# ---- if_stage ----
==> if_stage/clk_routes.png <==
The bar under the picture is 50 um long.
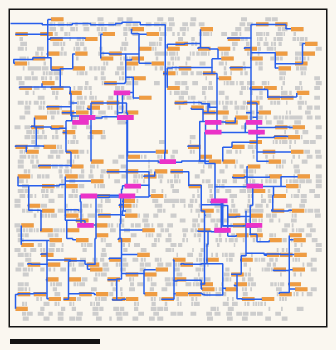

--- src/rtl/cpu_pkg.sv ---
// Shared constants for the fetch pipeline: FSM encoding, reset PC and the flush word.
package cpu_pkg;
    localparam logic [0:0]  ST_RUN       = 1'b0;
    localparam logic [0:0]  ST_HALTED    = 1'b1;
    localparam logic [31:0] CPU_RESET_PC = 32'h0;
    localparam logic [31:0] NOP_WORD     = 32'h0;
endpackage

--- src/rtl/perf_counter.sv ---
// 32-bit wrapping event counter with synchronous clear and count enable.
module perf_counter (
    input  logic        i_clk,
    input  logic        i_clr,
    input  logic        i_inc,
    output logic [31:0] o_count
);
    logic [31:0] r_count;

    always_ff @(posedge i_clk) begin
        if (i_clr)
            r_count <= 32'h0;
        else if (i_inc)
            r_count <= r_count + 32'h1;
    end

    assign o_count = r_count;
endmodule

--- src/rtl/if_stage.sv ---
// Instruction-fetch stage: PC register, IF/ID register, RUN/HALTED FSM and
// the cycle/stall/redirect performance counters.
module if_stage
    import cpu_pkg::*;
#(
    parameter logic [31:0] RESET_PC = CPU_RESET_PC
) (
    input  logic        clk,
    input  logic        rst,
    input  logic        redirect,
    input  logic [31:0] redirect_pc,
    input  logic        stall,
    input  logic        halt_req,
    input  logic        go,
    input  logic [31:0] imem_data,
    output logic [31:0] pc,
    output logic [31:0] id_pc,
    output logic [31:0] id_ir,
    output logic        id_valid,
    output logic        halted,
    output logic [31:0] cyc_cnt,
    output logic [31:0] stall_cnt,
    output logic [31:0] redir_cnt
);
    logic [0:0]  r_state;
    logic [31:0] r_pc;
    logic [31:0] r_id_pc;
    logic [31:0] r_id_ir;
    logic        r_id_valid;
    logic        w_run;

    assign w_run = (r_state == ST_RUN);

    // A redirect wins over everything but reset: ID holds a wrong-path word.
    always_ff @(posedge clk) begin
        if (rst) begin
            r_state    <= ST_RUN;
            r_pc       <= RESET_PC;
            r_id_pc    <= 32'h0;
            r_id_ir    <= NOP_WORD;
            r_id_valid <= 1'b0;
        end else if (redirect) begin
            r_state    <= ST_RUN;
            r_pc       <= redirect_pc;
            r_id_ir    <= NOP_WORD;
            r_id_valid <= 1'b0;
        end else if (!w_run) begin
            if (go)
                r_state <= ST_RUN;
        end else if (stall) begin
            r_state <= ST_RUN;
        end else if (halt_req) begin
            // Squash the halt in ID so it cannot re-trigger after resume.
            r_state    <= ST_HALTED;
            r_id_ir    <= NOP_WORD;
            r_id_valid <= 1'b0;
        end else begin
            r_pc       <= r_pc + 32'h1;
            r_id_pc    <= r_pc;
            r_id_ir    <= imem_data;
            r_id_valid <= 1'b1;
        end
    end

    perf_counter u_cyc (
        .i_clk   (clk),
        .i_clr   (rst),
        .i_inc   (w_run),
        .o_count (cyc_cnt)
    );

    perf_counter u_stall (
        .i_clk   (clk),
        .i_clr   (rst),
        .i_inc   (w_run && stall && !redirect),
        .o_count (stall_cnt)
    );

    perf_counter u_redir (
        .i_clk   (clk),
        .i_clr   (rst),
        .i_inc   (redirect),
        .o_count (redir_cnt)
    );

    assign pc       = r_pc;
    assign id_pc    = r_id_pc;
    assign id_ir    = r_id_ir;
    assign id_valid = r_id_valid;
    assign halted   = (r_state == ST_HALTED);
endmodule

--- config.mk ---
export PLATFORM = sky130hd
export DESIGN_NAME = if_stage
export DESIGN_NICKNAME = d
export VERILOG_FILES = /design/src/rtl/cpu_pkg.sv /design/src/rtl/perf_counter.sv /design/src/rtl/if_stage.sv
export SDC_FILE = /design/constraint.sdc
export NUM_CORES = 1
export LEC_CHECK = 0
export CAP_MARGIN = 20
export CORE_MARGIN = 2
export CORE_UTILIZATION = 31
export CTS_CLUSTER_DIAMETER = 50
export CTS_CLUSTER_SIZE = 8
export DETAILED_ROUTE_END_ITERATION = 16
export HOLD_SLACK_MARGIN = 0.1
export PLACE_DENSITY_LB_ADDON = 0.05
export REMOVE_ABC_BUFFERS = 1
export SYNTH_ARGS = -nofsm -noshare
export SYNTH_HDL_FRONTEND = slang
export SYNTH_HIERARCHICAL = 1
export SYNTH_SLANG_ARGS = --single-unit
--- constraint.sdc ---
create_clock -name clk -period 8.2 [get_ports clk]
set_clock_uncertainty 0.1 [all_clocks]
set_input_delay 0.82 -clock clk [delete_from_list [all_inputs] [get_ports clk]]
set_output_delay 0.82 -clock clk [all_outputs]
set_load 0.02 [all_outputs]
# ---- key_stream_loader_flat ----
File: src/rtl/key_stream_loader_if.sv
// Handshake and key bus between the key stream loader, the NVM reader and the locked core.
// Master is the controller/NVM side; slave is the loader itself.
interface key_stream_loader_if #(
    parameter int unsigned KEY_WIDTH = 16
);
    logic                 start;
    logic                 zeroize;
    logic                 nvm_req;
    logic                 nvm_bit;
    logic                 nvm_bit_valid;
    logic [KEY_WIDTH-1:0] key_out;
    logic                 key_valid;
    logic                 core_enable;
    logic                 busy;
    logic                 error;
    logic                 lockout;

    modport master (
        output start, zeroize, nvm_bit, nvm_bit_valid,
        input  nvm_req, key_out, key_valid, core_enable, busy, error, lockout
    );

    modport slave (
        input  start, zeroize, nvm_bit, nvm_bit_valid,
        output nvm_req, key_out, key_valid, core_enable, busy, error, lockout
    );
endinterface

File: src/rtl/key_stream_loader.sv
// Loads a serial key plus XOR checksum from NVM, verifies it and presents it in parallel;
// gates the locked core until a verified key is present and locks out after repeated failures.
module key_stream_loader #(
    parameter int unsigned KEY_WIDTH = 16,
    parameter int unsigned MAX_RETRY = 2,
    parameter int unsigned TIMEOUT   = 64
) (
    input logic                 clk,
    input logic                 rst,
    key_stream_loader_if.slave  bus
);
    localparam int unsigned StreamLen = KEY_WIDTH + 8;
    localparam int unsigned CntW      = $clog2(StreamLen + 1);
    localparam int unsigned ToW       = $clog2(TIMEOUT + 1);
    localparam int unsigned RetryW    = $clog2(MAX_RETRY + 2);

    typedef enum logic [2:0] {StIdle, StLoad, StCheck, StReady, StLockout} state_e;

    state_e                 state_q, state_d;
    logic [CntW-1:0]        bit_cnt_q, bit_cnt_d;
    logic [ToW-1:0]         to_cnt_q, to_cnt_d;
    logic [StreamLen-1:0]   shadow_q, shadow_d;
    logic [KEY_WIDTH-1:0]   key_q, key_d;
    logic                   key_valid_q, key_valid_d;
    logic                   error_q, error_d;
    logic [RetryW-1:0]      retry_q, retry_d;
    logic                   timeout_q, timeout_d;
    logic [7:0]             calc_sum;

    always_comb begin
        calc_sum = '0;
        for (int k = 0; k < int'(KEY_WIDTH / 8); k++) begin
            calc_sum = calc_sum ^ shadow_q[8*k +: 8];
        end
    end

    always_comb begin
        state_d     = state_q;
        bit_cnt_d   = bit_cnt_q;
        to_cnt_d    = to_cnt_q;
        shadow_d    = shadow_q;
        key_d       = key_q;
        key_valid_d = key_valid_q;
        error_d     = error_q;
        retry_d     = retry_q;
        timeout_d   = timeout_q;

        unique case (state_q)
            StIdle, StReady: begin
                if (bus.start) begin
                    state_d   = StLoad;
                    bit_cnt_d = '0;
                    to_cnt_d  = '0;
                    shadow_d  = '0;
                    timeout_d = 1'b0;
                end
            end
            StLoad: begin
                if (bus.nvm_bit_valid) begin
                    shadow_d[bit_cnt_q] = bus.nvm_bit;
                    bit_cnt_d           = bit_cnt_q + 1'b1;
                    to_cnt_d            = '0;
                    if (bit_cnt_q == CntW'(StreamLen - 1)) begin
                        state_d = StCheck;
                    end
                end else if (to_cnt_q == ToW'(TIMEOUT - 1)) begin
                    state_d   = StCheck;
                    timeout_d = 1'b1;
                end else begin
                    to_cnt_d = to_cnt_q + 1'b1;
                end
            end
            StCheck: begin
                if (!timeout_q && (calc_sum == shadow_q[StreamLen-1 -: 8])) begin
                    state_d     = StReady;
                    key_d       = shadow_q[KEY_WIDTH-1:0];
                    key_valid_d = 1'b1;
                    error_d     = 1'b0;
                    retry_d     = '0;
                end else begin
                    // A failed reload also drops any previously verified key.
                    key_d       = '0;
                    key_valid_d = 1'b0;
                    error_d     = 1'b1;
                    retry_d     = retry_q + 1'b1;
                    if (retry_q >= RetryW'(MAX_RETRY)) begin
                        state_d = StLockout;
                    end else begin
                        state_d   = StLoad;
                        bit_cnt_d = '0;
                        to_cnt_d  = '0;
                        shadow_d  = '0;
                        timeout_d = 1'b0;
                    end
                end
            end
            StLockout: begin
                key_d       = '0;
                key_valid_d = 1'b0;
            end
            default: state_d = StIdle;
        endcase

        // zeroize wins over start and over a same-cycle check result; lockout is immune.
        if (bus.zeroize && (state_q != StLockout)) begin
            state_d     = StIdle;
            key_d       = '0;
            key_valid_d = 1'b0;
            error_d     = 1'b0;
            retry_d     = '0;
        end
    end

    always_ff @(posedge clk) begin
        if (rst) begin
            state_q     <= StIdle;
            bit_cnt_q   <= '0;
            to_cnt_q    <= '0;
            shadow_q    <= '0;
            key_q       <= '0;
            key_valid_q <= 1'b0;
            error_q     <= 1'b0;
            retry_q     <= '0;
            timeout_q   <= 1'b0;
        end else begin
            state_q     <= state_d;
            bit_cnt_q   <= bit_cnt_d;
            to_cnt_q    <= to_cnt_d;
            shadow_q    <= shadow_d;
            key_q       <= key_d;
            key_valid_q <= key_valid_d;
            error_q     <= error_d;
            retry_q     <= retry_d;
            timeout_q   <= timeout_d;
        end
    end

    assign bus.nvm_req     = (state_q == StLoad);
    assign bus.busy        = (state_q == StLoad) || (state_q == StCheck);
    assign bus.lockout     = (state_q == StLockout);
    assign bus.key_out     = key_q;
    assign bus.key_valid   = key_valid_q;
    assign bus.core_enable = key_valid_q;
    assign bus.error       = error_q;
endmodule

File: src/flat_wrapper.sv
// flat-port wrapper written by rule: the top's interface ports become plain ports
module key_stream_loader_flat 
#(
    parameter int unsigned KEY_WIDTH = 16,
    parameter int unsigned MAX_RETRY = 2,
    parameter int unsigned TIMEOUT   = 64
)
  (clk, rst, bus_start, bus_zeroize, bus_nvm_bit, bus_nvm_bit_valid, bus_nvm_req, bus_key_out, bus_key_valid, bus_core_enable, bus_busy, bus_error, bus_lockout);
  key_stream_loader_if #(.KEY_WIDTH(KEY_WIDTH)) bus_i ();
  input logic clk;
  input logic rst;
  input wire logic [$bits(bus_i.start)-1:0] bus_start;
  input wire logic [$bits(bus_i.zeroize)-1:0] bus_zeroize;
  input wire logic [$bits(bus_i.nvm_bit)-1:0] bus_nvm_bit;
  input wire logic [$bits(bus_i.nvm_bit_valid)-1:0] bus_nvm_bit_valid;
  output wire logic [$bits(bus_i.nvm_req)-1:0] bus_nvm_req;
  output wire logic [$bits(bus_i.key_out)-1:0] bus_key_out;
  output wire logic [$bits(bus_i.key_valid)-1:0] bus_key_valid;
  output wire logic [$bits(bus_i.core_enable)-1:0] bus_core_enable;
  output wire logic [$bits(bus_i.busy)-1:0] bus_busy;
  output wire logic [$bits(bus_i.error)-1:0] bus_error;
  output wire logic [$bits(bus_i.lockout)-1:0] bus_lockout;
  assign bus_i.start = bus_start;
  assign bus_i.zeroize = bus_zeroize;
  assign bus_i.nvm_bit = bus_nvm_bit;
  assign bus_i.nvm_bit_valid = bus_nvm_bit_valid;
  assign bus_nvm_req = bus_i.nvm_req;
  assign bus_key_out = bus_i.key_out;
  assign bus_key_valid = bus_i.key_valid;
  assign bus_core_enable = bus_i.core_enable;
  assign bus_busy = bus_i.busy;
  assign bus_error = bus_i.error;
  assign bus_lockout = bus_i.lockout;
  key_stream_loader #(.KEY_WIDTH(KEY_WIDTH), .MAX_RETRY(MAX_RETRY), .TIMEOUT(TIMEOUT)) u_core (.clk(clk), .rst(rst), .bus(bus_i));
endmodule
File: config.mk
export PLATFORM = sky130hd
export DESIGN_NAME = key_stream_loader_flat
export DESIGN_NICKNAME = d
export VERILOG_FILES = /design/src/rtl/key_stream_loader_if.sv /design/src/rtl/key_stream_loader.sv /design/src/flat_wrapper.sv
export SDC_FILE = /design/constraint.sdc
export NUM_CORES = 1
export LEC_CHECK = 0
export CORE_MARGIN = 2
export CORE_UTILIZATION = 62
export CTS_CLUSTER_DIAMETER = 100
export CTS_CLUSTER_SIZE = 30
export DETAILED_ROUTE_END_ITERATION = 10
export HOLD_SLACK_MARGIN = 0.15
export PLACE_DENSITY = 0.89
export SLEW_MARGIN = 20
export SYNTH_ARGS = -nofsm -noshare
export SYNTH_HDL_FRONTEND = slang
export SYNTH_SLANG_ARGS = --single-unit
File: constraint.sdc
create_clock -name clk -period 3.2 [get_ports clk]
set_clock_uncertainty 0.2 [all_clocks]
set_input_delay 0.64 -clock clk [delete_from_list [all_inputs] [get_ports clk]]
set_output_delay 0.64 -clock clk [all_outputs]
set_load 0.03 [all_outputs]
# ---- gci_std_display_write_arbiter ----
==> config.mk <==
export PLATFORM = sky130hd
export DESIGN_NAME = gci_std_display_write_arbiter
export DESIGN_NICKNAME = d
export VERILOG_FILES = /design/src/rtl/gci_std_display_write_arbiter.sv
export SDC_FILE = /design/constraint.sdc
export NUM_CORES = 1
export LEC_CHECK = 0
export ABC_AREA = 1
export CAP_MARGIN = 20
export CORE_MARGIN = 1
export CORE_UTILIZATION = 50
export CTS_CLUSTER_DIAMETER = 60
export DETAILED_ROUTE_END_ITERATION = 8
export PLACE_DENSITY = 0.8
export SYNTH_ARGS = -nofsm -noshare
export SYNTH_HDL_FRONTEND = slang
export SYNTH_SLANG_ARGS = --single-unit
==> constraint.sdc <==
create_clock -name iCLOCK -period 1.9 [get_ports iCLOCK]
set_input_delay 0.38 -clock iCLOCK [delete_from_list [all_inputs] [get_ports iCLOCK]]
set_output_delay 0.38 -clock iCLOCK [all_outputs]
set_load 0.03 [all_outputs]
==> src/rtl/gci_std_display_write_arbiter.sv <==
// rtl/gci_std_display_write_arbiter.sv - display memory write port shared by bus writes and a bitmap fill engine
module gci_std_display_write_arbiter #(
    parameter logic [31:0] CLEAR_WADDR    = 32'h0000_3000,
    parameter logic [31:0] BMP_BASE_WADDR = 32'h0000_3100,
    parameter int unsigned BMP_WORDS      = 307200,
    parameter int unsigned FILL_BURST     = 16
) (
    input  logic        iCLOCK,
    input  logic        inRESET,
    input  logic        iBUS_REQ,
    output logic        oBUS_BUSY,
    input  logic [31:0] iBUS_ADDR,
    input  logic [31:0] iBUS_DATA,
    output logic        oIF_WR_REQ,
    input  logic        iIF_WR_BUSY,
    output logic [31:0] oIF_WR_ADDR,
    output logic [31:0] oIF_WR_DATA,
    output logic        oFILL_BUSY,
    output logic        oFILL_DONE
);

    // Index carries one spare bit so "all words loaded" is simply idx == BMP_WORDS.
    localparam int unsigned IDXW = $clog2(BMP_WORDS) + 1;
    localparam int unsigned BW   = $clog2(FILL_BURST + 1);

    localparam logic [IDXW-1:0] IDX_END   = IDXW'(BMP_WORDS);
    localparam logic [IDXW-1:0] IDX_LAST  = IDXW'(BMP_WORDS - 1);
    localparam logic [IDXW-1:0] IDX_ONE   = IDXW'(1);
    localparam logic [BW-1:0]   BURST_MAX = BW'(FILL_BURST);
    localparam logic [BW-1:0]   BURST_ONE = BW'(1);

    typedef enum logic {
        ST_IDLE,
        ST_FILL
    } state_t;

    state_t          state_q;
    logic [IDXW-1:0] idx_q;
    logic [BW-1:0]   burst_q;
    logic [15:0]     colour_q;
    logic            req_q;
    logic [31:0]     addr_q;
    logic [31:0]     data_q;
    logic            last_q;
    logic            fill_done_q;

    logic slot_free;
    logic bus_grant;
    logic bus_acc;
    logic clear_acc;
    logic bus_load;
    logic fill_load;
    logic fill_done_d;

    // Upper half of a clear command's data carries no meaning.
    logic unused_bus_data_hi;
    assign unused_bus_data_hi = ^iBUS_DATA[31:16];

    // Grant and load decisions; the bus grant follows iIF_WR_BUSY combinationally.
    always_comb begin
        slot_free   = !req_q || !iIF_WR_BUSY;
        bus_grant   = slot_free && ((state_q == ST_IDLE) || (burst_q == BURST_MAX));
        bus_acc     = iBUS_REQ && bus_grant;
        clear_acc   = bus_acc && (iBUS_ADDR == CLEAR_WADDR);
        bus_load    = bus_acc && !clear_acc;
        fill_load   = (state_q == ST_FILL) && slot_free && !bus_acc && (idx_q != IDX_END);
        // A clear taken in the same cycle aborts the fill, so no done pulse for it.
        fill_done_d = (state_q == ST_FILL) && last_q && req_q && !iIF_WR_BUSY && !clear_acc;
    end

    assign oBUS_BUSY   = !bus_grant;
    assign oIF_WR_REQ  = req_q;
    assign oIF_WR_ADDR = addr_q;
    assign oIF_WR_DATA = data_q;
    assign oFILL_BUSY  = (state_q == ST_FILL);
    assign oFILL_DONE  = fill_done_q;

    // Output slot, fill sequencing and IDLE/FILL state machine.
    always_ff @(posedge iCLOCK or negedge inRESET) begin
        if (!inRESET) begin
            state_q     <= ST_IDLE;
            idx_q       <= '0;
            burst_q     <= '0;
            colour_q    <= '0;
            req_q       <= 1'b0;
            addr_q      <= '0;
            data_q      <= '0;
            last_q      <= 1'b0;
            fill_done_q <= 1'b0;
        end else begin
            fill_done_q <= fill_done_d;

            if (slot_free) begin
                if (bus_load) begin
                    req_q  <= 1'b1;
                    addr_q <= iBUS_ADDR;
                    data_q <= iBUS_DATA;
                    last_q <= 1'b0;
                end else if (fill_load) begin
                    req_q  <= 1'b1;
                    addr_q <= BMP_BASE_WADDR + 32'(idx_q);
                    data_q <= {16'h0000, colour_q};
                    last_q <= (idx_q == IDX_LAST);
                end else begin
                    req_q  <= 1'b0;
                    last_q <= 1'b0;
                end
            end

            if (fill_load) begin
                idx_q <= idx_q + IDX_ONE;
                if (burst_q != BURST_MAX) begin
                    burst_q <= burst_q + BURST_ONE;
                end
            end

            // A bus write taken at a fairness slot opens a fresh burst window.
            if (bus_load && (state_q == ST_FILL)) begin
                burst_q <= '0;
            end

            if (fill_done_d) begin
                state_q <= ST_IDLE;
            end

            if (clear_acc) begin
                state_q  <= ST_FILL;
                colour_q <= iBUS_DATA[15:0];
                idx_q    <= '0;
                burst_q  <= '0;
            end
        end
    end

endmodule

==> key_stream_loader_flat/sizes.png <==
The bar under the picture is 20 um long.
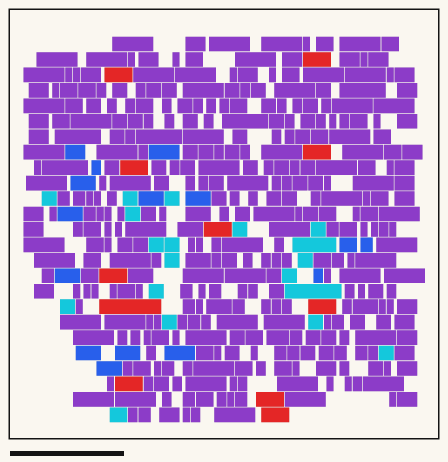
| size | colour | cells | share | most used |
|---|---|---|---|---|
| _3 and _4 cells | cyan | 19 | 4.9% | buf_4 |
| _2 cells | blue | 15 | 3.9% | a211oi_2 |
| _6 and larger | red | 11 | 2.8% | clkbuf_8 |
| _0 and _1 cells | purple | 343 | 88% | dfxtp_1 |
Non-Filler Cell Area, Final: 0.00369 mm^2
Synth-to-Final Area Change: 16.9%
non-clock buffer total of the final layout: 43
setup slack of the critical path after layout: 0.351 ns

==> summary.log, key_stream_loader_flat <==
INFO  yosys          ys_seq_share=38.0%
INFO  routing        via_density=6.60
INFO  global_routing antenna_found_initial=0
INFO  yosys          postSynthRegisterBits=60
INFO  job            max_cap_violations=0
INFO  setup_path     critical_path.n_buffers_inverters=2
INFO  clocking       cts_hold_buf=0
INFO  clocking       cts.repair_timing.setup_buffer_count=0
INFO  min_path       hold_depth=2
INFO  yosys          yosys.cell_count.top_type=sky130_fd_sc_hd__dfxtp_1
INFO  routing        detailed_router_s_first_iteration_violation_count=321
INFO  power_and_ir_drop comb_group=0.154mW
INFO  yosys          avgSynthCellArea=8.72um^2
INFO  routing        route.layer.met1.wl=3500um
INFO  min_path       worstHoldPathType=register to register
INFO  floorplanning  design.core.area=0.00482mm^2
INFO  run_status     run_status=complete, no violations
INFO  yosys          synth_top_flop_cell=sky130_fd_sc_hd__dfxtp_1
INFO  clocking       root_buffer=sky130_fd_sc_hd__clkbuf_8
INFO  power_and_ir_drop p_sw_share=25.5%
INFO  global_routing grt_use_met3=5.16%
INFO  global_routing grt_pass1_wl=12,600um
INFO  yosys          ys_cells=362
INFO  yosys          yosys.area.top_type=sky130_fd_sc_hd__dfxtp_1
INFO  final_timing   total_negative_setup_slacks=0ns
INFO  final_timing   post-route-period-util=89.0%
INFO  power_and_ir_drop power.sequential.fraction=47.6%
INFO  min_path       hold_path.startpoint=u_core.to_cnt_q[6]$_SDFFE_PP0P_
INFO  floorplanning  top_level_ports=28
INFO  yosys          synth.cell_area=0.00316mm^2
-- key_stream_loader_flat: metrics by stage --
stage | instances | util [%] | setup slack, ns | area [um^2] | power (mW)
floorplan | 362 | - | 1.06 | 3160 | 0.875
global placement | 439 | 72.6 | 0.608 | 3500 | 0.918
detailed placement | 439 | 72.6 | 0.553 | 3500 | 0.922
CTS | 455 | 76.6 | 0.342 | 3690 | 1.59
global route | 455 | 76.6 | 0.249 | 3690 | 1.63
finish | 455 | 76.6 | 0.351 | 3690 | 1.59
-- key_stream_loader_flat: final cells by class --
type | instances | area, um^2
Fill cell | 362 | 1130
Clock inverter | 4 | 48.8
Multi-Input combinational cell | 261 | 1790
Inverter | 8 | 30.0
Clock buffer | 12 | 145
Timing Repair Buffer | 43 | 390
Sequential cell | 60 | 1200
Tap cell | 67 | 83.8
-- key_stream_loader_flat: kinds of logic (layout without fill, tap and decap cells) --
kind of cell | Yosys count | after routing | synth area share (%)
buffers and inverters | 41 | 67 | 5.23
AND/OR/NAND/NOR | 93 | 93 | 15.6
AND-OR/OR-AND | 154 | 154 | 34.3
flip-flops | 60 | 60 | 38.0
XOR/XNOR | 8 | 8 | 4.40
adder cells (fa/ha/maj) | 6 | 6 | 2.38
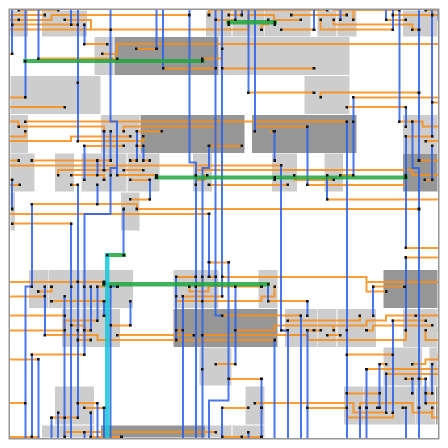
(if_stage/detail.png)
Region (116, 29) to (146, 59) um. Cells in grey, sequential cells in the stronger grey; small squares are vias.
| layer | colour |
|---|---|
| metal 2 | blue |
| metal 4 | cyan |
| metal 1 | orange |
| metal 3 | green |
cells with their middle in the window: 45
netlist names of flops here include: `pc` (4), `id_pc` (1)
sequential cells in the window: 5
most frequent: nand2_1 (8), a211oi_1 (7)

## Picture notes: if_stage/clk_routes.png
[flip-flops] orange | count: 194
[clock wires] blue | length: 2,870 um
[clock drivers] magenta | count: 17
routed clock nets: 18
flops lie: spread over the die
clock latency at the later pin of the worst-skew pair: 0.43 ns
clock share of power: 42.4%
clock network power: 0.872 mW

==> summary.log, if_stage <==
INFO  run_status     run_status=complete, no violations
INFO  yosys          synth_top_flop_cell=sky130_fd_sc_hd__dfxtp_1
INFO  yosys          yosys.cell_types.count=55
INFO  final_layout   dominant_cells=multi-input combinational cells
INFO  setup_path     crit_path_capture_type=register
INFO  global_routing gr-total-overflow=0
INFO  global_routing vias_in_the_first_global_route=8,012
INFO  final_layout   layout.cells.most_common=sky130_fd_sc_hd__clkdlybuf4s50_1
INFO  clocking       cts.repair_timing.setup_buffer_count=0
INFO  routing        post-route-drc-count=0
INFO  clocking       cts_tree=done
INFO  global_routing global_route.peak_usage_layer=met2
INFO  setup_path     slowest_stage=sky130_fd_sc_hd__nor3_2
INFO  job            stage_log_warnings=25
INFO  final_layout   logic_gates=799
INFO  floorplanning  design.core.area=0.0288mm^2
INFO  final_layout   flow.area_growth_from_synthesis=38.3%
INFO  clocking       root_buffer=sky130_fd_sc_hd__clkbuf_16
INFO  yosys          yosys.area.top_type=sky130_fd_sc_hd__dfxtp_1
INFO  routing        wl_met3=1860um
INFO  power_and_ir_drop cellLeakagePower=4.21nW
INFO  global_routing grt_pass1_wl=44,100um
INFO  place          placement.io_buffers=263
INFO  final_timing   setup-violations-final=0
INFO  yosys          ys_cells=1,094
[if_stage: cells by family (layout without fill, tap and decap cells)]
kind of cell | after synthesis | in the layout | share of synthesized area [%]
xor gates and xnor gates | 50 | 50 | 4.82
and+or+nand+nor | 543 | 543 | 31.9
AOI/OAI and AO/OA | 164 | 164 | 10.8
other | 0 | 1 | 0
muxes | 38 | 38 | 4.64
buffers and inverters | 101 | 331 | 4.53
DFF | 194 | 194 | 42.8
adders and majority gates | 4 | 4 | 0.551
[if_stage: final timing paths]
kind                                                    endpoint  depth (start not counted)  slack [ns]                   start
worst max-delay path                       id_pc[3]$_SDFFE_PP0P_                          6        4.93                   stall
worst max register to register  u_stall/o_count[28]$_SDFFE_PP0P_                          6        5.39       halted$_SDFF_PP0_
worst min register to register            id_ir[21]$_SDFFE_PP0P_                          2        0.35  id_ir[21]$_SDFFE_PP0P_
worst min-delay path                      id_ir[21]$_SDFFE_PP0P_                          2        0.35  id_ir[21]$_SDFFE_PP0P_
[if_stage: report_power, final]
| part | internal, mW | total (mW) | switching [mW] |
|---|---|---|---|
| clock | 0.447 | 0.872 | 0.425 |
| combinational | 0.0919 | 0.197 | 0.105 |
| sequential | 0.961 | 0.989 | 0.0278 |
==> gci_std_display_write_arbiter/detail.png <==
Region (68, 13) to (98, 43) um. Cells in grey, sequential cells in the stronger grey; small squares are vias.
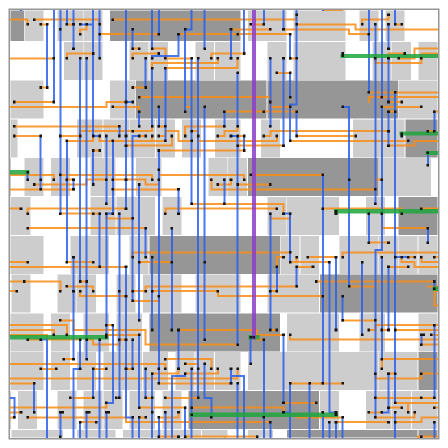
| layer | colour |
|---|---|
| metal 3 | green |
| metal 4 | purple |
| metal 1 | orange |
| metal 2 | blue |
cells with their middle in the window: 94
most frequent: nand2_1 (32), nand3_1 (16), buf_4 (11)
sequential cells in the window: 8
netlist names of flops here include: `oIF_WR_ADDR` (8)

==> summary.log, gci_std_display_write_arbiter <==
INFO  setup_path     worstSetupStartpoint=oIF_WR_REQ$_DFFE_PN0N_
INFO  final_timing   setup-violations-final=0
INFO  global_routing grt_pass1_wl=26,500um
INFO  power_and_ir_drop power.share.clock=26.8%
INFO  place          place_hpwl=12,000um
INFO  clocking       tritoncts_num_sinks=109
INFO  final_timing   hold_ws=0.480ns
INFO  floorplanning  starting_density=51.4%
INFO  clocking       clock_latency_at_the_later_pin_of_the_worst_skew_pair=0.36ns
INFO  final_layout   final-instance-count-excl-fill=1,130
INFO  yosys          yosys.cell_count.top_type=sky130_fd_sc_hd__nand2_1
INFO  run_status     run_status=complete, no violations
INFO  global_routing total_routing_resource_utilization_after_global_routing=28.4%
INFO  power_and_ir_drop comb_group=2.29mW
INFO  power_and_ir_drop p_comb_share=32.8%
INFO  final_layout   logic_gates=546
INFO  power_and_ir_drop p_sw_share=34.6%
INFO  final_layout   layout-drive-gt1-share=13.3%
INFO  yosys          ys_top_cells_by_area=sky130_fd_sc_hd__dfrtp_1 (46%), sky130_fd_sc_hd__nand2_1 (17%), sky130_fd_sc_hd__nand3_1 (9.6%)
INFO  setup_path     worstPathArrival=1.48ns
INFO  yosys          ys_sh_aoi=4.90%
INFO  routing        via_density=5.28
INFO  routing        via_count=5,967
INFO  yosys          ys_seq_share=46.4%
INFO  yosys          synth.comb.largest_family=simple AND/OR/NAND/NOR gates
-- gci_std_display_write_arbiter: per-layer routing --
layer  track usage [%]  up-vias  wire length, um
met3              4.29       31             1190
met1              39.4     2782             7320
met2              43.7      268             7900
met5                 0        -                0
li1                  -     2886                -
met4              13.3        0              564
-- gci_std_display_write_arbiter: placed cells by master (no fill, tap or decap), types with 8 or more instances in the layout --
cell type | synthesis | layout
sky130_fd_sc_hd__clkbuf_16 | 0 | 11
sky130_fd_sc_hd__o21ai_0 | 30 | 27
sky130_fd_sc_hd__clkdlybuf4s50_1 | 0 | 132
sky130_fd_sc_hd__inv_1 | 87 | 85
sky130_fd_sc_hd__nor2_1 | 44 | 39
sky130_fd_sc_hd__buf_12 | 0 | 10
sky130_fd_sc_hd__nand3b_1 | 16 | 16
sky130_fd_sc_hd__nand3_1 | 113 | 112
sky130_fd_sc_hd__xor2_1 | 15 | 15
sky130_fd_sc_hd__o21ai_1 | 24 | 27
sky130_fd_sc_hd__nand2_1 | 263 | 258
sky130_fd_sc_hd__buf_6 | 7 | 8
sky130_fd_sc_hd__dfrtp_1 | 109 | 109
sky130_fd_sc_hd__nand4_1 | 19 | 19
sky130_fd_sc_hd__buf_4 | 8 | 68

==> screenshots <==
Clock wiring as the flow saved it.
shot_01.png
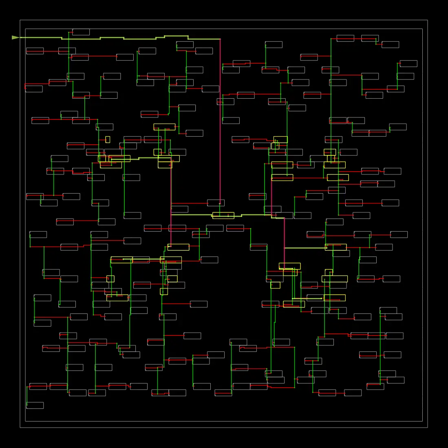
shot_02.png
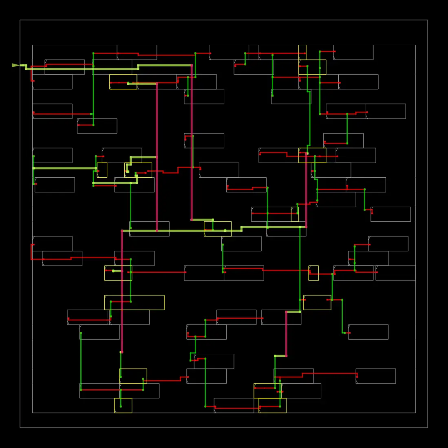
shot_03.png
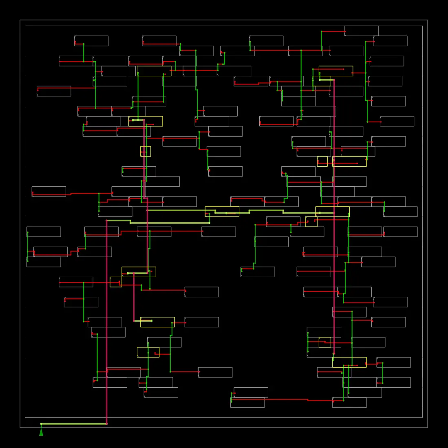
| from | picture |
|---|---|
| key_stream_loader_flat | shot_02.png |
| if_stage | shot_01.png |
| gci_std_display_write_arbiter | shot_03.png |


# ---- ticket_dispense_arbiter_flat ----
==> ticket_dispense_arbiter_flat/detail.png <==
Region (36, 5) to (66, 35) um. Cells in grey, sequential cells in the stronger grey; small squares are vias.
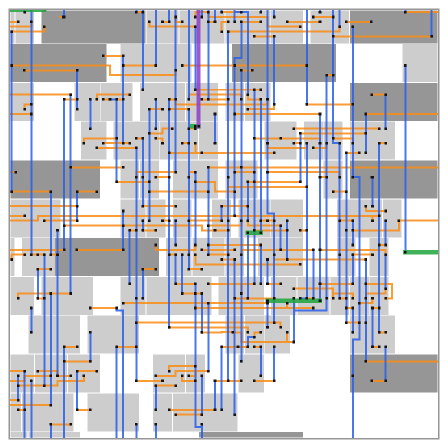

--- src/rtl/ticket_dispense_arbiter_if.sv ---
// Booth-side and dispenser-side signals shared by the ticket dispense arbiter.
// The slave modport is the arbiter's view; master is the booth/dispenser side.
interface ticket_dispense_arbiter_if #(
  parameter int N_REQ = 4
);
  logic [N_REQ-1:0]   req;
  logic [2*N_REQ-1:0] dest;
  logic [5*N_REQ-1:0] paid;
  logic               disp_ready;
  logic [N_REQ-1:0]   gnt;
  logic [N_REQ-1:0]   done;
  logic               howrah;
  logic               manikaran;
  logic               esplanade;
  logic [4:0]         change_out;
  logic               change_valid;
  logic               err;

  modport slave (
    input  req, dest, paid, disp_ready,
    output gnt, done, howrah, manikaran, esplanade, change_out, change_valid, err
  );

  modport master (
    output req, dest, paid, disp_ready,
    input  gnt, done, howrah, manikaran, esplanade, change_out, change_valid, err
  );
endinterface

--- src/rtl/ticket_dispense_arbiter.sv ---
// Round-robin arbiter/sequencer sharing one ticket dispenser and change chute
// among N_REQ booths: grant, fare check, dispense, then change or refund.
module ticket_dispense_arbiter #(
  parameter int N_REQ       = 4,
  parameter int DISP_CYCLES = 3,
  parameter int TIMEOUT     = 15
) (
  input  logic                  clk,
  input  logic                  rst,
  ticket_dispense_arbiter_if.slave bus
);
  localparam int IW = $clog2(N_REQ);
  localparam logic [IW:0] NREQ_W = (IW+1)'(N_REQ);

  typedef enum logic [2:0] {
    S_IDLE, S_CHECK, S_WAIT_RDY, S_DISPENSE, S_SETTLE, S_REFUND, S_DONE
  } state_t;

  state_t        state_q, state_d;
  logic [IW-1:0] ptr_q, ptr_d;
  logic [IW-1:0] sel_q, sel_d;
  logic [1:0]    dest_q, dest_d;
  logic [4:0]    paid_q, paid_d;
  logic [7:0]    timer_q, timer_d;
  logic [3:0]    dcnt_q, dcnt_d;

  logic [IW-1:0] win;
  logic [1:0]    win_dest;
  logic [4:0]    win_paid;
  logic [4:0]    fare;

  function automatic logic [4:0] fare_of(input logic [1:0] d);
    case (d)
      2'b01:   fare_of = 5'd10;
      2'b10:   fare_of = 5'd15;
      2'b11:   fare_of = 5'd25;
      default: fare_of = 5'd0;
    endcase
  endfunction

  assign fare = fare_of(dest_q);

  // First requesting booth at or above ptr, wrapping around.
  always_comb begin : pick
    logic [IW:0] sum;
    logic        found;
    sum      = '0;
    found    = 1'b0;
    win      = ptr_q;
    win_dest = '0;
    win_paid = '0;
    for (int k = 0; k < N_REQ; k++) begin
      sum = {1'b0, ptr_q} + (IW+1)'(k);
      if (sum >= NREQ_W) sum = sum - NREQ_W;
      if (!found && bus.req[sum[IW-1:0]]) begin
        found    = 1'b1;
        win      = sum[IW-1:0];
        win_dest = bus.dest[2*sum[IW-1:0] +: 2];
        win_paid = bus.paid[5*sum[IW-1:0] +: 5];
      end
    end
  end

  always_comb begin
    state_d = state_q;
    ptr_d   = ptr_q;
    sel_d   = sel_q;
    dest_d  = dest_q;
    paid_d  = paid_q;
    timer_d = timer_q;
    dcnt_d  = dcnt_q;
    case (state_q)
      S_IDLE: begin
        if (|bus.req) begin
          sel_d   = win;
          dest_d  = win_dest;
          paid_d  = win_paid;
          state_d = S_CHECK;
        end
      end
      S_CHECK: begin
        if (dest_q == 2'b00 || paid_q < fare) begin
          state_d = S_REFUND;
        end else begin
          timer_d = '0;
          state_d = S_WAIT_RDY;
        end
      end
      S_WAIT_RDY: begin
        // Readiness wins over a timer expiring in the same cycle.
        if (bus.disp_ready) begin
          dcnt_d  = 4'(DISP_CYCLES - 1);
          state_d = S_DISPENSE;
        end else begin
          timer_d = timer_q + 8'd1;
          if (timer_d == 8'(TIMEOUT)) state_d = S_REFUND;
        end
      end
      S_DISPENSE: begin
        if (dcnt_q == '0) state_d = S_SETTLE;
        else              dcnt_d  = dcnt_q - 4'd1;
      end
      S_SETTLE: state_d = S_DONE;
      S_REFUND: state_d = S_DONE;
      S_DONE: begin
        ptr_d   = (sel_q == IW'(N_REQ - 1)) ? '0 : sel_q + 1'b1;
        state_d = S_IDLE;
      end
      default: state_d = S_IDLE;
    endcase
  end

  always_ff @(posedge clk) begin
    if (rst) begin
      state_q <= S_IDLE;
      ptr_q   <= '0;
      sel_q   <= '0;
      dest_q  <= '0;
      paid_q  <= '0;
      timer_q <= '0;
      dcnt_q  <= '0;
    end else begin
      state_q <= state_d;
      ptr_q   <= ptr_d;
      sel_q   <= sel_d;
      dest_q  <= dest_d;
      paid_q  <= paid_d;
      timer_q <= timer_d;
      dcnt_q  <= dcnt_d;
    end
  end

  // Outputs decode only registered state and latched booth data.
  always_comb begin
    bus.gnt          = '0;
    bus.done         = '0;
    bus.howrah       = 1'b0;
    bus.manikaran    = 1'b0;
    bus.esplanade    = 1'b0;
    bus.change_out   = '0;
    bus.change_valid = 1'b0;
    bus.err          = 1'b0;
    if (state_q != S_IDLE) bus.gnt[sel_q] = 1'b1;
    case (state_q)
      S_DISPENSE: begin
        bus.howrah    = (dest_q == 2'b01);
        bus.manikaran = (dest_q == 2'b10);
        bus.esplanade = (dest_q == 2'b11);
      end
      S_SETTLE: begin
        bus.change_out   = paid_q - fare;
        bus.change_valid = 1'b1;
      end
      S_REFUND: begin
        bus.change_out   = paid_q;
        bus.change_valid = 1'b1;
        bus.err          = 1'b1;
      end
      S_DONE:  bus.done[sel_q] = 1'b1;
      default: ;
    endcase
  end
endmodule

--- src/flat_wrapper.sv ---
// flat-port wrapper written by rule: the top's interface ports become plain ports
module ticket_dispense_arbiter_flat 
#(
  parameter int N_REQ       = 4,
  parameter int DISP_CYCLES = 3,
  parameter int TIMEOUT     = 15
)
  (clk, rst, bus_req, bus_dest, bus_paid, bus_disp_ready, bus_gnt, bus_done, bus_howrah, bus_manikaran, bus_esplanade, bus_change_out, bus_change_valid, bus_err);
  ticket_dispense_arbiter_if #(.N_REQ(N_REQ)) bus_i ();
  input  logic clk;
  input  logic rst;
  input wire logic [$bits(bus_i.req)-1:0] bus_req;
  input wire logic [$bits(bus_i.dest)-1:0] bus_dest;
  input wire logic [$bits(bus_i.paid)-1:0] bus_paid;
  input wire logic [$bits(bus_i.disp_ready)-1:0] bus_disp_ready;
  output wire logic [$bits(bus_i.gnt)-1:0] bus_gnt;
  output wire logic [$bits(bus_i.done)-1:0] bus_done;
  output wire logic [$bits(bus_i.howrah)-1:0] bus_howrah;
  output wire logic [$bits(bus_i.manikaran)-1:0] bus_manikaran;
  output wire logic [$bits(bus_i.esplanade)-1:0] bus_esplanade;
  output wire logic [$bits(bus_i.change_out)-1:0] bus_change_out;
  output wire logic [$bits(bus_i.change_valid)-1:0] bus_change_valid;
  output wire logic [$bits(bus_i.err)-1:0] bus_err;
  assign bus_i.req = bus_req;
  assign bus_i.dest = bus_dest;
  assign bus_i.paid = bus_paid;
  assign bus_i.disp_ready = bus_disp_ready;
  assign bus_gnt = bus_i.gnt;
  assign bus_done = bus_i.done;
  assign bus_howrah = bus_i.howrah;
  assign bus_manikaran = bus_i.manikaran;
  assign bus_esplanade = bus_i.esplanade;
  assign bus_change_out = bus_i.change_out;
  assign bus_change_valid = bus_i.change_valid;
  assign bus_err = bus_i.err;
  ticket_dispense_arbiter #(.N_REQ(N_REQ), .DISP_CYCLES(DISP_CYCLES), .TIMEOUT(TIMEOUT)) u_core (.clk(clk), .rst(rst), .bus(bus_i));
endmodule
--- config.mk ---
export PLATFORM = sky130hd
export DESIGN_NAME = ticket_dispense_arbiter_flat
export DESIGN_NICKNAME = d
export VERILOG_FILES = /design/src/rtl/ticket_dispense_arbiter_if.sv /design/src/rtl/ticket_dispense_arbiter.sv /design/src/flat_wrapper.sv
export SDC_FILE = /design/constraint.sdc
export NUM_CORES = 1
export LEC_CHECK = 0
export CAP_MARGIN = 10
export CORE_ASPECT_RATIO = 1.2
export CORE_MARGIN = 1
export CORE_UTILIZATION = 54
export DETAILED_ROUTE_END_ITERATION = 6
export GPL_TIMING_DRIVEN = 0
export PLACE_DENSITY_LB_ADDON = 0.08
export SYNTH_ARGS = -nofsm -noshare
export SYNTH_HDL_FRONTEND = slang
export SYNTH_SLANG_ARGS = --single-unit
--- constraint.sdc ---
create_clock -name clk -period 2.7 [get_ports clk]
set_input_delay 0.54 -clock clk [delete_from_list [all_inputs] [get_ports clk]]
set_output_delay 0.54 -clock clk [all_outputs]
set_load 0.01 [all_outputs]
# ---- serial_subtractor ----
<file path="src/rtl/serial_subtractor.sv">
// Multi-cycle subtractor: diff = a - b - bin, DIGIT bits per clock, LSB first.
// Start/ready/done handshake; reports unsigned borrow-out and signed overflow.
module serial_subtractor #(
    parameter int WIDTH = 8,
    parameter int DIGIT = 1
) (
    input  logic             clk,
    input  logic             rst_n,
    input  logic             start,
    input  logic [WIDTH-1:0] a,
    input  logic [WIDTH-1:0] b,
    input  logic             bin,
    output logic             ready,
    output logic             busy,
    output logic             done,
    output logic [WIDTH-1:0] diff,
    output logic             borrow,
    output logic             overflow
);

    localparam int N  = WIDTH / DIGIT;
    localparam int CW = (N > 1) ? $clog2(N) : 1;

    typedef enum logic [1:0] {IDLE, CALC, DONE} state_t;

    state_t           state, state_nx;
    logic [CW-1:0]    cnt;
    logic             bint;
    logic [WIDTH-1:0] ra, rb, res, res_nx;
    logic             amsb, bmsb;
    logic [DIGIT-1:0] d;
    logic             bnext;
    logic             last;
    logic             accept;

    always_ff @(posedge clk) begin
        if (!rst_n) state <= IDLE;
        else        state <= state_nx;
    end

    always_comb begin
        state_nx = state;
        ready    = 1'b0;
        busy     = 1'b0;
        done     = 1'b0;
        accept   = 1'b0;
        unique case (state)
            IDLE: begin
                ready  = 1'b1;
                accept = start;
                if (start) state_nx = CALC;
            end
            CALC: begin
                busy = 1'b1;
                if (last) state_nx = DONE;
            end
            DONE: begin
                ready    = 1'b1;
                done     = 1'b1;
                accept   = start;
                state_nx = start ? CALC : IDLE;
            end
            default: state_nx = IDLE;
        endcase
    end

    // Operands shift right so the current slice is always the low DIGIT bits.
    always_comb begin
        {bnext, d} = {1'b0, ra[DIGIT-1:0]} - {1'b0, rb[DIGIT-1:0]}
                   - (DIGIT+1)'(bint);
        res_nx = res >> DIGIT;
        res_nx[WIDTH-1 -: DIGIT] = d;
        last = (N == 1) ? 1'b1 : (cnt == CW'(N - 1));
    end

    always_ff @(posedge clk) begin
        if (!rst_n) begin
            cnt      <= '0;
            bint     <= 1'b0;
            ra       <= '0;
            rb       <= '0;
            res      <= '0;
            amsb     <= 1'b0;
            bmsb     <= 1'b0;
            diff     <= '0;
            borrow   <= 1'b0;
            overflow <= 1'b0;
        end else if (accept) begin
            cnt  <= '0;
            bint <= bin;
            ra   <= a;
            rb   <= b;
            amsb <= a[WIDTH-1];
            bmsb <= b[WIDTH-1];
        end else if (state == CALC) begin
            ra   <= ra >> DIGIT;
            rb   <= rb >> DIGIT;
            res  <= res_nx;
            bint <= bnext;
            cnt  <= cnt + CW'(1);
            if (last) begin
                diff     <= res_nx;
                borrow   <= bnext;
                overflow <= (amsb != bmsb) && (d[DIGIT-1] != amsb);
            end
        end
    end

endmodule

</file>
<file path="config.mk">
export PLATFORM = sky130hd
export DESIGN_NAME = serial_subtractor
export DESIGN_NICKNAME = d
export VERILOG_FILES = /design/src/rtl/serial_subtractor.sv
export SDC_FILE = /design/constraint.sdc
export NUM_CORES = 1
export LEC_CHECK = 0
export CAP_MARGIN = 20
export CORE_UTILIZATION = 50
export DETAILED_ROUTE_END_ITERATION = 12
export PLACE_DENSITY = 0.87
export REMOVE_ABC_BUFFERS = 1
export SETUP_SLACK_MARGIN = 0.05
export SYNTH_ARGS = -nofsm -noshare
export SYNTH_HDL_FRONTEND = slang
export SYNTH_SLANG_ARGS = --single-unit
</file>
<file path="constraint.sdc">
create_clock -name clk -period 1.65 [get_ports clk]
set_input_delay 0.165 -clock clk [delete_from_list [all_inputs] [get_ports clk]]
set_output_delay 0.165 -clock clk [all_outputs]
set_load 0.01 [all_outputs]
</file>

==> gallery <==
Clock wires, drivers and flops.
The bar under the picture is 20 um long.
picture 1
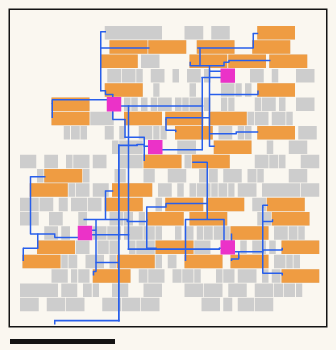
picture 2
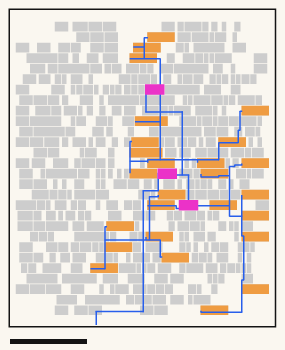
- picture 2 = ticket_dispense_arbiter_flat
- picture 1 = serial_subtractor
The one with the largest die is picture 2.

==> serial_subtractor/sizes.png <==
The bar under the picture is 20 um long.
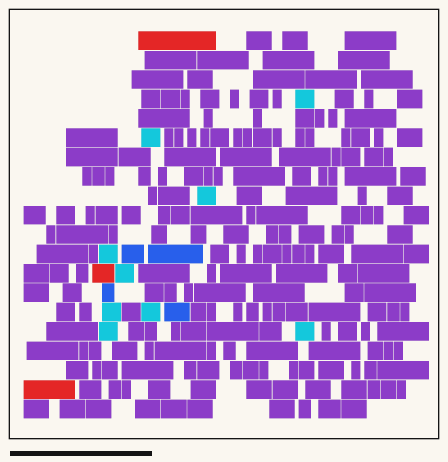
| size | colour | cells | share |
|---|---|---|---|
| _0 and _1 cells | purple | 205 | 93% |
| _2 cells | blue | 4 | 1.8% |
| _3 and _4 cells | cyan | 9 | 4.1% |
| _6 and larger | red | 3 | 1.4% |
setup slack of the critical path after layout: 0.183 ns
Synth-to-Final Area Change: 23.4%

==> summary.log, serial_subtractor <==
INFO  final_timing   hold_ws=0.385ns
INFO  run_status     run_status=complete, no violations
INFO  clocking       cts_buffer_depth=2
INFO  job            max_cap_violations=0
INFO  power_and_ir_drop cellLeakagePower=0.772nW
INFO  yosys          ys_top_cells_by_area=sky130_fd_sc_hd__dfxtp_1 (49%), sky130_fd_sc_hd__nand2_1 (11%), sky130_fd_sc_hd__a21boi_0 (7.1%)
INFO  power_and_ir_drop total_switching_power=0.464mW
INFO  yosys          synthTopCellsByCount=sky130_fd_sc_hd__nand2_1 (51), sky130_fd_sc_hd__dfxtp_1 (41), sky130_fd_sc_hd__a21boi_0 (16), sky130_fd_sc_hd__nor2_1 (8), sky130_fd_sc_hd__o21ai_0 (7)
INFO  place          place_hpwl=2150um
INFO  power_and_ir_drop comb_group=0.244mW
INFO  setup_path     worst-r2r-setup-slack=0.23ns
INFO  setup_path     critical_path.max_stage_delay=0.53ns
INFO  yosys          yosys.cell_count.top_type=sky130_fd_sc_hd__nand2_1
INFO  floorplanning  top_level_ports=33
INFO  final_layout   fin_nets=244
INFO  floorplanning  die_width=60.1um
INFO  yosys          avgSynthCellArea=8.83um^2
INFO  setup_path     regToRegEndpoint=overflow$_SDFFE_PN0P_
INFO  floorplanning  vertical_extent_of_the_die=60.1um
INFO  yosys          synth_top_flop_cell=sky130_fd_sc_hd__dfxtp_1
## serial_subtractor: cell families (layout without fill, tap and decap cells)
family                     after synthesis  count (layout)  synth area share (%)
DFF                                     41              41                  48.7
xor gates and xnor gates                 1               1                 0.519
adders and majority gates                3               3                  2.67
AOI/OAI and AO/OA                       50              50                  20.8
and+or+nand+nor                         79              79                  20.2
buffers and inverters                   17              47                  7.20
## serial_subtractor: state kept, by name, indices dropped and copies added (netlist names), 2 cells and up
register and count:
rb 8, res 7, cnt 3, state 2, ra 8, diff 8
## serial_subtractor: timing repair
item                       in CTS  in global routing
setup buffers                   0                  0
setup endpoints to repair       2                  1
resized                         4                  1
## serial_subtractor: worst min-delay path, delay by kind of cell
family	cells	cell delay, ns
buffers and inverters	1	0.40
and+or+nand+nor	1	0.08
AOI/OAI and AO/OA	1	0.05
## serial_subtractor: area by class of cell
type | count | area, um^2 | area share (%)
clock buffer | 5 | 37.5 | 1.80
clock inverter | 2 | 35.0 | 1.68
sequential | 41 | 822 | 39.5
multi-input combinational | 133 | 748 | 35.9
inverter | 3 | 16.3 | 0.781
timing repair buffer | 37 | 368 | 17.7
tap | 44 | 55.1 | 2.64
==> ticket_dispense_arbiter_flat/flops_by_reg.png <==
The bar under the picture is 20 um long. Other sequential cells in the stronger grey, the rest of the logic in the fainter grey.
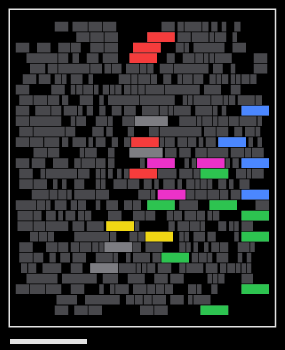
| netlist name | colour | placed flops |
|---|---|---|
| `u_core.paid_q` | red | 5 |
| `u_core.dcnt_q` | blue | 4 |
| `u_core.sel_q` | yellow | 2 |
| `u_core.timer_q` | green | 8 |
| `u_core.state_q` | magenta | 3 |
sequential cell area share: 14.6%
power drawn by the sequential cells: 0.611 mW
flip-flop and latch area: 528 um^2

Notes on ticket_dispense_arbiter_flat/detail.png above:
| layer | colour |
|---|---|
| metal 1 | orange |
| metal 4 | purple |
| metal 2 | blue |
| metal 3 | green |
sequential cells in the window: 9
netlist names of flops here include: `u_core.timer_q` (6)
cells with their middle in the window: 79
most frequent: nand2_1 (10), dfxtp_1 (9), nor2_1 (8)

==> summary.log, ticket_dispense_arbiter_flat <==
INFO  run_status     run_status=complete, but fails checks
INFO  run_status     violations=setup timing
INFO  min_path       hold_path.startpoint=u_core.timer_q[7]$_SDFFE_PP0P_
INFO  final_layout   layout.cell_area.non_filler=0.00361mm^2
INFO  global_routing global_route.peak_usage_layer=met2
INFO  setup_path     critical_path.startpoint_type=register
INFO  yosys          ys_cells=350
INFO  floorplanning  top_level_ports=53
INFO  routing        wl_met3=425um
INFO  clocking       clock_latency_at_the_later_pin_of_the_worst_skew_pair=0.28ns
INFO  floorplanning  std_cell_rows=28
INFO  final_timing   final_critical_path_setup_slack=-0.0854ns
INFO  final_timing   hold_ws=0.496ns
INFO  job            max_cap_violations=0
INFO  setup_path     slowest_stage=sky130_fd_sc_hd__dfxtp_4
INFO  clocking       number_of_cts_inserted_buffers=3
INFO  floorplanning  die_width=68.5um
INFO  routing        antenna_violating_nets_post_route=0
INFO  power_and_ir_drop cellLeakagePower=1.29nW
INFO  final_timing   setup-violations-final=1
INFO  routing        route.layer.met1.wl=3080um
INFO  routing        totalWireLength=7370um
INFO  min_path       worstHoldPathType=register to register
INFO  final_layout   fin_nets=464
INFO  setup_path     critical_path.most_common_cell=sky130_fd_sc_hd__ha_4
INFO  routing        via_count=2,946
INFO  setup_path     worst-r2r-setup-slack=0.33ns
INFO  clocking       h-tree-depth=1
INFO  yosys          synthesis.nets=404
[ticket_dispense_arbiter_flat: where the power goes]
| group | leakage [nW] | internal, mW | total, mW | switching (mW) |
|---|---|---|---|---|
| logic | 1.04 | 0.798 | 1.70 | 0.901 |
| registers | 0.213 | 0.482 | 0.611 | 0.129 |
| clock network | 0.0357 | 0.199 | 0.328 | 0.130 |
| total | 1.29 | 1.48 | 2.64 | 1.16 |
[ticket_dispense_arbiter_flat: flip-flops by register name (all words and copies together), names as in the netlist]
register / cells
u_core.state_q: 3
u_core.sel_q: 2
u_core.dest_q: 2
u_core.paid_q: 5
u_core.dcnt_q: 4
u_core.timer_q: 8
u_core.ptr_q: 2
[ticket_dispense_arbiter_flat: cell type report]
cell class                 instances  area [um^2]  area share (%)
tap                               60         75.1            2.08
sequential                        26          528            14.6
clock inverter                     1         30.0           0.832
buffer                            25          158            4.37
inverter                          17         66.3            1.84
timing repair buffer              55          523            14.5
multi-input combinational        282         2190            60.6
clock buffer                       3         41.3            1.14

# ---- count_event_monitor ----
==> count_event_monitor/flops_by_reg.png <==
The bar under the picture is 20 um long. Other sequential cells in the stronger grey, the rest of the logic in the fainter grey.
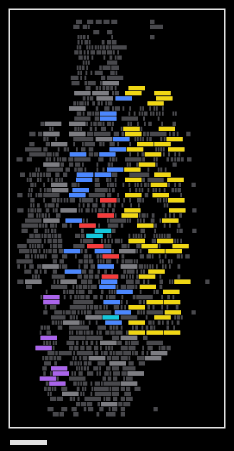

### src/rtl/count_event_monitor.sv
// count_event_monitor: classifies counter changes, queues WRAP/JUMP events.
// Optional COUNT_MON_HOLD_CHECK_EN: a held counter emits a STALL event.
module count_event_monitor #(
    parameter int WIDTH = 8,
    parameter int DEPTH = 4
) (
    input  logic             clk,
    input  logic             reset,
    input  logic             en,
    input  logic [WIDTH-1:0] count0,
    input  logic [WIDTH-1:0] count1,
    input  logic [WIDTH-1:0] count2,
    output logic             evt_valid,
    input  logic             evt_ready,
    output logic [WIDTH+3:0] evt_data,
    output logic             overflow,
    output logic [7:0]       err_cnt
);
    localparam int AW = $clog2(DEPTH);

    logic [WIDTH-1:0] cnt [3];
    logic [WIDTH-1:0] prev [3];
    logic [WIDTH-1:0] delta [3];
    logic [WIDTH-1:0] pend_d [3];
    logic [1:0]       pend_k [3];
    logic [1:0]       kind [3];
    logic [2:0]       primed, pend_v;
    logic [2:0]       wrap, hold, jump, fire, load, drain;
    logic             drop;

    logic [WIDTH+3:0] mem [DEPTH];
    logic [AW-1:0]    rptr, wptr;
    logic [AW:0]      used;
    logic             full, pop, push;
    logic [1:0]       win;
    logic [1:0]       njump;
    logic [8:0]       esum;
    logic [7:0]       err_next;

    assign cnt[0] = count0;
    assign cnt[1] = count1;
    assign cnt[2] = count2;

    always_comb begin
        for (int i = 0; i < 3; i++) begin
            delta[i] = cnt[i] - prev[i];
            wrap[i]  = (&prev[i]) && (cnt[i] == '0);
            hold[i]  = (delta[i] == '0);
            jump[i]  = en && primed[i] && !wrap[i] && !hold[i]
                       && (delta[i] != WIDTH'(1));
`ifdef COUNT_MON_HOLD_CHECK_EN
            fire[i]  = en && primed[i] && (wrap[i] || hold[i]) || jump[i];
            kind[i]  = wrap[i] ? 2'd1 : (hold[i] ? 2'd3 : 2'd2);
`else
            fire[i]  = en && primed[i] && wrap[i] || jump[i];
            kind[i]  = wrap[i] ? 2'd1 : 2'd2;
`endif
        end
    end

    // Fixed-priority arbiter: ch0 > ch1 > ch2, one slot per cycle.
    always_comb begin
        if (pend_v[0])      win = 2'd0;
        else if (pend_v[1]) win = 2'd1;
        else                win = 2'd2;
    end

    assign full      = (used == (AW+1)'(DEPTH));
    assign evt_valid = (used != '0);
    assign evt_data  = mem[rptr];
    assign pop       = evt_valid && evt_ready;
    assign push      = (|pend_v) && (!full || pop);

    always_comb begin
        for (int i = 0; i < 3; i++) begin
            drain[i] = push && (win == 2'(i));
            load[i]  = fire[i] && (!pend_v[i] || drain[i]);
        end
        drop = |(fire & ~load);
    end

    assign njump    = 2'(jump[0]) + 2'(jump[1]) + 2'(jump[2]);
    assign esum     = {1'b0, err_cnt} + 9'(njump);
    assign err_next = esum[8] ? 8'hFF : esum[7:0];

    always_ff @(posedge clk or negedge reset) begin
        if (!reset) begin
            prev     <= '{default: '0};
            pend_d   <= '{default: '0};
            pend_k   <= '{default: '0};
            primed   <= '0;
            pend_v   <= '0;
            overflow <= 1'b0;
            err_cnt  <= '0;
            rptr     <= '0;
            wptr     <= '0;
            used     <= '0;
            for (int j = 0; j < DEPTH; j++) mem[j] <= '0;
        end else begin
            for (int i = 0; i < 3; i++) begin
                if (en) begin
                    prev[i]   <= cnt[i];
                    primed[i] <= 1'b1;
                end
                if (load[i]) begin
                    pend_v[i] <= 1'b1;
                    pend_k[i] <= kind[i];
                    pend_d[i] <= cnt[i];
                end else if (drain[i]) begin
                    pend_v[i] <= 1'b0;
                end
            end
            if (drop) overflow <= 1'b1;
            err_cnt <= err_next;
            if (push) begin
                mem[wptr] <= {win, pend_k[win], pend_d[win]};
                wptr      <= wptr + 1'b1;
            end
            if (pop) rptr <= rptr + 1'b1;
            used <= used + (AW+1)'(push) - (AW+1)'(pop);
        end
    end
endmodule

### config.mk
export PLATFORM = sky130hd
export DESIGN_NAME = count_event_monitor
export DESIGN_NICKNAME = d
export VERILOG_FILES = /design/src/rtl/count_event_monitor.sv
export SDC_FILE = /design/constraint.sdc
export NUM_CORES = 1
export LEC_CHECK = 0
export ABC_AREA = 1
export CAP_MARGIN = 10
export CORE_ASPECT_RATIO = 2
export CORE_MARGIN = 3
export CORE_UTILIZATION = 29
export CTS_CLUSTER_DIAMETER = 200
export DETAILED_ROUTE_END_ITERATION = 6
export SLEW_MARGIN = 20
export SYNTH_ARGS = -nofsm -noshare
export SYNTH_HDL_FRONTEND = slang
export SYNTH_SLANG_ARGS = --single-unit
export TNS_END_PERCENT = 5
### constraint.sdc
create_clock -name clk -period 3.4 [get_ports clk]
set_input_delay 0.85 -clock clk [delete_from_list [all_inputs] [get_ports clk]]
set_output_delay 0.85 -clock clk [all_outputs]
set_load 0.05 [all_outputs]
# ---- oem_block_merger_flat ----
[config.mk]
export PLATFORM = sky130hd
export DESIGN_NAME = oem_block_merger_flat
export DESIGN_NICKNAME = d
export VERILOG_FILES = /design/src/rtl/oem_block_merger_if.sv /design/src/rtl/oem_block_merger.sv /design/src/flat_wrapper.sv
export SDC_FILE = /design/constraint.sdc
export NUM_CORES = 1
export LEC_CHECK = 0
export CAP_MARGIN = 10
export CORE_ASPECT_RATIO = 0.5
export CORE_MARGIN = 2
export CORE_UTILIZATION = 60
export DETAILED_ROUTE_END_ITERATION = 7
export DONT_BUFFER_PORTS = 1
export HOLD_SLACK_MARGIN = 0.1
export PLACE_DENSITY = 0.78
export SLEW_MARGIN = 5
export SYNTH_ARGS = -nofsm -noshare
export SYNTH_HDL_FRONTEND = slang
export SYNTH_SLANG_ARGS = --single-unit
[constraint.sdc]
create_clock -name clk -period 7.7 [get_ports clk]
set_input_delay 1.925 -clock clk [delete_from_list [all_inputs] [get_ports clk]]
set_output_delay 1.925 -clock clk [all_outputs]
set_load 0.05 [all_outputs]
[src/rtl/oem_block_merger_if.sv]
// Handshake bundle for the block merger: block-in stream and element-out stream.
// The slave side is the merger itself; the master side is the upstream/downstream.
interface oem_block_merger_if #(
  parameter int DW  = 6,
  parameter int BLK = 16
);
  logic              in_valid;
  logic              in_ready;
  logic [DW*BLK-1:0] blk_in;
  logic              out_valid;
  logic              out_ready;
  logic [DW-1:0]     out_data;
  logic              out_last;

  modport master (
    output in_valid, blk_in, out_ready,
    input  in_ready, out_valid, out_data, out_last
  );

  modport slave (
    input  in_valid, blk_in, out_ready,
    output in_ready, out_valid, out_data, out_last
  );
endinterface

[src/rtl/oem_block_merger.sv]
// Captures two sorted 16-element blocks and streams them out as one sorted
// 32-element run, one element per handshake.
//
// state  | meaning
// LOAD_A | waiting for the first block, stored into bank A
// LOAD_B | waiting for the second block, stored into bank B
// MERGE  | emitting the smaller bank head each handshake, ties favour A
module oem_block_merger #(
  parameter int DW  = 6,
  parameter int BLK = 16
) (
  input  logic               clk,
  input  logic               rst,
  oem_block_merger_if.slave  bus
);

  typedef enum logic [1:0] {LOAD_A, LOAD_B, MERGE} state_t;

  state_t        state, state_nxt;
  logic [DW-1:0] a [BLK];
  logic [DW-1:0] b [BLK];
  logic [4:0]    ia, ib;
  logic          rdy;
  logic          in_fire, out_fire, sel_a, last;
  logic [DW-1:0] a_head, b_head;

  assign a_head   = a[ia[3:0]];
  assign b_head   = b[ib[3:0]];
  // A pointer at 16 means A is exhausted; a B pointer at 16 forces A.
  assign sel_a    = ib[4] | (~ia[4] & (a_head <= b_head));
  assign last     = (state == MERGE) && (({1'b0, ia} + {1'b0, ib}) == 6'd31);
  assign in_fire  = rdy & bus.in_valid;
  assign out_fire = (state == MERGE) & bus.out_ready;

  always_comb begin
    state_nxt = state;
    case (state)
      LOAD_A:  if (in_fire) state_nxt = LOAD_B;
      LOAD_B:  if (in_fire) state_nxt = MERGE;
      MERGE:   if (out_fire && last) state_nxt = LOAD_A;
      default: state_nxt = LOAD_A;
    endcase
  end

  // in_ready is registered so it stays low for every cycle rst is held.
  always_ff @(posedge clk) begin
    if (rst) begin
      state <= LOAD_A;
      rdy   <= 1'b0;
    end else begin
      state <= state_nxt;
      rdy   <= (state_nxt != MERGE);
    end
  end

  always_ff @(posedge clk) begin
    if (rst) begin
      ia <= '0;
      ib <= '0;
      for (int k = 0; k < BLK; k++) begin
        a[k] <= '0;
        b[k] <= '0;
      end
    end else begin
      if (state == LOAD_A && in_fire) begin
        for (int k = 0; k < BLK; k++) a[k] <= bus.blk_in[DW*k +: DW];
        ia <= '0;
      end
      if (state == LOAD_B && in_fire) begin
        for (int k = 0; k < BLK; k++) b[k] <= bus.blk_in[DW*k +: DW];
        ib <= '0;
      end
      if (out_fire) begin
        if (sel_a) ia <= ia + 5'd1;
        else       ib <= ib + 5'd1;
      end
    end
  end

  assign bus.in_ready  = rdy;
  assign bus.out_valid = (state == MERGE);
  assign bus.out_data  = (state == MERGE) ? (sel_a ? a_head : b_head) : '0;
  assign bus.out_last  = last;

endmodule

[src/flat_wrapper.sv]
// flat-port wrapper written by rule: the top's interface ports become plain ports
module oem_block_merger_flat 
#(
  parameter int DW  = 6,
  parameter int BLK = 16
)
  (clk, rst, bus_in_valid, bus_blk_in, bus_out_ready, bus_in_ready, bus_out_valid, bus_out_data, bus_out_last);
  oem_block_merger_if #(.DW(DW), .BLK(BLK)) bus_i ();
  input  logic clk;
  input  logic rst;
  input wire logic [$bits(bus_i.in_valid)-1:0] bus_in_valid;
  input wire logic [$bits(bus_i.blk_in)-1:0] bus_blk_in;
  input wire logic [$bits(bus_i.out_ready)-1:0] bus_out_ready;
  output wire logic [$bits(bus_i.in_ready)-1:0] bus_in_ready;
  output wire logic [$bits(bus_i.out_valid)-1:0] bus_out_valid;
  output wire logic [$bits(bus_i.out_data)-1:0] bus_out_data;
  output wire logic [$bits(bus_i.out_last)-1:0] bus_out_last;
  assign bus_i.in_valid = bus_in_valid;
  assign bus_i.blk_in = bus_blk_in;
  assign bus_i.out_ready = bus_out_ready;
  assign bus_in_ready = bus_i.in_ready;
  assign bus_out_valid = bus_i.out_valid;
  assign bus_out_data = bus_i.out_data;
  assign bus_out_last = bus_i.out_last;
  oem_block_merger #(.DW(DW), .BLK(BLK)) u_core (.clk(clk), .rst(rst), .bus(bus_i));
endmodule
# ---- transposer_row_feeder ----
## src/rtl/transposer_pkg.sv

```systemverilog
// Shared types and constants for the transposer row feeder.
// Element and row types, FSM state encoding, column mask and command clamp helpers.
// Optional output skid stage is selected with TRANSPOSER_FEEDER_SKID_EN (see transposer_row_feeder).
package transposer_pkg;

    localparam int DIM = 16;
    localparam int W   = 8;
    localparam int CW  = $clog2(DIM + 1);

    typedef logic [W-1:0]    elem_t;
    typedef elem_t [DIM-1:0] row_t;

    typedef enum logic [1:0] {
        IDLE = 2'd0,
        FEED = 2'd1,
        PAD  = 2'd2
    } feeder_state_e;

    // Keep elements below the column count, zero the rest.
    function automatic row_t mask_row(input row_t r, input logic [CW-1:0] cols);
        row_t m;
        for (int i = 0; i < DIM; i++) begin
            m[i] = (i < int'(cols)) ? r[i] : '0;
        end
        return m;
    endfunction

    // Commands may ask for more than DIM rows/cols; anything above DIM behaves as DIM.
    function automatic logic [CW-1:0] clamp_dim(input logic [CW-1:0] v);
        return (v > CW'(DIM)) ? CW'(DIM) : v;
    endfunction

endpackage

```

## src/rtl/feeder_skid_buf.sv

```systemverilog
// Purpose: 2-entry buffer between the feeder FSM and the transposer (row payload + last flag).
// Latency: 1 cycle from enqueue to output valid; sustains 1 row/cycle.
// Backpressure: in_rdy_o comes only from the registered occupancy, never from out_rdy_i.
module feeder_skid_buf
    import transposer_pkg::*;
(
    input  logic clock,
    input  logic reset,
    input  logic in_vld_i,
    output logic in_rdy_o,
    input  row_t in_row_i,
    input  logic in_last_i,
    output logic out_vld_o,
    input  logic out_rdy_i,
    output row_t out_row_o,
    output logic out_last_o,
    output logic empty_o
);

    row_t       data_q [2];
    logic       last_q [2];
    logic       wr_ptr_q, wr_ptr_d;
    logic       rd_ptr_q, rd_ptr_d;
    logic [1:0] count_q, count_d;
    logic       in_fire, out_fire;

    assign in_rdy_o  = (count_q != 2'd2);
    assign out_vld_o = (count_q != 2'd0);
    assign empty_o   = (count_q == 2'd0);
    assign in_fire   = in_vld_i & in_rdy_o;
    assign out_fire  = out_vld_o & out_rdy_i;

    // Output is forced to zero while no entry is held, so reset presents an all-zero row.
    assign out_row_o  = out_vld_o ? data_q[rd_ptr_q] : '0;
    assign out_last_o = out_vld_o & last_q[rd_ptr_q];

    // Pointer and occupancy bookkeeping.
    always_comb begin
        wr_ptr_d = wr_ptr_q ^ in_fire;
        rd_ptr_d = rd_ptr_q ^ out_fire;
        count_d  = count_q + {1'b0, in_fire} - {1'b0, out_fire};
    end

    // Entry storage and control registers; entries come out of reset invalid and zeroed.
    always_ff @(posedge clock or posedge reset) begin
        if (reset) begin
            wr_ptr_q <= 1'b0;
            rd_ptr_q <= 1'b0;
            count_q  <= 2'd0;
            for (int i = 0; i < 2; i++) begin
                data_q[i] <= '0;
                last_q[i] <= 1'b0;
            end
        end else begin
            wr_ptr_q <= wr_ptr_d;
            rd_ptr_q <= rd_ptr_d;
            count_q  <= count_d;
            if (in_fire) begin
                data_q[wr_ptr_q] <= in_row_i;
                last_q[wr_ptr_q] <= in_last_i;
            end
        end
    end

endmodule

```

## src/rtl/transposer_row_feeder.sv

```systemverilog
// Purpose: turns one block command plus scratchpad row reads into exactly DIM masked/padded rows.
// Latency: 0 cycles rdRow->outRow (combinational); 1 cycle with TRANSPOSER_FEEDER_SKID_EN.
// Backpressure: outRow_ready stalls the FSM; with TRANSPOSER_FEEDER_SKID_EN it is absorbed by a 2-entry skid.
module transposer_row_feeder
    import transposer_pkg::*;
(
    input  logic              clock,
    input  logic              reset,
    input  logic              io_cmd_valid,
    output logic              io_cmd_ready,
    input  logic [CW-1:0]     io_cmd_rows,
    input  logic [CW-1:0]     io_cmd_cols,
    input  logic              io_rdRow_valid,
    output logic              io_rdRow_ready,
    input  logic [DIM*W-1:0]  io_rdRow_bits,
    output logic              io_outRow_valid,
    input  logic              io_outRow_ready,
    output logic [DIM*W-1:0]  io_outRow_bits,
    output logic              io_outRow_last,
    output logic              io_busy
);

    feeder_state_e state_q, state_d;
    logic [CW-1:0] cnt_q, cnt_d;
    logic [CW-1:0] rows_q, rows_d;
    logic [CW-1:0] cols_q, cols_d;
    logic [CW-1:0] cmd_rows_clamped;
    logic          cmd_fire;
    logic          enq_vld, enq_rdy, enq_fire, enq_last;
    row_t          enq_row;

    assign cmd_rows_clamped = clamp_dim(io_cmd_rows);
    assign cmd_fire         = io_cmd_valid & io_cmd_ready;
    assign enq_fire         = enq_vld & enq_rdy;
    assign enq_last         = enq_vld & (cnt_q == CW'(DIM - 1));
    assign io_busy          = (state_q != IDLE);

    // Next-state and row-source selection; the FSM counts rows handed downstream.
    always_comb begin
        state_d        = state_q;
        cnt_d          = cnt_q;
        rows_d         = rows_q;
        cols_d         = cols_q;
        enq_vld        = 1'b0;
        enq_row        = '0;
        io_rdRow_ready = 1'b0;
        case (state_q)
            IDLE: begin
                if (cmd_fire) begin
                    rows_d  = cmd_rows_clamped;
                    cols_d  = clamp_dim(io_cmd_cols);
                    cnt_d   = '0;
                    state_d = (cmd_rows_clamped == '0) ? PAD : FEED;
                end
            end
            FEED: begin
                enq_vld        = io_rdRow_valid;
                io_rdRow_ready = enq_rdy;
                enq_row        = mask_row(row_t'(io_rdRow_bits), cols_q);
                if (enq_fire) begin
                    cnt_d = cnt_q + CW'(1);
                    if (cnt_q == rows_q - CW'(1)) begin
                        state_d = (rows_q == CW'(DIM)) ? IDLE : PAD;
                    end
                end
            end
            PAD: begin
                enq_vld = 1'b1;
                if (enq_fire) begin
                    cnt_d = cnt_q + CW'(1);
                    if (cnt_q == CW'(DIM - 1)) begin
                        state_d = IDLE;
                    end
                end
            end
            default: begin
                state_d = IDLE;
            end
        endcase
    end

    // FSM state, row counter and latched command fields.
    always_ff @(posedge clock or posedge reset) begin
        if (reset) begin
            state_q <= IDLE;
            cnt_q   <= '0;
            rows_q  <= '0;
            cols_q  <= '0;
        end else begin
            state_q <= state_d;
            cnt_q   <= cnt_d;
            rows_q  <= rows_d;
            cols_q  <= cols_d;
        end
    end

`ifdef TRANSPOSER_FEEDER_SKID_EN
    logic skid_empty;
    row_t skid_row;

    // Rows are registered before the transposer; the FSM advances on enqueue.
    feeder_skid_buf u_skid (
        .clock      (clock),
        .reset      (reset),
        .in_vld_i   (enq_vld),
        .in_rdy_o   (enq_rdy),
        .in_row_i   (enq_row),
        .in_last_i  (enq_last),
        .out_vld_o  (io_outRow_valid),
        .out_rdy_i  (io_outRow_ready),
        .out_row_o  (skid_row),
        .out_last_o (io_outRow_last),
        .empty_o    (skid_empty)
    );

    assign io_outRow_bits = skid_row;
    // A new block may only start once every row of the previous one has left the skid.
    assign io_cmd_ready   = (state_q == IDLE) & skid_empty;
`else
    // Direct path: the transposer handshake drives the FSM in the same cycle.
    assign enq_rdy         = io_outRow_ready;
    assign io_outRow_valid = enq_vld;
    assign io_outRow_bits  = enq_row;
    assign io_outRow_last  = enq_last;
    assign io_cmd_ready    = (state_q == IDLE);
`endif

endmodule

```

## config.mk

```make
export PLATFORM = sky130hd
export DESIGN_NAME = transposer_row_feeder
export DESIGN_NICKNAME = d
export VERILOG_FILES = /design/src/rtl/transposer_pkg.sv /design/src/rtl/feeder_skid_buf.sv /design/src/rtl/transposer_row_feeder.sv
export SDC_FILE = /design/constraint.sdc
export NUM_CORES = 1
export LEC_CHECK = 0
export CORE_AREA = 3 3 106 108
export DETAILED_ROUTE_END_ITERATION = 10
export DIE_AREA = 0 0 109 111
export HOLD_SLACK_MARGIN = 0.05
export MAX_ROUTING_LAYER = met4
export PLACE_DENSITY_LB_ADDON = 0.15
export SLEW_MARGIN = 20
export SYNTH_ARGS = -nofsm -noshare
export SYNTH_HDL_FRONTEND = slang
export SYNTH_SLANG_ARGS = --single-unit
```

## constraint.sdc

```tcl
create_clock -name clock -period 2.4 [get_ports clock]
set_clock_uncertainty 0.15 [all_clocks]
set_input_delay 0.48 -clock clock [delete_from_list [all_inputs] [get_ports clock]]
set_output_delay 0.48 -clock clock [all_outputs]
set_load 0.01 [all_outputs]
```

# ---- args_hs_tx ----
## config.mk

```make
export PLATFORM = sky130hd
export DESIGN_NAME = args_hs_tx
export DESIGN_NICKNAME = d
export VERILOG_FILES = /design/src/rtl/args_pkg.sv /design/src/rtl/args_sync.sv /design/src/rtl/args_hs_tx.sv
export SDC_FILE = /design/constraint.sdc
export NUM_CORES = 1
export LEC_CHECK = 0
export CORE_MARGIN = 3
export CORE_UTILIZATION = 44
export DETAILED_ROUTE_END_ITERATION = 12
export GPL_TIMING_DRIVEN = 0
export HOLD_SLACK_MARGIN = 0.02
export MAX_ROUTING_LAYER = met4
export PLACE_DENSITY = 0.91
export SYNTH_ARGS = -nofsm -noshare
export SYNTH_HDL_FRONTEND = slang
export SYNTH_HIERARCHICAL = 1
export SYNTH_SLANG_ARGS = --single-unit
```

## constraint.sdc

```tcl
create_clock -name c -period 2.1 [get_ports c]
set_input_delay 0.42 -clock c [delete_from_list [all_inputs] [get_ports c]]
set_output_delay 0.42 -clock c [all_outputs]
set_load 0.02 [all_outputs]
```

## src/rtl/args_pkg.sv

```systemverilog
`default_nettype none
// ============================================================================
//  Module      : args_pkg
//  Description : Shared definitions for the argument handshake transmitter:
//                FSM state encoding and a ceiling-log2 helper.
//  Revision    : 1.0  initial release
// ============================================================================
package args_pkg;

    localparam int STATE_W = 2;

    localparam logic [STATE_W-1:0] ST_SYNC = 2'd0;
    localparam logic [STATE_W-1:0] ST_IDLE = 2'd1;
    localparam logic [STATE_W-1:0] ST_WAIT = 2'd2;

    // Ceiling log2, never smaller than 1 so it can size a vector directly.
    function automatic int clog2(input int value);
        int res;
        res = 0;
        while ((1 << res) < value) begin
            res = res + 1;
        end
        if (res == 0) begin
            res = 1;
        end
        return res;
    endfunction

endpackage
`default_nettype wire

```

## src/rtl/args_sync.sv

```systemverilog
`default_nettype none
// ============================================================================
//  Module      : args_sync
//  Description : N-flop single-bit resynchronizer for an asynchronous input.
//                The flops power up at INIT and have no functional reset, so a
//                local reset never disturbs what the chain has sampled.
//  Revision    : 1.0  initial release
// ============================================================================
module args_sync #(
    parameter int   N    = 2,
    parameter logic INIT = 1'b0
) (
    input  logic clk,
    input  logic din,
    output logic dout
);

    (* ASYNC_REG = "TRUE", SHREG_EXTRACT = "NO" *)
    logic [N-1:0] chain = {N{INIT}};

    // Shift the asynchronous input through the metastability chain.
    always_ff @(posedge clk) begin
        chain <= {chain[N-2:0], din};
    end

    assign dout = chain[N-1];

endmodule
`default_nettype wire

```

## src/rtl/args_hs_tx.sv

```systemverilog
`default_nettype none
// ============================================================================
//  Module      : args_hs_tx
//  Description : Source side of a two-phase (toggle) request/acknowledge CDC
//                handshake. Accepts one word on a valid/ready port, holds it
//                on tx_dat, toggles tx_req and waits for tx_ack to follow.
//  Revision    : 1.0  initial release
// ============================================================================
module args_hs_tx
    import args_pkg::*;
#(
    parameter int W       = 32,
    parameter int N_SYNC  = 2,
    parameter int TIMEOUT = 1024
) (
    input  logic         c,
    input  logic         r,
    input  logic         in_vld,
    input  logic [W-1:0] in_dat,
    output logic         in_rdy,
    output logic         tx_req,
    output logic [W-1:0] tx_dat,
    input  logic         tx_ack,
    output logic         tx_done,
    output logic         to_err
);

    localparam int                CNT_W   = clog2(TIMEOUT);
    localparam logic [CNT_W-1:0]  CNT_MAX = CNT_W'(TIMEOUT - 1);
    localparam int                SET_W   = clog2(N_SYNC + 1);
    localparam logic [SET_W-1:0]  SET_MAX = SET_W'(N_SYNC);

    logic [STATE_W-1:0] state;
    logic [CNT_W-1:0]   to_cnt;
    logic [SET_W-1:0]   settle_cnt;
    logic               ack_s;

    args_sync #(
        .N    (N_SYNC),
        .INIT (1'b0)
    ) u_ack_sync (
        .clk  (c),
        .din  (tx_ack),
        .dout (ack_s)
    );

    // Ready is a pure state decode so it never depends on in_vld.
    assign in_rdy = (state == ST_IDLE);

    // Handshake FSM, data holding register and timeout watchdog.
    // In SYNC the chain is first allowed to refill with N_SYNC fresh samples
    // so ack_s reflects the peer's current level, not pre-reset history.
    always_ff @(posedge c) begin
        if (r) begin
            state      <= ST_SYNC;
            tx_req     <= 1'b0;
            tx_dat     <= '0;
            tx_done    <= 1'b0;
            to_err     <= 1'b0;
            to_cnt     <= '0;
            settle_cnt <= '0;
        end else begin
            tx_done <= 1'b0;
            case (state)
                ST_SYNC: begin
                    if (settle_cnt != SET_MAX) begin
                        settle_cnt <= settle_cnt + SET_W'(1);
                    end else if (ack_s == tx_req) begin
                        state <= ST_IDLE;
                    end
                end
                ST_IDLE: begin
                    if (in_vld) begin
                        tx_dat <= in_dat;
                        tx_req <= ~tx_req;
                        to_cnt <= '0;
                        state  <= ST_WAIT;
                    end
                end
                ST_WAIT: begin
                    // A timeout only flags; the transfer keeps waiting.
                    if (to_cnt != CNT_MAX) begin
                        to_cnt <= to_cnt + CNT_W'(1);
                    end else begin
                        to_err <= 1'b1;
                    end
                    if (ack_s == tx_req) begin
                        tx_done <= 1'b1;
                        state   <= ST_IDLE;
                    end
                end
                default: begin
                    state <= ST_SYNC;
                end
            endcase
        end
    end

endmodule
`default_nettype wire

```


==> screenshots <==
Sizing map.
(a)
The bar under the picture is 20 um long.
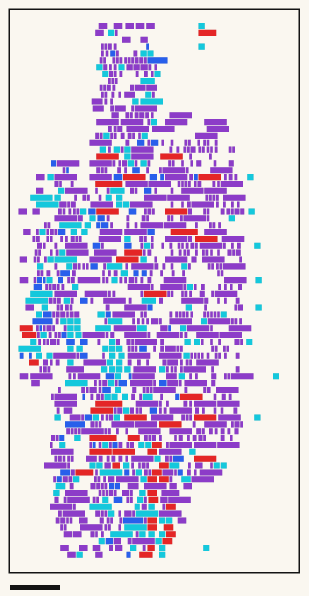
(b)
The bar under the picture is 20 um long.
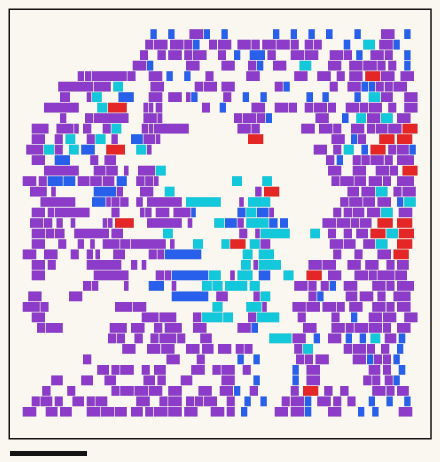
(c)
The bar under the picture is 50 um long.
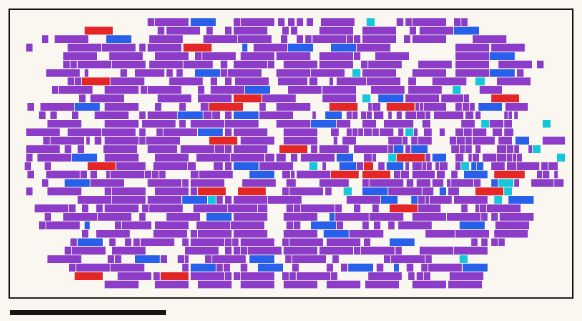
(d)
The bar under the picture is 20 um long.
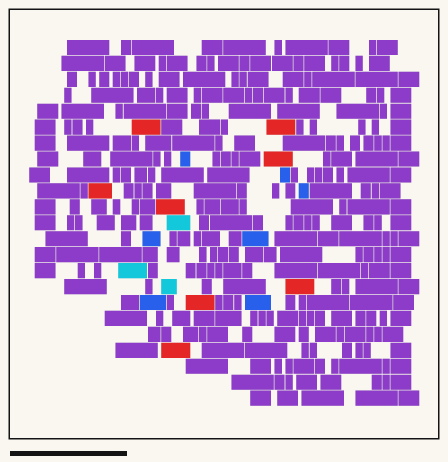
oem_block_merger_flat -> (c)
transposer_row_feeder -> (b)
args_hs_tx -> (d)
count_event_monitor -> (a)
Of these, most cells: (a)
Of these, fewest cells: (d)

Key to (c):
| size | colour | cells | share | most used |
|---|---|---|---|---|
| _6 and larger | red | 22 | 3.6% | clkbuf_16 |
| _0 and _1 cells | purple | 508 | 84% | edfxtp_1 |
| _2 cells | blue | 54 | 9.0% | mux4_2 |
| _3 and _4 cells | cyan | 19 | 3.2% | buf_4 |

==> args_hs_tx/flops_by_reg.png <==
The bar under the picture is 20 um long. Other sequential cells in the stronger grey, the rest of the logic in the fainter grey.
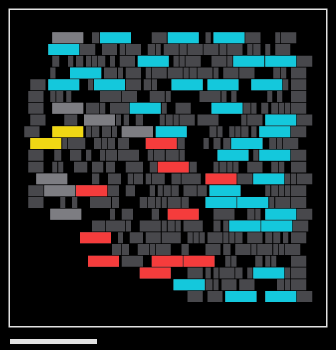
| netlist name | colour | placed flops |
|---|---|---|
| `tx_dat` | cyan | 32 |
| `to_cnt` | red | 10 |
| `u_ack_sync/chain` | yellow | 2 |
not coloured: 7
flip-flop and latch area: 0.00102 mm^2
power drawn by the sequential cells: 1.05 mW
Core Util, Final: 68.2%
sequential cell area share: 35.9%

==> summary.log, args_hs_tx <==
INFO  yosys          ys_async_sr_fraction=0%
INFO  yosys          ys_chip_area=0.00198mm^2
INFO  yosys          synth.cell_area=0.00198mm^2
INFO  setup_path     critical_path.n_buffers_inverters=1
INFO  routing        totalWireLength=4790um
INFO  setup_path     critical_path_required=1.68ns
INFO  global_routing grt_max_degree=16
INFO  final_timing   fmax=509MHz
INFO  floorplanning  n_tap_cell=50
INFO  routing        route.layer.met1.wl=2070um
INFO  place          placement.io_buffers=70
INFO  power_and_ir_drop comb_group=0.371mW
INFO  global_routing gr-total-overflow=0
INFO  power_and_ir_drop p_comb_share=18.2%
INFO  clocking       number_of_cts_inserted_buffers=5
INFO  yosys          post-synth-top-area-fraction=51.6%
INFO  run_status     run_status=complete, no violations
==> args_hs_tx: final timing paths <==
path / start / to / cells past startpoint / slack (ns)
worst max-delay path: state[1]$_SDFFE_PP0P_ / in_rdy / 2 / 0.13
worst min-delay path: u_ack_sync/chain[0]$_DFF_P_ / u_ack_sync/chain[1]$_DFF_P_ / 0 / 0.33
worst max register to register: to_cnt[0]$_SDFFE_PP0P_ / to_cnt[2]$_SDFFE_PP0P_ / 5 / 0.24
worst min register to register: u_ack_sync/chain[0]$_DFF_P_ / u_ack_sync/chain[1]$_DFF_P_ / 0 / 0.33
==> args_hs_tx: layout by cell type (no fill, tap or decap), drive strengths merged <==
cell type      instances
a21oi                 39
o21ai                  2
a41oi                  2
inv                    3
ha                     2
xnor2                  3
nor2                  15
and2b                  1
clkinvlp               1
a32o                   1
mux2i                  1
or4                    1
and4bb                 1
a211oi                 3
a31o                   1
and3b                  1
and3                   1
nand2b                 1
nand2                 73
a31oi                  2
dfxtp                 51
nand3                  3
nand4                  1
nand3b                 2
buf                    4
a211o                  1
nor3                   6
nor3b                  1
or3                    1
nor4                   2
a2111oi                1
xor2                   1
clkdlybuf4s50         70
a311oi                 1
nor2b                  1
a21o                   1
clkbuf                17
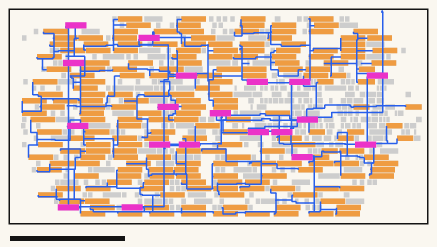
(oem_block_merger_flat/clk_routes.png)
The bar under the picture is 50 um long.
[flip-flops] orange | count: 205
[clock wires] blue | length: 2,250 um
[clock drivers] magenta | count: 19
routed clock nets: 20
clock latency at the later pin of the worst-skew pair: 0.49 ns
clock share of power: 34.7%

==> summary.log, oem_block_merger_flat <==
INFO  final_layout   flow.area_growth_from_synthesis=8.74%
INFO  setup_path     worstPathArrival=4.80ns
INFO  yosys          synthTopCellsByCount=sky130_fd_sc_hd__edfxtp_1 (192), sky130_fd_sc_hd__and2_1 (123), sky130_fd_sc_hd__nor2b_1 (44), sky130_fd_sc_hd__mux4_2 (34), sky130_fd_sc_hd__clkbuf_1 (24)
INFO  power_and_ir_drop total_switching_power=0.604mW
INFO  min_path       hold_depth=1
INFO  power_and_ir_drop dominant_power_group=registers
INFO  place          gp_congestion=0.942
INFO  yosys          yosys.cell_types.count=48
INFO  routing        top_signal_layer_used=met4
INFO  run_status     run_status=complete, no violations
INFO  global_routing total_routing_resource_utilization_after_global_routing=24.2%
INFO  global_routing antenna_found_initial=0
INFO  yosys          ys_async_sr_fraction=0%
INFO  yosys          avgSynthCellArea=15.9um^2
INFO  setup_path     regToRegEndpoint=u_core.ia[3]$_SDFF_PP0_
INFO  final_layout   layout.cell_area.non_filler=0.0102mm^2
INFO  setup_path     critical_path.most_common_cell=sky130_fd_sc_hd__buf_4
[oem_block_merger_flat: worst register-to-register path: cells and delay by family, from the launching register on]
family / cells / cell delay [ns]
AND-OR/OR-AND: 5 / 0.98
adder cells (fa/ha/maj): 1 / 0.30
buffers and inverters: 2 / 0.62
AND/OR/NAND/NOR: 2 / 0.67
flip-flops: 1 / 1.01
multiplexers: 1 / 0.61
[oem_block_merger_flat: final cells by class]
| cell class | count | area [um^2] |
|---|---|---|
| tap | 204 | 255 |
| sequential | 205 | 6030 |
| multi-input combinational | 342 | 3150 |
| fill | 1057 | 5160 |
| clock inverter | 10 | 82.6 |
| inverter | 6 | 23.8 |
| clock buffer | 23 | 490 |
| timing repair buffer | 17 | 148 |
[oem_block_merger_flat: per-stage QoR]
stage | util, % | setup slack [ns] | total power, mW | hold WS [ns] | cells
2_1_floorplan | - | 2.10 | 1.61 | 0.432 | 589
3_3_place_gp | 62.5 | 1.72 | 1.67 | 0.440 | 773
3_5_place_dp | 62.5 | 1.61 | 1.68 | 0.448 | 773
4_1_cts | 66.2 | 1.03 | 2.56 | 0.454 | 806
5_1_grt | 66.4 | 0.820 | 2.64 | 0.494 | 807
6_report | 66.4 | 0.978 | 2.55 | 0.456 | 807
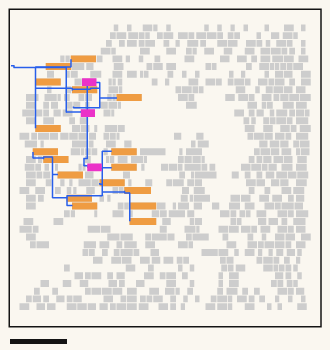
(transposer_row_feeder/clk_routes.png)
The bar under the picture is 20 um long.
[flip-flops] orange | count: 17
[clock wires] blue | length: 258 um
[clock drivers] magenta | count: 3
flops lie: west
routed clock nets: 4
clock share of power: 4.6%
clock latency at the later pin of the worst-skew pair: 0.26 ns
clock network power: 0.226 mW

==> transposer_row_feeder/clocks.png <==
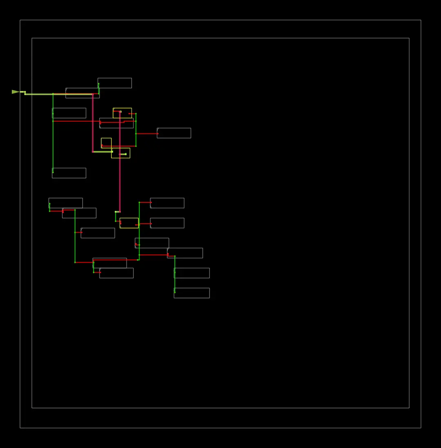
number of clock sinks: 17
Layout clock buffers: 3
number of CTS-inserted buffers: 3
Flops: 17

==> summary.log, transposer_row_feeder <==
INFO  run_status     run_status=complete, but fails checks
INFO  clocking       cts.repair_timing.setup_buffer_count=9
INFO  setup_path     regToRegStartpoint=state_q[1]$_DFFE_PP0P_
INFO  final_timing   final_critical_path_setup_slack=-0.0228ns
INFO  place          gp_congestion=0.874
INFO  run_status     violations=setup timing
INFO  final_layout   insertedDiodeCount=2
INFO  power_and_ir_drop cellLeakagePower=2.75nW
INFO  setup_path     worstPathArrival=1.79ns
INFO  final_layout   utilization=50.2%
INFO  power_and_ir_drop p_comb_share=83.0%
INFO  setup_path     critical_path.max_stage_delay=0.46ns
INFO  final_timing   post-route-period-util=101%
INFO  floorplanning  die_width=109um
INFO  final_timing   setup-violations-final=1
INFO  setup_path     slowest_stage=sky130_fd_sc_hd__dfrtp_2
INFO  routing        top_signal_layer_used=met4
transposer_row_feeder: power groups by stage:
| stage | sequential (mW) | combinational (mW) | clock [mW] |
|---|---|---|---|
| global route | 0.640 | 4.50 | 0.245 |
| detailed placement | 0.598 | 4.19 | 0 |
| floorplan | 0.558 | 1.94 | 0 |
| finish | 0.614 | 4.12 | 0.226 |
| global placement | 0.593 | 4.15 | 0 |
| CTS | 0.600 | 4.06 | 0.231 |
transposer_row_feeder: per-stage QoR:
stage	cells	worst slack, ns
6_report	730	-0.0228
4_1_cts	724	-0.200
5_1_grt	730	-0.0872
3_5_place_dp	711	-0.186
2_1_floorplan	278	0.373
3_3_place_gp	711	-0.153
transposer_row_feeder: logic make-up after synthesis:
kind of cell / after synthesis / synth area share [%]
compound gates: 39 / 13.9
xor+xnor: 6 / 2.50
fa+ha+maj: 6 / 3.57
buf+inv: 18 / 3.57
flops: 17 / 20.3
mux: 6 / 3.10
simple gates: 186 / 53.1
transposer_row_feeder: sequential cells by signal, indices dropped and copies added, names as in the netlist:
name     cells
cnt_q        5
cols_q       5
rows_q       5
state_q      2
==> count_event_monitor/clocks.png <==
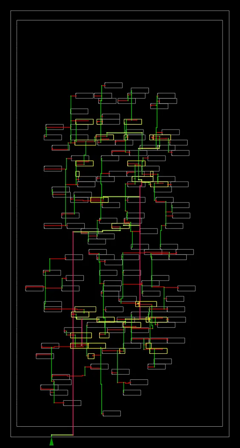
Flops: 122
Layout clock buffers: 20
clock network power: 1.91 mW

## Picture notes: count_event_monitor/flops_by_reg.png
| netlist name | colour | placed flops |
|---|---|---|
| `pend_v` | cyan | 3 |
| `pend_k` | red | 6 |
| `err_cnt` | purple | 8 |
| `pend_d` | blue | 24 |
| `mem` | yellow | 48 |
not coloured: 33
power drawn by the sequential cells: 2.32 mW
sequential cell area share: 32.1%

==> summary.log, count_event_monitor <==
INFO  clocking       clock_latency_at_the_later_pin_of_the_worst_skew_pair=0.41ns
INFO  yosys          ys_async_sr_fraction=100%
INFO  final_timing   final_critical_path_setup_slack=-0.106ns
INFO  floorplanning  n_tap_cell=280
INFO  run_status     run_status=complete, but fails checks
INFO  power_and_ir_drop dominant_power_group=combinational logic
INFO  yosys          yosys.cell_types.count=41
INFO  clocking       h-tree-depth=4
INFO  setup_path     regToRegStartpoint=prev[16]$_DFFE_PN0P_
INFO  final_layout   largest_register=mem
INFO  min_path       worstHoldPathType=primary input to async pin
INFO  final_layout   area_share_clock_buf_inv=6.49%
INFO  run_status     violations=setup timing
INFO  yosys          ys_cells=873
INFO  final_timing   setup-violations-final=14
## count_event_monitor: worst min path at each step
stage / from / endpoint
after global routing: primed[0]$_DFFE_PN0P_ / primed[0]$_DFFE_PN0P_
final: reset / prev[2]$_DFFE_PN0P_
after detailed placement: mem[19]$_DFFE_PN0P_ / mem[19]$_DFFE_PN0P_
after global placement: primed[0]$_DFFE_PN0P_ / primed[0]$_DFFE_PN0P_
after floorplan: primed[0]$_DFFE_PN0P_ / primed[0]$_DFFE_PN0P_
after CTS: reset / prev[4]$_DFFE_PN0P_
## count_event_monitor: timing repair
action | CTS | global route
resized | 78 | 20
pin swaps | 38 | 11
setup buffers | 45 | 0
hold endpoints to repair | 0 | 0
setup endpoints to repair | 8 | 22
## count_event_monitor: cells by family after synthesis
group / after synthesis / share of synthesized area (%)
compound gates: 127 / 11.3
flops: 122 / 44.9
buf+inv: 145 / 8.83
fa+ha+maj: 34 / 6.92
simple gates: 436 / 26.9
xor+xnor: 9 / 1.16
## count_event_monitor: per-layer routing
metal / vias to the layer above / global-route usage (%)
met5: - / 0
met4: 0 / 6.87
met3: 32 / 2.13
met2: 104 / 30.6
met1: 2897 / 15.0
li1: 3136 / -

# ---- fetch_stage_flat ----
`src/rtl/fetch_pkg.sv`:
```
// Shared constants and helpers for the MIPS instruction-fetch stage.
// The decoder and benches import the opcode values from here as well.
package fetch_pkg;

    localparam logic [31:0] PC_INC           = 32'd4;
    localparam logic [31:0] NOP_WORD_DEFAULT = 32'h0000_0000;
    localparam logic [31:0] RESET_PC_DEFAULT = 32'h0000_0000;

    localparam logic [5:0] OP_J   = 6'b000010;
    localparam logic [5:0] OP_JAL = 6'b000011;

    // Source of the next PC, in decreasing priority order.
    typedef enum logic [1:0] {
        SEL_JR   = 2'd0,
        SEL_JUMP = 2'd1,
        SEL_HOLD = 2'd2,
        SEL_SEQ  = 2'd3
    } pc_sel_e;

    // The j/jal target keeps the upper PC nibble of the delay-free successor.
    function automatic logic [31:0] jump_target(input logic [31:0] pc_plus4,
                                                input logic [31:0] instr);
        return {pc_plus4[31:28], instr[25:0], 2'b00};
    endfunction

    function automatic logic [31:0] jr_target(input logic [31:0] rs_data);
        return {rs_data[31:2], 2'b00};
    endfunction

endpackage

```
`src/rtl/fetch_if.sv`:
```
// Signal bundle between the fetch stage and its surroundings
// (hazard unit, controller, register file, instruction memory, decoder).
interface fetch_if;

    // Stall holds the PC and IF/ID for the cycle it is high; Jump/JumpReg
    // only take effect while IfId_Valid is high, and then override Stall.
    logic        Stall;
    logic        Jump;
    logic        JumpReg;
    logic [31:0] JrTarget;
    logic [31:0] ImemData;
    logic [31:0] ImemAddr;
    logic [31:0] IfId_Instruction;
    logic [31:0] IfId_PCPlus4;
    logic        IfId_Valid;
    logic [31:0] FetchCount;
    logic        Misalign;

    modport master (
        input  Stall,
        input  Jump,
        input  JumpReg,
        input  JrTarget,
        input  ImemData,
        output ImemAddr,
        output IfId_Instruction,
        output IfId_PCPlus4,
        output IfId_Valid,
        output FetchCount,
        output Misalign
    );

    modport slave (
        output Stall,
        output Jump,
        output JumpReg,
        output JrTarget,
        output ImemData,
        input  ImemAddr,
        input  IfId_Instruction,
        input  IfId_PCPlus4,
        input  IfId_Valid,
        input  FetchCount,
        input  Misalign
    );

endinterface

```
`src/rtl/if_id_reg.sv`:
```
// IF/ID pipeline register: flush inserts a bubble and beats enable,
// enable low holds the current contents.
module if_id_reg
    import fetch_pkg::*;
#(
    parameter logic [31:0] NOP_WORD = NOP_WORD_DEFAULT
) (
    input  logic        Clk,
    input  logic        Reset,
    input  logic        en,
    input  logic        flush,
    input  logic [31:0] instr_in,
    input  logic [31:0] pc_plus4_in,
    output logic [31:0] instr,
    output logic [31:0] pc_plus4,
    output logic        valid
);

    logic [31:0] instr_q, instr_d;
    logic [31:0] pc_plus4_q, pc_plus4_d;
    logic        valid_q, valid_d;

    always_comb begin
        instr_d    = instr_q;
        pc_plus4_d = pc_plus4_q;
        valid_d    = valid_q;
        if (flush) begin
            instr_d    = NOP_WORD;
            pc_plus4_d = 32'd0;
            valid_d    = 1'b0;
        end else if (en) begin
            instr_d    = instr_in;
            pc_plus4_d = pc_plus4_in;
            valid_d    = 1'b1;
        end
    end

    always_ff @(posedge Clk) begin
        if (Reset) begin
            instr_q    <= NOP_WORD;
            pc_plus4_q <= 32'd0;
            valid_q    <= 1'b0;
        end else begin
            instr_q    <= instr_d;
            pc_plus4_q <= pc_plus4_d;
            valid_q    <= valid_d;
        end
    end

    assign instr    = instr_q;
    assign pc_plus4 = pc_plus4_q;
    assign valid    = valid_q;

endmodule

```
`src/rtl/fetch_stage.sv`:
```
// Instruction-fetch stage: owns the PC, applies j/jal/jr redirects resolved
// in ID with a one-bubble penalty, and honours load-use stalls.
module fetch_stage
    import fetch_pkg::*;
#(
    parameter logic [31:0] RESET_PC = RESET_PC_DEFAULT,
    parameter logic [31:0] NOP_WORD = NOP_WORD_DEFAULT
) (
    input  logic   Clk,
    input  logic   Reset,
    fetch_if.master bus
);

    logic [31:0] pc_q, pc_d;
    logic [31:0] fetch_count_q, fetch_count_d;
    logic        misalign_q, misalign_d;

    logic [31:0] pc_plus4;
    logic [31:0] ifid_instr;
    logic [31:0] ifid_pcplus4;
    logic        ifid_valid;
    logic        redirect;
    pc_sel_e     pc_sel;

    assign pc_plus4 = pc_q + PC_INC;

    // A redirect is only meaningful when ID holds a real instruction.
    assign redirect = (bus.Jump | bus.JumpReg) & ifid_valid;

    always_comb begin
        pc_sel = SEL_SEQ;
        if (redirect && bus.JumpReg) begin
            pc_sel = SEL_JR;
        end else if (redirect) begin
            pc_sel = SEL_JUMP;
        end else if (bus.Stall) begin
            pc_sel = SEL_HOLD;
        end
    end

    always_comb begin
        pc_d          = pc_q;
        fetch_count_d = fetch_count_q;
        misalign_d    = misalign_q;
        case (pc_sel)
            SEL_JR: begin
                pc_d = jr_target(bus.JrTarget);
                if (bus.JrTarget[1:0] != 2'b00) begin
                    misalign_d = 1'b1;
                end
            end
            SEL_JUMP: begin
                pc_d = jump_target(ifid_pcplus4, ifid_instr);
            end
            SEL_HOLD: begin
                pc_d = pc_q;
            end
            default: begin
                pc_d          = pc_plus4;
                fetch_count_d = fetch_count_q + 32'd1;
            end
        endcase
    end

    always_ff @(posedge Clk) begin
        if (Reset) begin
            pc_q          <= RESET_PC;
            fetch_count_q <= 32'd0;
            misalign_q    <= 1'b0;
        end else begin
            pc_q          <= pc_d;
            fetch_count_q <= fetch_count_d;
            misalign_q    <= misalign_d;
        end
    end

    if_id_reg #(
        .NOP_WORD (NOP_WORD)
    ) u_if_id_reg (
        .Clk         (Clk),
        .Reset       (Reset),
        .en          (~bus.Stall),
        .flush       (redirect),
        .instr_in    (bus.ImemData),
        .pc_plus4_in (pc_plus4),
        .instr       (ifid_instr),
        .pc_plus4    (ifid_pcplus4),
        .valid       (ifid_valid)
    );

    assign bus.ImemAddr         = pc_q;
    assign bus.IfId_Instruction = ifid_instr;
    assign bus.IfId_PCPlus4     = ifid_pcplus4;
    assign bus.IfId_Valid       = ifid_valid;
    assign bus.FetchCount       = fetch_count_q;
    assign bus.Misalign         = misalign_q;

endmodule

```
`src/flat_wrapper.sv`:
```
// flat-port wrapper written by rule: the top's interface ports become plain ports
module fetch_stage_flat import fetch_pkg::*;
#(
    parameter logic [31:0] RESET_PC = RESET_PC_DEFAULT,
    parameter logic [31:0] NOP_WORD = NOP_WORD_DEFAULT
)
  (Clk, Reset, bus_Stall, bus_Jump, bus_JumpReg, bus_JrTarget, bus_ImemData, bus_ImemAddr, bus_IfId_Instruction, bus_IfId_PCPlus4, bus_IfId_Valid, bus_FetchCount, bus_Misalign);
  fetch_if bus_i ();
  input  logic Clk;
  input  logic Reset;
  input wire logic [$bits(bus_i.Stall)-1:0] bus_Stall;
  input wire logic [$bits(bus_i.Jump)-1:0] bus_Jump;
  input wire logic [$bits(bus_i.JumpReg)-1:0] bus_JumpReg;
  input wire logic [$bits(bus_i.JrTarget)-1:0] bus_JrTarget;
  input wire logic [$bits(bus_i.ImemData)-1:0] bus_ImemData;
  output wire logic [$bits(bus_i.ImemAddr)-1:0] bus_ImemAddr;
  output wire logic [$bits(bus_i.IfId_Instruction)-1:0] bus_IfId_Instruction;
  output wire logic [$bits(bus_i.IfId_PCPlus4)-1:0] bus_IfId_PCPlus4;
  output wire logic [$bits(bus_i.IfId_Valid)-1:0] bus_IfId_Valid;
  output wire logic [$bits(bus_i.FetchCount)-1:0] bus_FetchCount;
  output wire logic [$bits(bus_i.Misalign)-1:0] bus_Misalign;
  assign bus_i.Stall = bus_Stall;
  assign bus_i.Jump = bus_Jump;
  assign bus_i.JumpReg = bus_JumpReg;
  assign bus_i.JrTarget = bus_JrTarget;
  assign bus_i.ImemData = bus_ImemData;
  assign bus_ImemAddr = bus_i.ImemAddr;
  assign bus_IfId_Instruction = bus_i.IfId_Instruction;
  assign bus_IfId_PCPlus4 = bus_i.IfId_PCPlus4;
  assign bus_IfId_Valid = bus_i.IfId_Valid;
  assign bus_FetchCount = bus_i.FetchCount;
  assign bus_Misalign = bus_i.Misalign;
  fetch_stage #(.RESET_PC(RESET_PC), .NOP_WORD(NOP_WORD)) u_core (.Clk(Clk), .Reset(Reset), .bus(bus_i));
endmodule
```
`config.mk`:
```
export PLATFORM = sky130hd
export DESIGN_NAME = fetch_stage_flat
export DESIGN_NICKNAME = d
export VERILOG_FILES = /design/src/rtl/fetch_pkg.sv /design/src/rtl/fetch_if.sv /design/src/rtl/if_id_reg.sv /design/src/rtl/fetch_stage.sv /design/src/flat_wrapper.sv
export SDC_FILE = /design/constraint.sdc
export NUM_CORES = 1
export LEC_CHECK = 0
export CORE_ASPECT_RATIO = 0.8
export CORE_MARGIN = 2
export CORE_UTILIZATION = 35
export CTS_CLUSTER_SIZE = 20
export DETAILED_ROUTE_END_ITERATION = 7
export SLEW_MARGIN = 20
export SYNTH_ARGS = -nofsm -noshare
export SYNTH_HDL_FRONTEND = slang
export SYNTH_SLANG_ARGS = --single-unit
export TNS_END_PERCENT = 1
```
`constraint.sdc`:
```
create_clock -name Clk -period 2.5 [get_ports Clk]
set_clock_uncertainty 0.15 [all_clocks]
set_input_delay 0.25 -clock Clk [delete_from_list [all_inputs] [get_ports Clk]]
set_output_delay 0.25 -clock Clk [all_outputs]
set_load 0.005 [all_outputs]
```
# ---- bram_stream_loader ----
$ cat config.mk
export PLATFORM = sky130hd
export DESIGN_NAME = bram_stream_loader
export DESIGN_NICKNAME = d
export VERILOG_FILES = /design/src/rtl/bram_stream_loader_pkg.sv /design/src/rtl/bram_stream_loader_chk.sv /design/src/rtl/bram_stream_loader.sv
export SDC_FILE = /design/constraint.sdc
export NUM_CORES = 1
export LEC_CHECK = 0
export CORE_ASPECT_RATIO = 1.75
export CORE_MARGIN = 4
export CORE_UTILIZATION = 40
export DETAILED_ROUTE_END_ITERATION = 16
export GPL_ROUTABILITY_DRIVEN = 0
export GPL_TIMING_DRIVEN = 0
export PLACE_DENSITY = 0.83
export SYNTH_ARGS = -nofsm -noshare
export SYNTH_HDL_FRONTEND = slang
export SYNTH_SLANG_ARGS = --single-unit
export TNS_END_PERCENT = 20
$ cat constraint.sdc
create_clock -name clk -period 3.8 [get_ports clk]
set_clock_uncertainty 0.05 [all_clocks]
set_input_delay 0.76 -clock clk [delete_from_list [all_inputs] [get_ports clk]]
set_output_delay 0.76 -clock clk [all_outputs]
set_load 0.005 [all_outputs]
$ cat src/rtl/bram_stream_loader_pkg.sv
// -----------------------------------------------------------------------------
// bram_stream_loader_pkg
// Shared constants and types for the BRAM stream loader.
//   DEF_ADDR_W : default word-address width (memory depth 2**DEF_ADDR_W)
//   DEF_DATA_W : default data width (multiple of 8)
//   state_t    : control FSM states
// -----------------------------------------------------------------------------
package bram_stream_loader_pkg;

    localparam int DEF_ADDR_W = 10;
    localparam int DEF_DATA_W = 32;

    typedef enum logic [1:0] {
        IDLE  = 2'd0,
        WRITE = 2'd1,
        DRAIN = 2'd2
    } state_t;

endpackage

$ cat src/rtl/bram_stream_loader_chk.sv
// -----------------------------------------------------------------------------
// bram_stream_loader_chk
// Readback checker: delays each written beat alongside a port-A read of the
// same address, compares the returned word on the enabled bytes only, and
// keeps the sticky error flag, first-error address and saturating error count.
// Only built when BRAM_STREAM_LOADER_READBACK_EN is defined.
// Ports:
//   clk, rst_n            clock, async active-low reset
//   clear                 accepted start: wipe error bookkeeping
//   in_valid/addr/data/strb  stage-0 beat (the registered port-B write)
//   mem_addr_a            registered port-A read address
//   mem_q_a               port-A read data (one cycle after address sampled)
//   busy                  a beat is still in flight inside the checker
//   err, err_addr, err_cnt  error reporting
// -----------------------------------------------------------------------------
module bram_stream_loader_chk
    import bram_stream_loader_pkg::*;
#(
    parameter int ADDR_W = DEF_ADDR_W,
    parameter int DATA_W = DEF_DATA_W,
    localparam int BE_W  = DATA_W / 8
) (
    input  logic              clk,
    input  logic              rst_n,
    input  logic              clear,
    input  logic              in_valid,
    input  logic [ADDR_W-1:0] in_addr,
    input  logic [DATA_W-1:0] in_data,
    input  logic [BE_W-1:0]   in_strb,
    output logic [ADDR_W-1:0] mem_addr_a,
    input  logic [DATA_W-1:0] mem_q_a,
    output logic              busy,
    output logic              err,
    output logic [ADDR_W-1:0] err_addr,
    output logic [ADDR_W:0]   err_cnt
);

    logic              v1_reg, v2_reg;
    logic [ADDR_W-1:0] addr_a_reg, addr2_reg;
    logic [DATA_W-1:0] exp1_reg, exp2_reg;
    logic [BE_W-1:0]   strb1_reg, strb2_reg;
    logic              err_reg;
    logic [ADDR_W-1:0] err_addr_reg;
    logic [ADDR_W:0]   err_cnt_reg;
    logic [DATA_W-1:0] byte_mask;
    logic              mismatch;

    // Expand the delayed strobe to a bit mask so unwritten bytes are ignored.
    generate
        for (genvar gi = 0; gi < BE_W; gi++) begin : g_mask
            assign byte_mask[gi*8 +: 8] = {8{strb2_reg[gi]}};
        end
    endgenerate

    assign mismatch = v2_reg && (|((mem_q_a ^ exp2_reg) & byte_mask));

    always_ff @(posedge clk or negedge rst_n) begin
        if (!rst_n) begin
            v1_reg       <= 1'b0;
            v2_reg       <= 1'b0;
            addr_a_reg   <= '0;
            addr2_reg    <= '0;
            exp1_reg     <= '0;
            exp2_reg     <= '0;
            strb1_reg    <= '0;
            strb2_reg    <= '0;
            err_reg      <= 1'b0;
            err_addr_reg <= '0;
            err_cnt_reg  <= '0;
        end else begin
            // Stage 1: present the address to port A one cycle after the
            // port-B write register, so the read never collides with the write.
            v1_reg <= in_valid;
            if (in_valid) begin
                addr_a_reg <= in_addr;
                exp1_reg   <= in_data;
                strb1_reg  <= in_strb;
            end
            // Stage 2: memory samples addr_a; keep expectations aligned.
            v2_reg    <= v1_reg;
            addr2_reg <= addr_a_reg;
            exp2_reg  <= exp1_reg;
            strb2_reg <= strb1_reg;
            // Stage 3: compare result lands in the error bookkeeping.
            if (clear) begin
                err_reg      <= 1'b0;
                err_addr_reg <= '0;
                err_cnt_reg  <= '0;
            end else if (mismatch) begin
                err_reg <= 1'b1;
                if (!err_reg) begin
                    err_addr_reg <= addr2_reg;
                end
                if (err_cnt_reg != '1) begin
                    err_cnt_reg <= err_cnt_reg + 1'b1;
                end
            end
        end
    end

    assign mem_addr_a = addr_a_reg;
    assign busy       = v1_reg | v2_reg;
    assign err        = err_reg;
    assign err_addr   = err_addr_reg;
    assign err_cnt    = err_cnt_reg;

endmodule

$ cat src/rtl/bram_stream_loader.sv
// -----------------------------------------------------------------------------
// bram_stream_loader
// Writes a valid/ready word stream into a contiguous (wrapping) window of a
// dual-port BRAM through its byte-write port B. With the optional macro
// BRAM_STREAM_LOADER_READBACK_EN defined, every written word is read back
// through port A and compared on the enabled bytes.
// Ports:
//   clk, rst_n          clock, async active-low reset
//   start, base_addr, count   transfer request (sampled in IDLE only)
//   s_valid, s_data, s_strb, s_ready   input stream
//   mem_we_b, mem_addr_b, mem_din_b    registered port-B write
//   mem_addr_a, mem_q_a                port-A readback
//   busy, done                         transfer status
//   err, err_addr, err_cnt             readback error reporting
// -----------------------------------------------------------------------------
module bram_stream_loader
    import bram_stream_loader_pkg::*;
#(
    parameter int ADDR_W = DEF_ADDR_W,
    parameter int DATA_W = DEF_DATA_W,
    localparam int BE_W  = DATA_W / 8
) (
    input  logic              clk,
    input  logic              rst_n,
    input  logic              start,
    input  logic [ADDR_W-1:0] base_addr,
    input  logic [ADDR_W:0]   count,
    input  logic              s_valid,
    input  logic [DATA_W-1:0] s_data,
    input  logic [BE_W-1:0]   s_strb,
    output logic              s_ready,
    output logic [BE_W-1:0]   mem_we_b,
    output logic [ADDR_W-1:0] mem_addr_b,
    output logic [DATA_W-1:0] mem_din_b,
    output logic [ADDR_W-1:0] mem_addr_a,
    input  logic [DATA_W-1:0] mem_q_a,
    output logic              busy,
    output logic              done,
    output logic              err,
    output logic [ADDR_W-1:0] err_addr,
    output logic [ADDR_W:0]   err_cnt
);

    state_t            state_reg, state_next;
    logic [ADDR_W-1:0] ptr_reg;
    logic [ADDR_W:0]   remaining_reg;
    logic [BE_W-1:0]   we_reg;
    logic [ADDR_W-1:0] addr_b_reg;
    logic [DATA_W-1:0] din_b_reg;
    logic              v0_reg;      // a beat sits in the port-B write register
    logic              fresh_reg;   // first cycle spent in DRAIN
    logic              done_reg;
    logic              start_ok, beat, last_beat, pipe_empty, drain_done;

    assign start_ok  = start && (state_reg == IDLE);
    assign s_ready   = (state_reg == WRITE) && (remaining_reg != '0);
    assign beat      = s_valid && s_ready;
    assign last_beat = beat && (remaining_reg == (ADDR_W+1)'(1));

`ifdef BRAM_STREAM_LOADER_READBACK_EN
    logic chk_busy;

    bram_stream_loader_chk #(
        .ADDR_W (ADDR_W),
        .DATA_W (DATA_W)
    ) u_chk (
        .clk        (clk),
        .rst_n      (rst_n),
        .clear      (start_ok),
        .in_valid   (v0_reg),
        .in_addr    (addr_b_reg),
        .in_data    (din_b_reg),
        .in_strb    (we_reg),
        .mem_addr_a (mem_addr_a),
        .mem_q_a    (mem_q_a),
        .busy       (chk_busy),
        .err        (err),
        .err_addr   (err_addr),
        .err_cnt    (err_cnt)
    );

    assign pipe_empty = !v0_reg && !chk_busy;
`else
    logic unused_q;
    assign unused_q   = ^mem_q_a;
    assign mem_addr_a = '0;
    assign err        = 1'b0;
    assign err_addr   = '0;
    assign err_cnt    = '0;
    assign pipe_empty = !v0_reg;
`endif

    // Holding DRAIN for at least one full cycle keeps an empty transfer's
    // done pulse two cycles after start, same as a write-only drain.
    assign drain_done = (state_reg == DRAIN) && !fresh_reg && pipe_empty;

    always_ff @(posedge clk or negedge rst_n) begin
        if (!rst_n) begin
            state_reg <= IDLE;
        end else begin
            state_reg <= state_next;
        end
    end

    always_comb begin
        state_next = state_reg;
        case (state_reg)
            IDLE: begin
                if (start) begin
                    state_next = (count == '0) ? DRAIN : WRITE;
                end
            end
            WRITE: begin
                if (last_beat) begin
                    state_next = DRAIN;
                end
            end
            DRAIN: begin
                if (drain_done) begin
                    state_next = IDLE;
                end
            end
            default: state_next = IDLE;
        endcase
    end

    always_ff @(posedge clk or negedge rst_n) begin
        if (!rst_n) begin
            ptr_reg       <= '0;
            remaining_reg <= '0;
            we_reg        <= '0;
            addr_b_reg    <= '0;
            din_b_reg     <= '0;
            v0_reg        <= 1'b0;
            fresh_reg     <= 1'b0;
            done_reg      <= 1'b0;
        end else begin
            we_reg    <= beat ? s_strb : '0;
            v0_reg    <= beat;
            fresh_reg <= (state_reg != DRAIN) && (state_next == DRAIN);
            done_reg  <= drain_done;
            if (start_ok) begin
                ptr_reg       <= base_addr;
                remaining_reg <= count;
            end else if (beat) begin
                addr_b_reg    <= ptr_reg;
                din_b_reg     <= s_data;
                ptr_reg       <= ptr_reg + ADDR_W'(1);   // wraps at the top
                remaining_reg <= remaining_reg - (ADDR_W+1)'(1);
            end
        end
    end

    assign mem_we_b   = we_reg;
    assign mem_addr_b = addr_b_reg;
    assign mem_din_b  = din_b_reg;
    assign busy       = (state_reg != IDLE);
    assign done       = done_reg;

endmodule

==> fetch_stage_flat/clocks.png <==
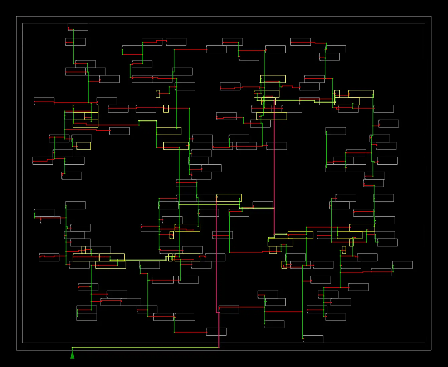
Flops: 126
number of clock sinks: 126
number of CTS-inserted buffers: 17
clock latency at the later pin of the worst-skew pair: 0.41 ns

==> summary.log, fetch_stage_flat <==
INFO  run_status     run_status=complete, no violations
INFO  final_layout   layout.cells.most_common_list=sky130_fd_sc_hd__clkdlybuf4s50_1 (191), sky130_fd_sc_hd__dfxtp_1 (125), sky130_fd_sc_hd__nor2_1 (101)
INFO  floorplanning  starting_density=35.5%
INFO  final_layout   layout.non_clock_buffers=220
INFO  job            max_cap_violations=0
INFO  routing        antenna_violating_nets_post_route=0
INFO  final_timing   final_max_slew_viol_count=0
INFO  yosys          yosys.cell_types.count=45
INFO  yosys          synth.cell_area=0.00611mm^2
INFO  clocking       cts-resized-gates=0
INFO  power_and_ir_drop comb_group=0.748mW
INFO  final_layout   final-instance-count-excl-fill=1,113
INFO  final_timing   final_critical_path_setup_slack=0.205ns
INFO  setup_path     slowest_stage=sky130_fd_sc_hd__nor3_1
INFO  min_path       worstHoldPathType=primary input to register
INFO  setup_path     worstPathMaxFanout=7
INFO  clocking       cts_hold_buf=0
==> fetch_stage_flat: Yosys cell counts, drive strengths merged <==
library cell,count
inv,5
o21ai,22
or4,5
a21o,1
xor2,42
a211oi,43
o31ai,4
nor3,18
and4b,1
and2,7
or3,3
mux2i,51
nand4b,1
or2,1
o21a,2
nor4bb,1
clkbuf,33
ha,2
dfxtp,126
a21oi,29
nand3,21
nor2b,16
nand2,27
and4,7
o211a,2
nand2b,1
o211ai,1
nor2,101
nor4,8
nand4,29
a311oi,1
buf,23
conb,1
xnor2,42
and3,12
==> fetch_stage_flat: registers in the layout, summed over array words and instances (netlist names) <==
register and cells:
u_core.bus.FetchCount 32, u_core.bus.ImemAddr 30, u_core.bus.Misalign 1, u_core.u_if_id_reg.instr 32, u_core.u_if_id_reg.pc_plus4 30, u_core.u_if_id_reg.valid 1
==> fetch_stage_flat: per-layer routing <==
layer | wire length (um) | part of all wire (%) | vias up
met5 | 0 | 0 | -
met4 | 152 | 0.80 | 0
met3 | 1180 | 6.2 | 9
met2 | 8210 | 43 | 176
met1 | 9480 | 50 | 2677
li1 | - | - | 2780
==> bram_stream_loader/sizes.png <==
The bar under the picture is 20 um long.
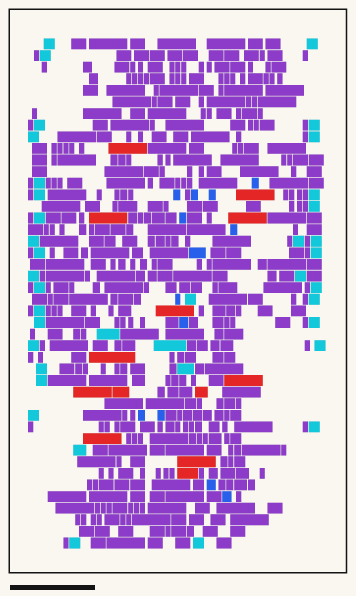
| size | colour | cells | share | most used |
|---|---|---|---|---|
| _6 and larger | red | 13 | 2.4% | clkbuf_16 |
| _0 and _1 cells | purple | 476 | 88% | nand2_1 |
| _3 and _4 cells | cyan | 38 | 7.0% | buf_4 |
| _2 cells | blue | 13 | 2.4% | buf_2 |
Synth-to-Final Area Change: 47.1%
non-clock buffer total of the final layout: 160
Non-Filler Cell Area, Final: 0.00515 mm^2
setup slack of the critical path after layout: 0.508 ns

==> summary.log, bram_stream_loader <==
INFO  final_layout   layout.cells.most_common=sky130_fd_sc_hd__nand2_1
INFO  power_and_ir_drop total_switching_power=1.13mW
INFO  job            max_cap_violations=0
INFO  routing        route.met2.wl=5220um
INFO  yosys          yosys.area.top_type=sky130_fd_sc_hd__dfrtp_1
INFO  routing        detailed_router_s_first_iteration_violation_count=188
INFO  setup_path     worstPathMaxFanout=6
INFO  yosys          postSynthRegisterBits=72
INFO  final_layout   area_share_clock_buf_inv=5.81%
INFO  run_status     run_status=complete, no violations
INFO  power_and_ir_drop cellLeakagePower=2.47nW
INFO  power_and_ir_drop clock_power=0.843mW
INFO  routing        top_signal_layer_used=met4
INFO  final_layout   insertedDiodeCount=0
INFO  yosys          area_share_of_xor_xnor_cells_in_the_synthesized_design=0%
INFO  setup_path     worstPathArrival=2.48ns
INFO  global_routing total_routing_resource_utilization_after_global_routing=18.8%
INFO  final_layout   sequential_cell_area_share=35.0%
INFO  final_layout   layout.clock_buffers=12
INFO  routing        totalWireLength=9600um
INFO  final_timing   fmax=304MHz
INFO  setup_path     timing.critical_path.cells=inv_1 > ha_1 > nor3b_1 > nand2_1 > nor2_1 > nor3b_1 > clkdlybuf4s50_1
INFO  final_layout   utilization=61.1%
INFO  final_timing   final_max_slew_viol_count=0
INFO  clocking       cts.repair_timing.setup_buffer_count=0
INFO  min_path       timing.hold.worst_endpoint=done$_DFF_PN0_
INFO  final_timing   slew_headroom=38.4%
INFO  floorplanning  starting_density=41.5%
## bram_stream_loader: metrics by stage
step | area [um^2] | TNS (ns) | worst slack [ns] | total power, mW | std cells
after floorplan | 3610 | 0 | 1.53 | 1.88 | 415
after global placement | 4850 | -38.19 | -0.537 | 2.49 | 639
after detailed placement | 4850 | 0 | 0.800 | 2.53 | 639
after CTS | 5150 | 0 | 0.534 | 3.39 | 655
after global routing | 5150 | 0 | 0.381 | 3.58 | 655
final | 5150 | 0 | 0.508 | 3.37 | 655
## bram_stream_loader: how the worst max path moves through the flow
stage | from | end | slack (ns) | cells after the start
detailed placement | s_valid | ptr_reg[1]$_DFFE_PN0P_ | 0.80 | 9
CTS | remaining_reg[0]$_DFFE_PN0P_ | s_ready | 0.53 | 7
finish | remaining_reg[0]$_DFFE_PN0P_ | s_ready | 0.51 | 7
global route | remaining_reg[0]$_DFFE_PN0P_ | s_ready | 0.38 | 7
global placement | rst_n | mem_din_b[19]$_DFFE_PN0P_ | -0.54 | 1
floorplan | remaining_reg[0]$_DFFE_PN0P_ | ptr_reg[6]$_DFFE_PN0P_ | 1.53 | 8


==> notes/layouts.md <==
Pictures saved along the way, in no particular order.

Zoomed window.
image #1
Region (67, 13) to (97, 43) um. Cells in grey, sequential cells in the stronger grey; small squares are vias.
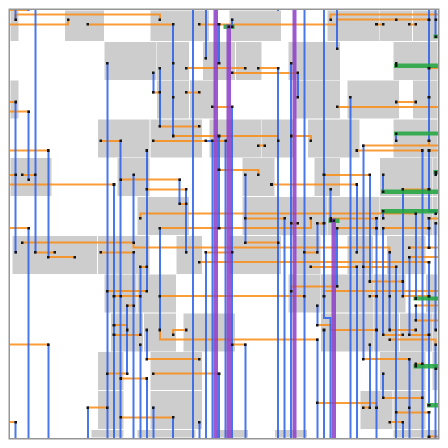
image #2
Region (30, 0) to (60, 30) um. Cells in grey, sequential cells in the stronger grey; small squares are vias.
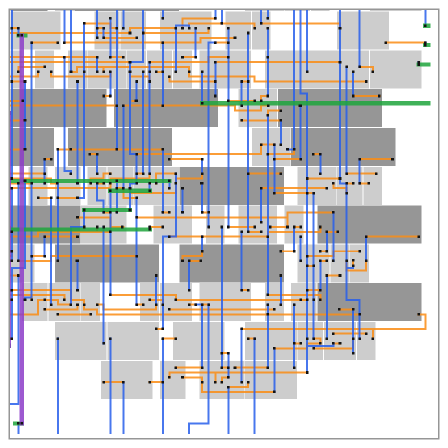
image #3
Region (99, 16) to (129, 46) um. Cells in grey, sequential cells in the stronger grey; small squares are vias.
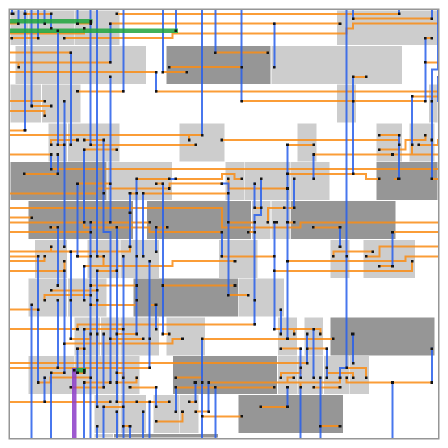
image #4
Region (42, 4) to (72, 34) um. Cells in grey, sequential cells in the stronger grey; small squares are vias.
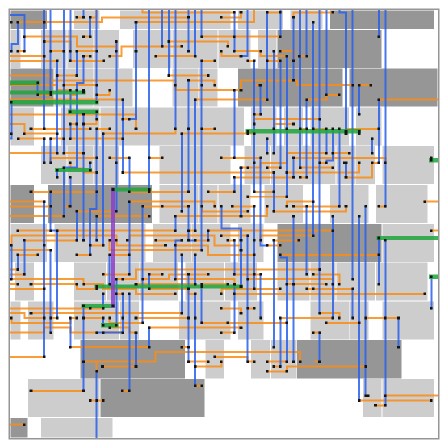
image #5
Region (71, 41) to (101, 71) um. Cells in grey, sequential cells in the stronger grey; small squares are vias.
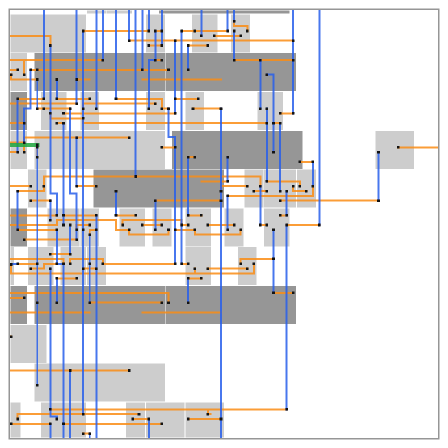
image #6
Region (44, 18) to (74, 48) um. Cells in grey, sequential cells in the stronger grey; small squares are vias.
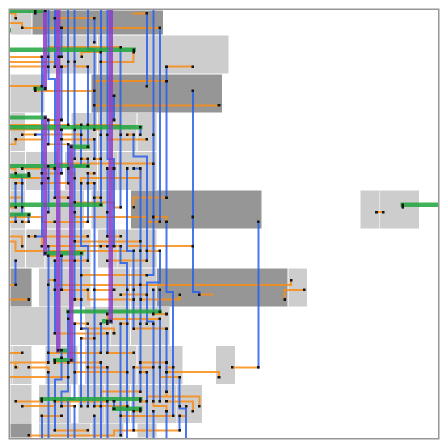
- image #3 = fetch_stage_flat
- image #4 = key_stream_loader_flat
- image #6 = bram_stream_loader
- image #5 = count_event_monitor
- image #1 = transposer_row_feeder
- image #2 = serial_subtractor


==> notes/layouts.md <==
Pictures saved along the way, in no particular order.

Sequential cells coloured by netlist name.
Plate I
The bar under the picture is 20 um long. Other sequential cells in the stronger grey, the rest of the logic in the fainter grey.
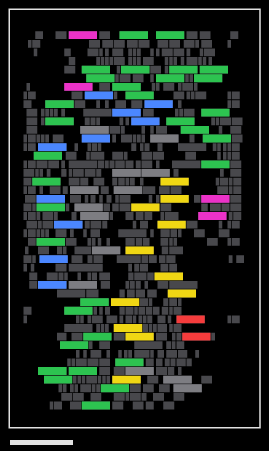
Plate II
The bar under the picture is 20 um long. Other sequential cells in the stronger grey, the rest of the logic in the fainter grey.
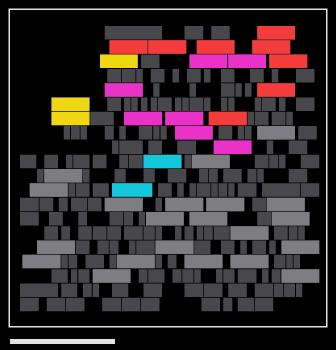
Plate III
The bar under the picture is 50 um long. Other sequential cells in the stronger grey, the rest of the logic in the fainter grey.
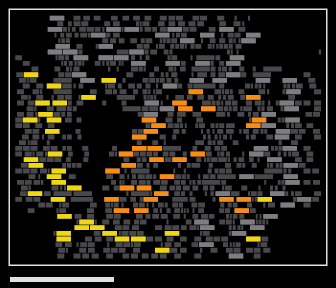
Plate IV
The bar under the picture is 20 um long. Other sequential cells in the stronger grey, the rest of the logic in the fainter grey.
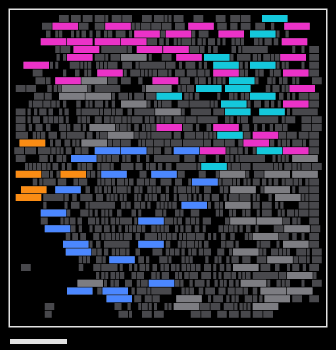
Plate V
The bar under the picture is 20 um long. Other sequential cells in the stronger grey, the rest of the logic in the fainter grey.
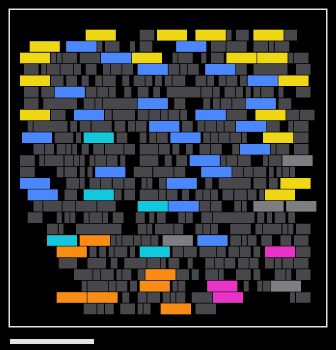
Plate VI
The bar under the picture is 50 um long. Other sequential cells in the stronger grey, the rest of the logic in the fainter grey.
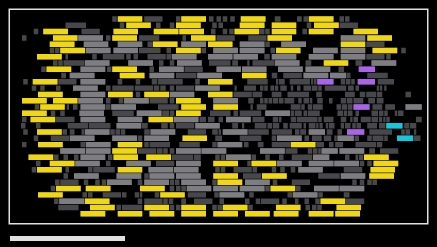
Plate V is key_stream_loader_flat.
Plate III is fetch_stage_flat.
Plate VI is oem_block_merger_flat.
Plate IV is gci_std_display_write_arbiter.
Plate II is serial_subtractor.
Plate I is bram_stream_loader.
- fewest cells: Plate II

Power figures rest on the tool's default switching activity, not on a simulated workload.
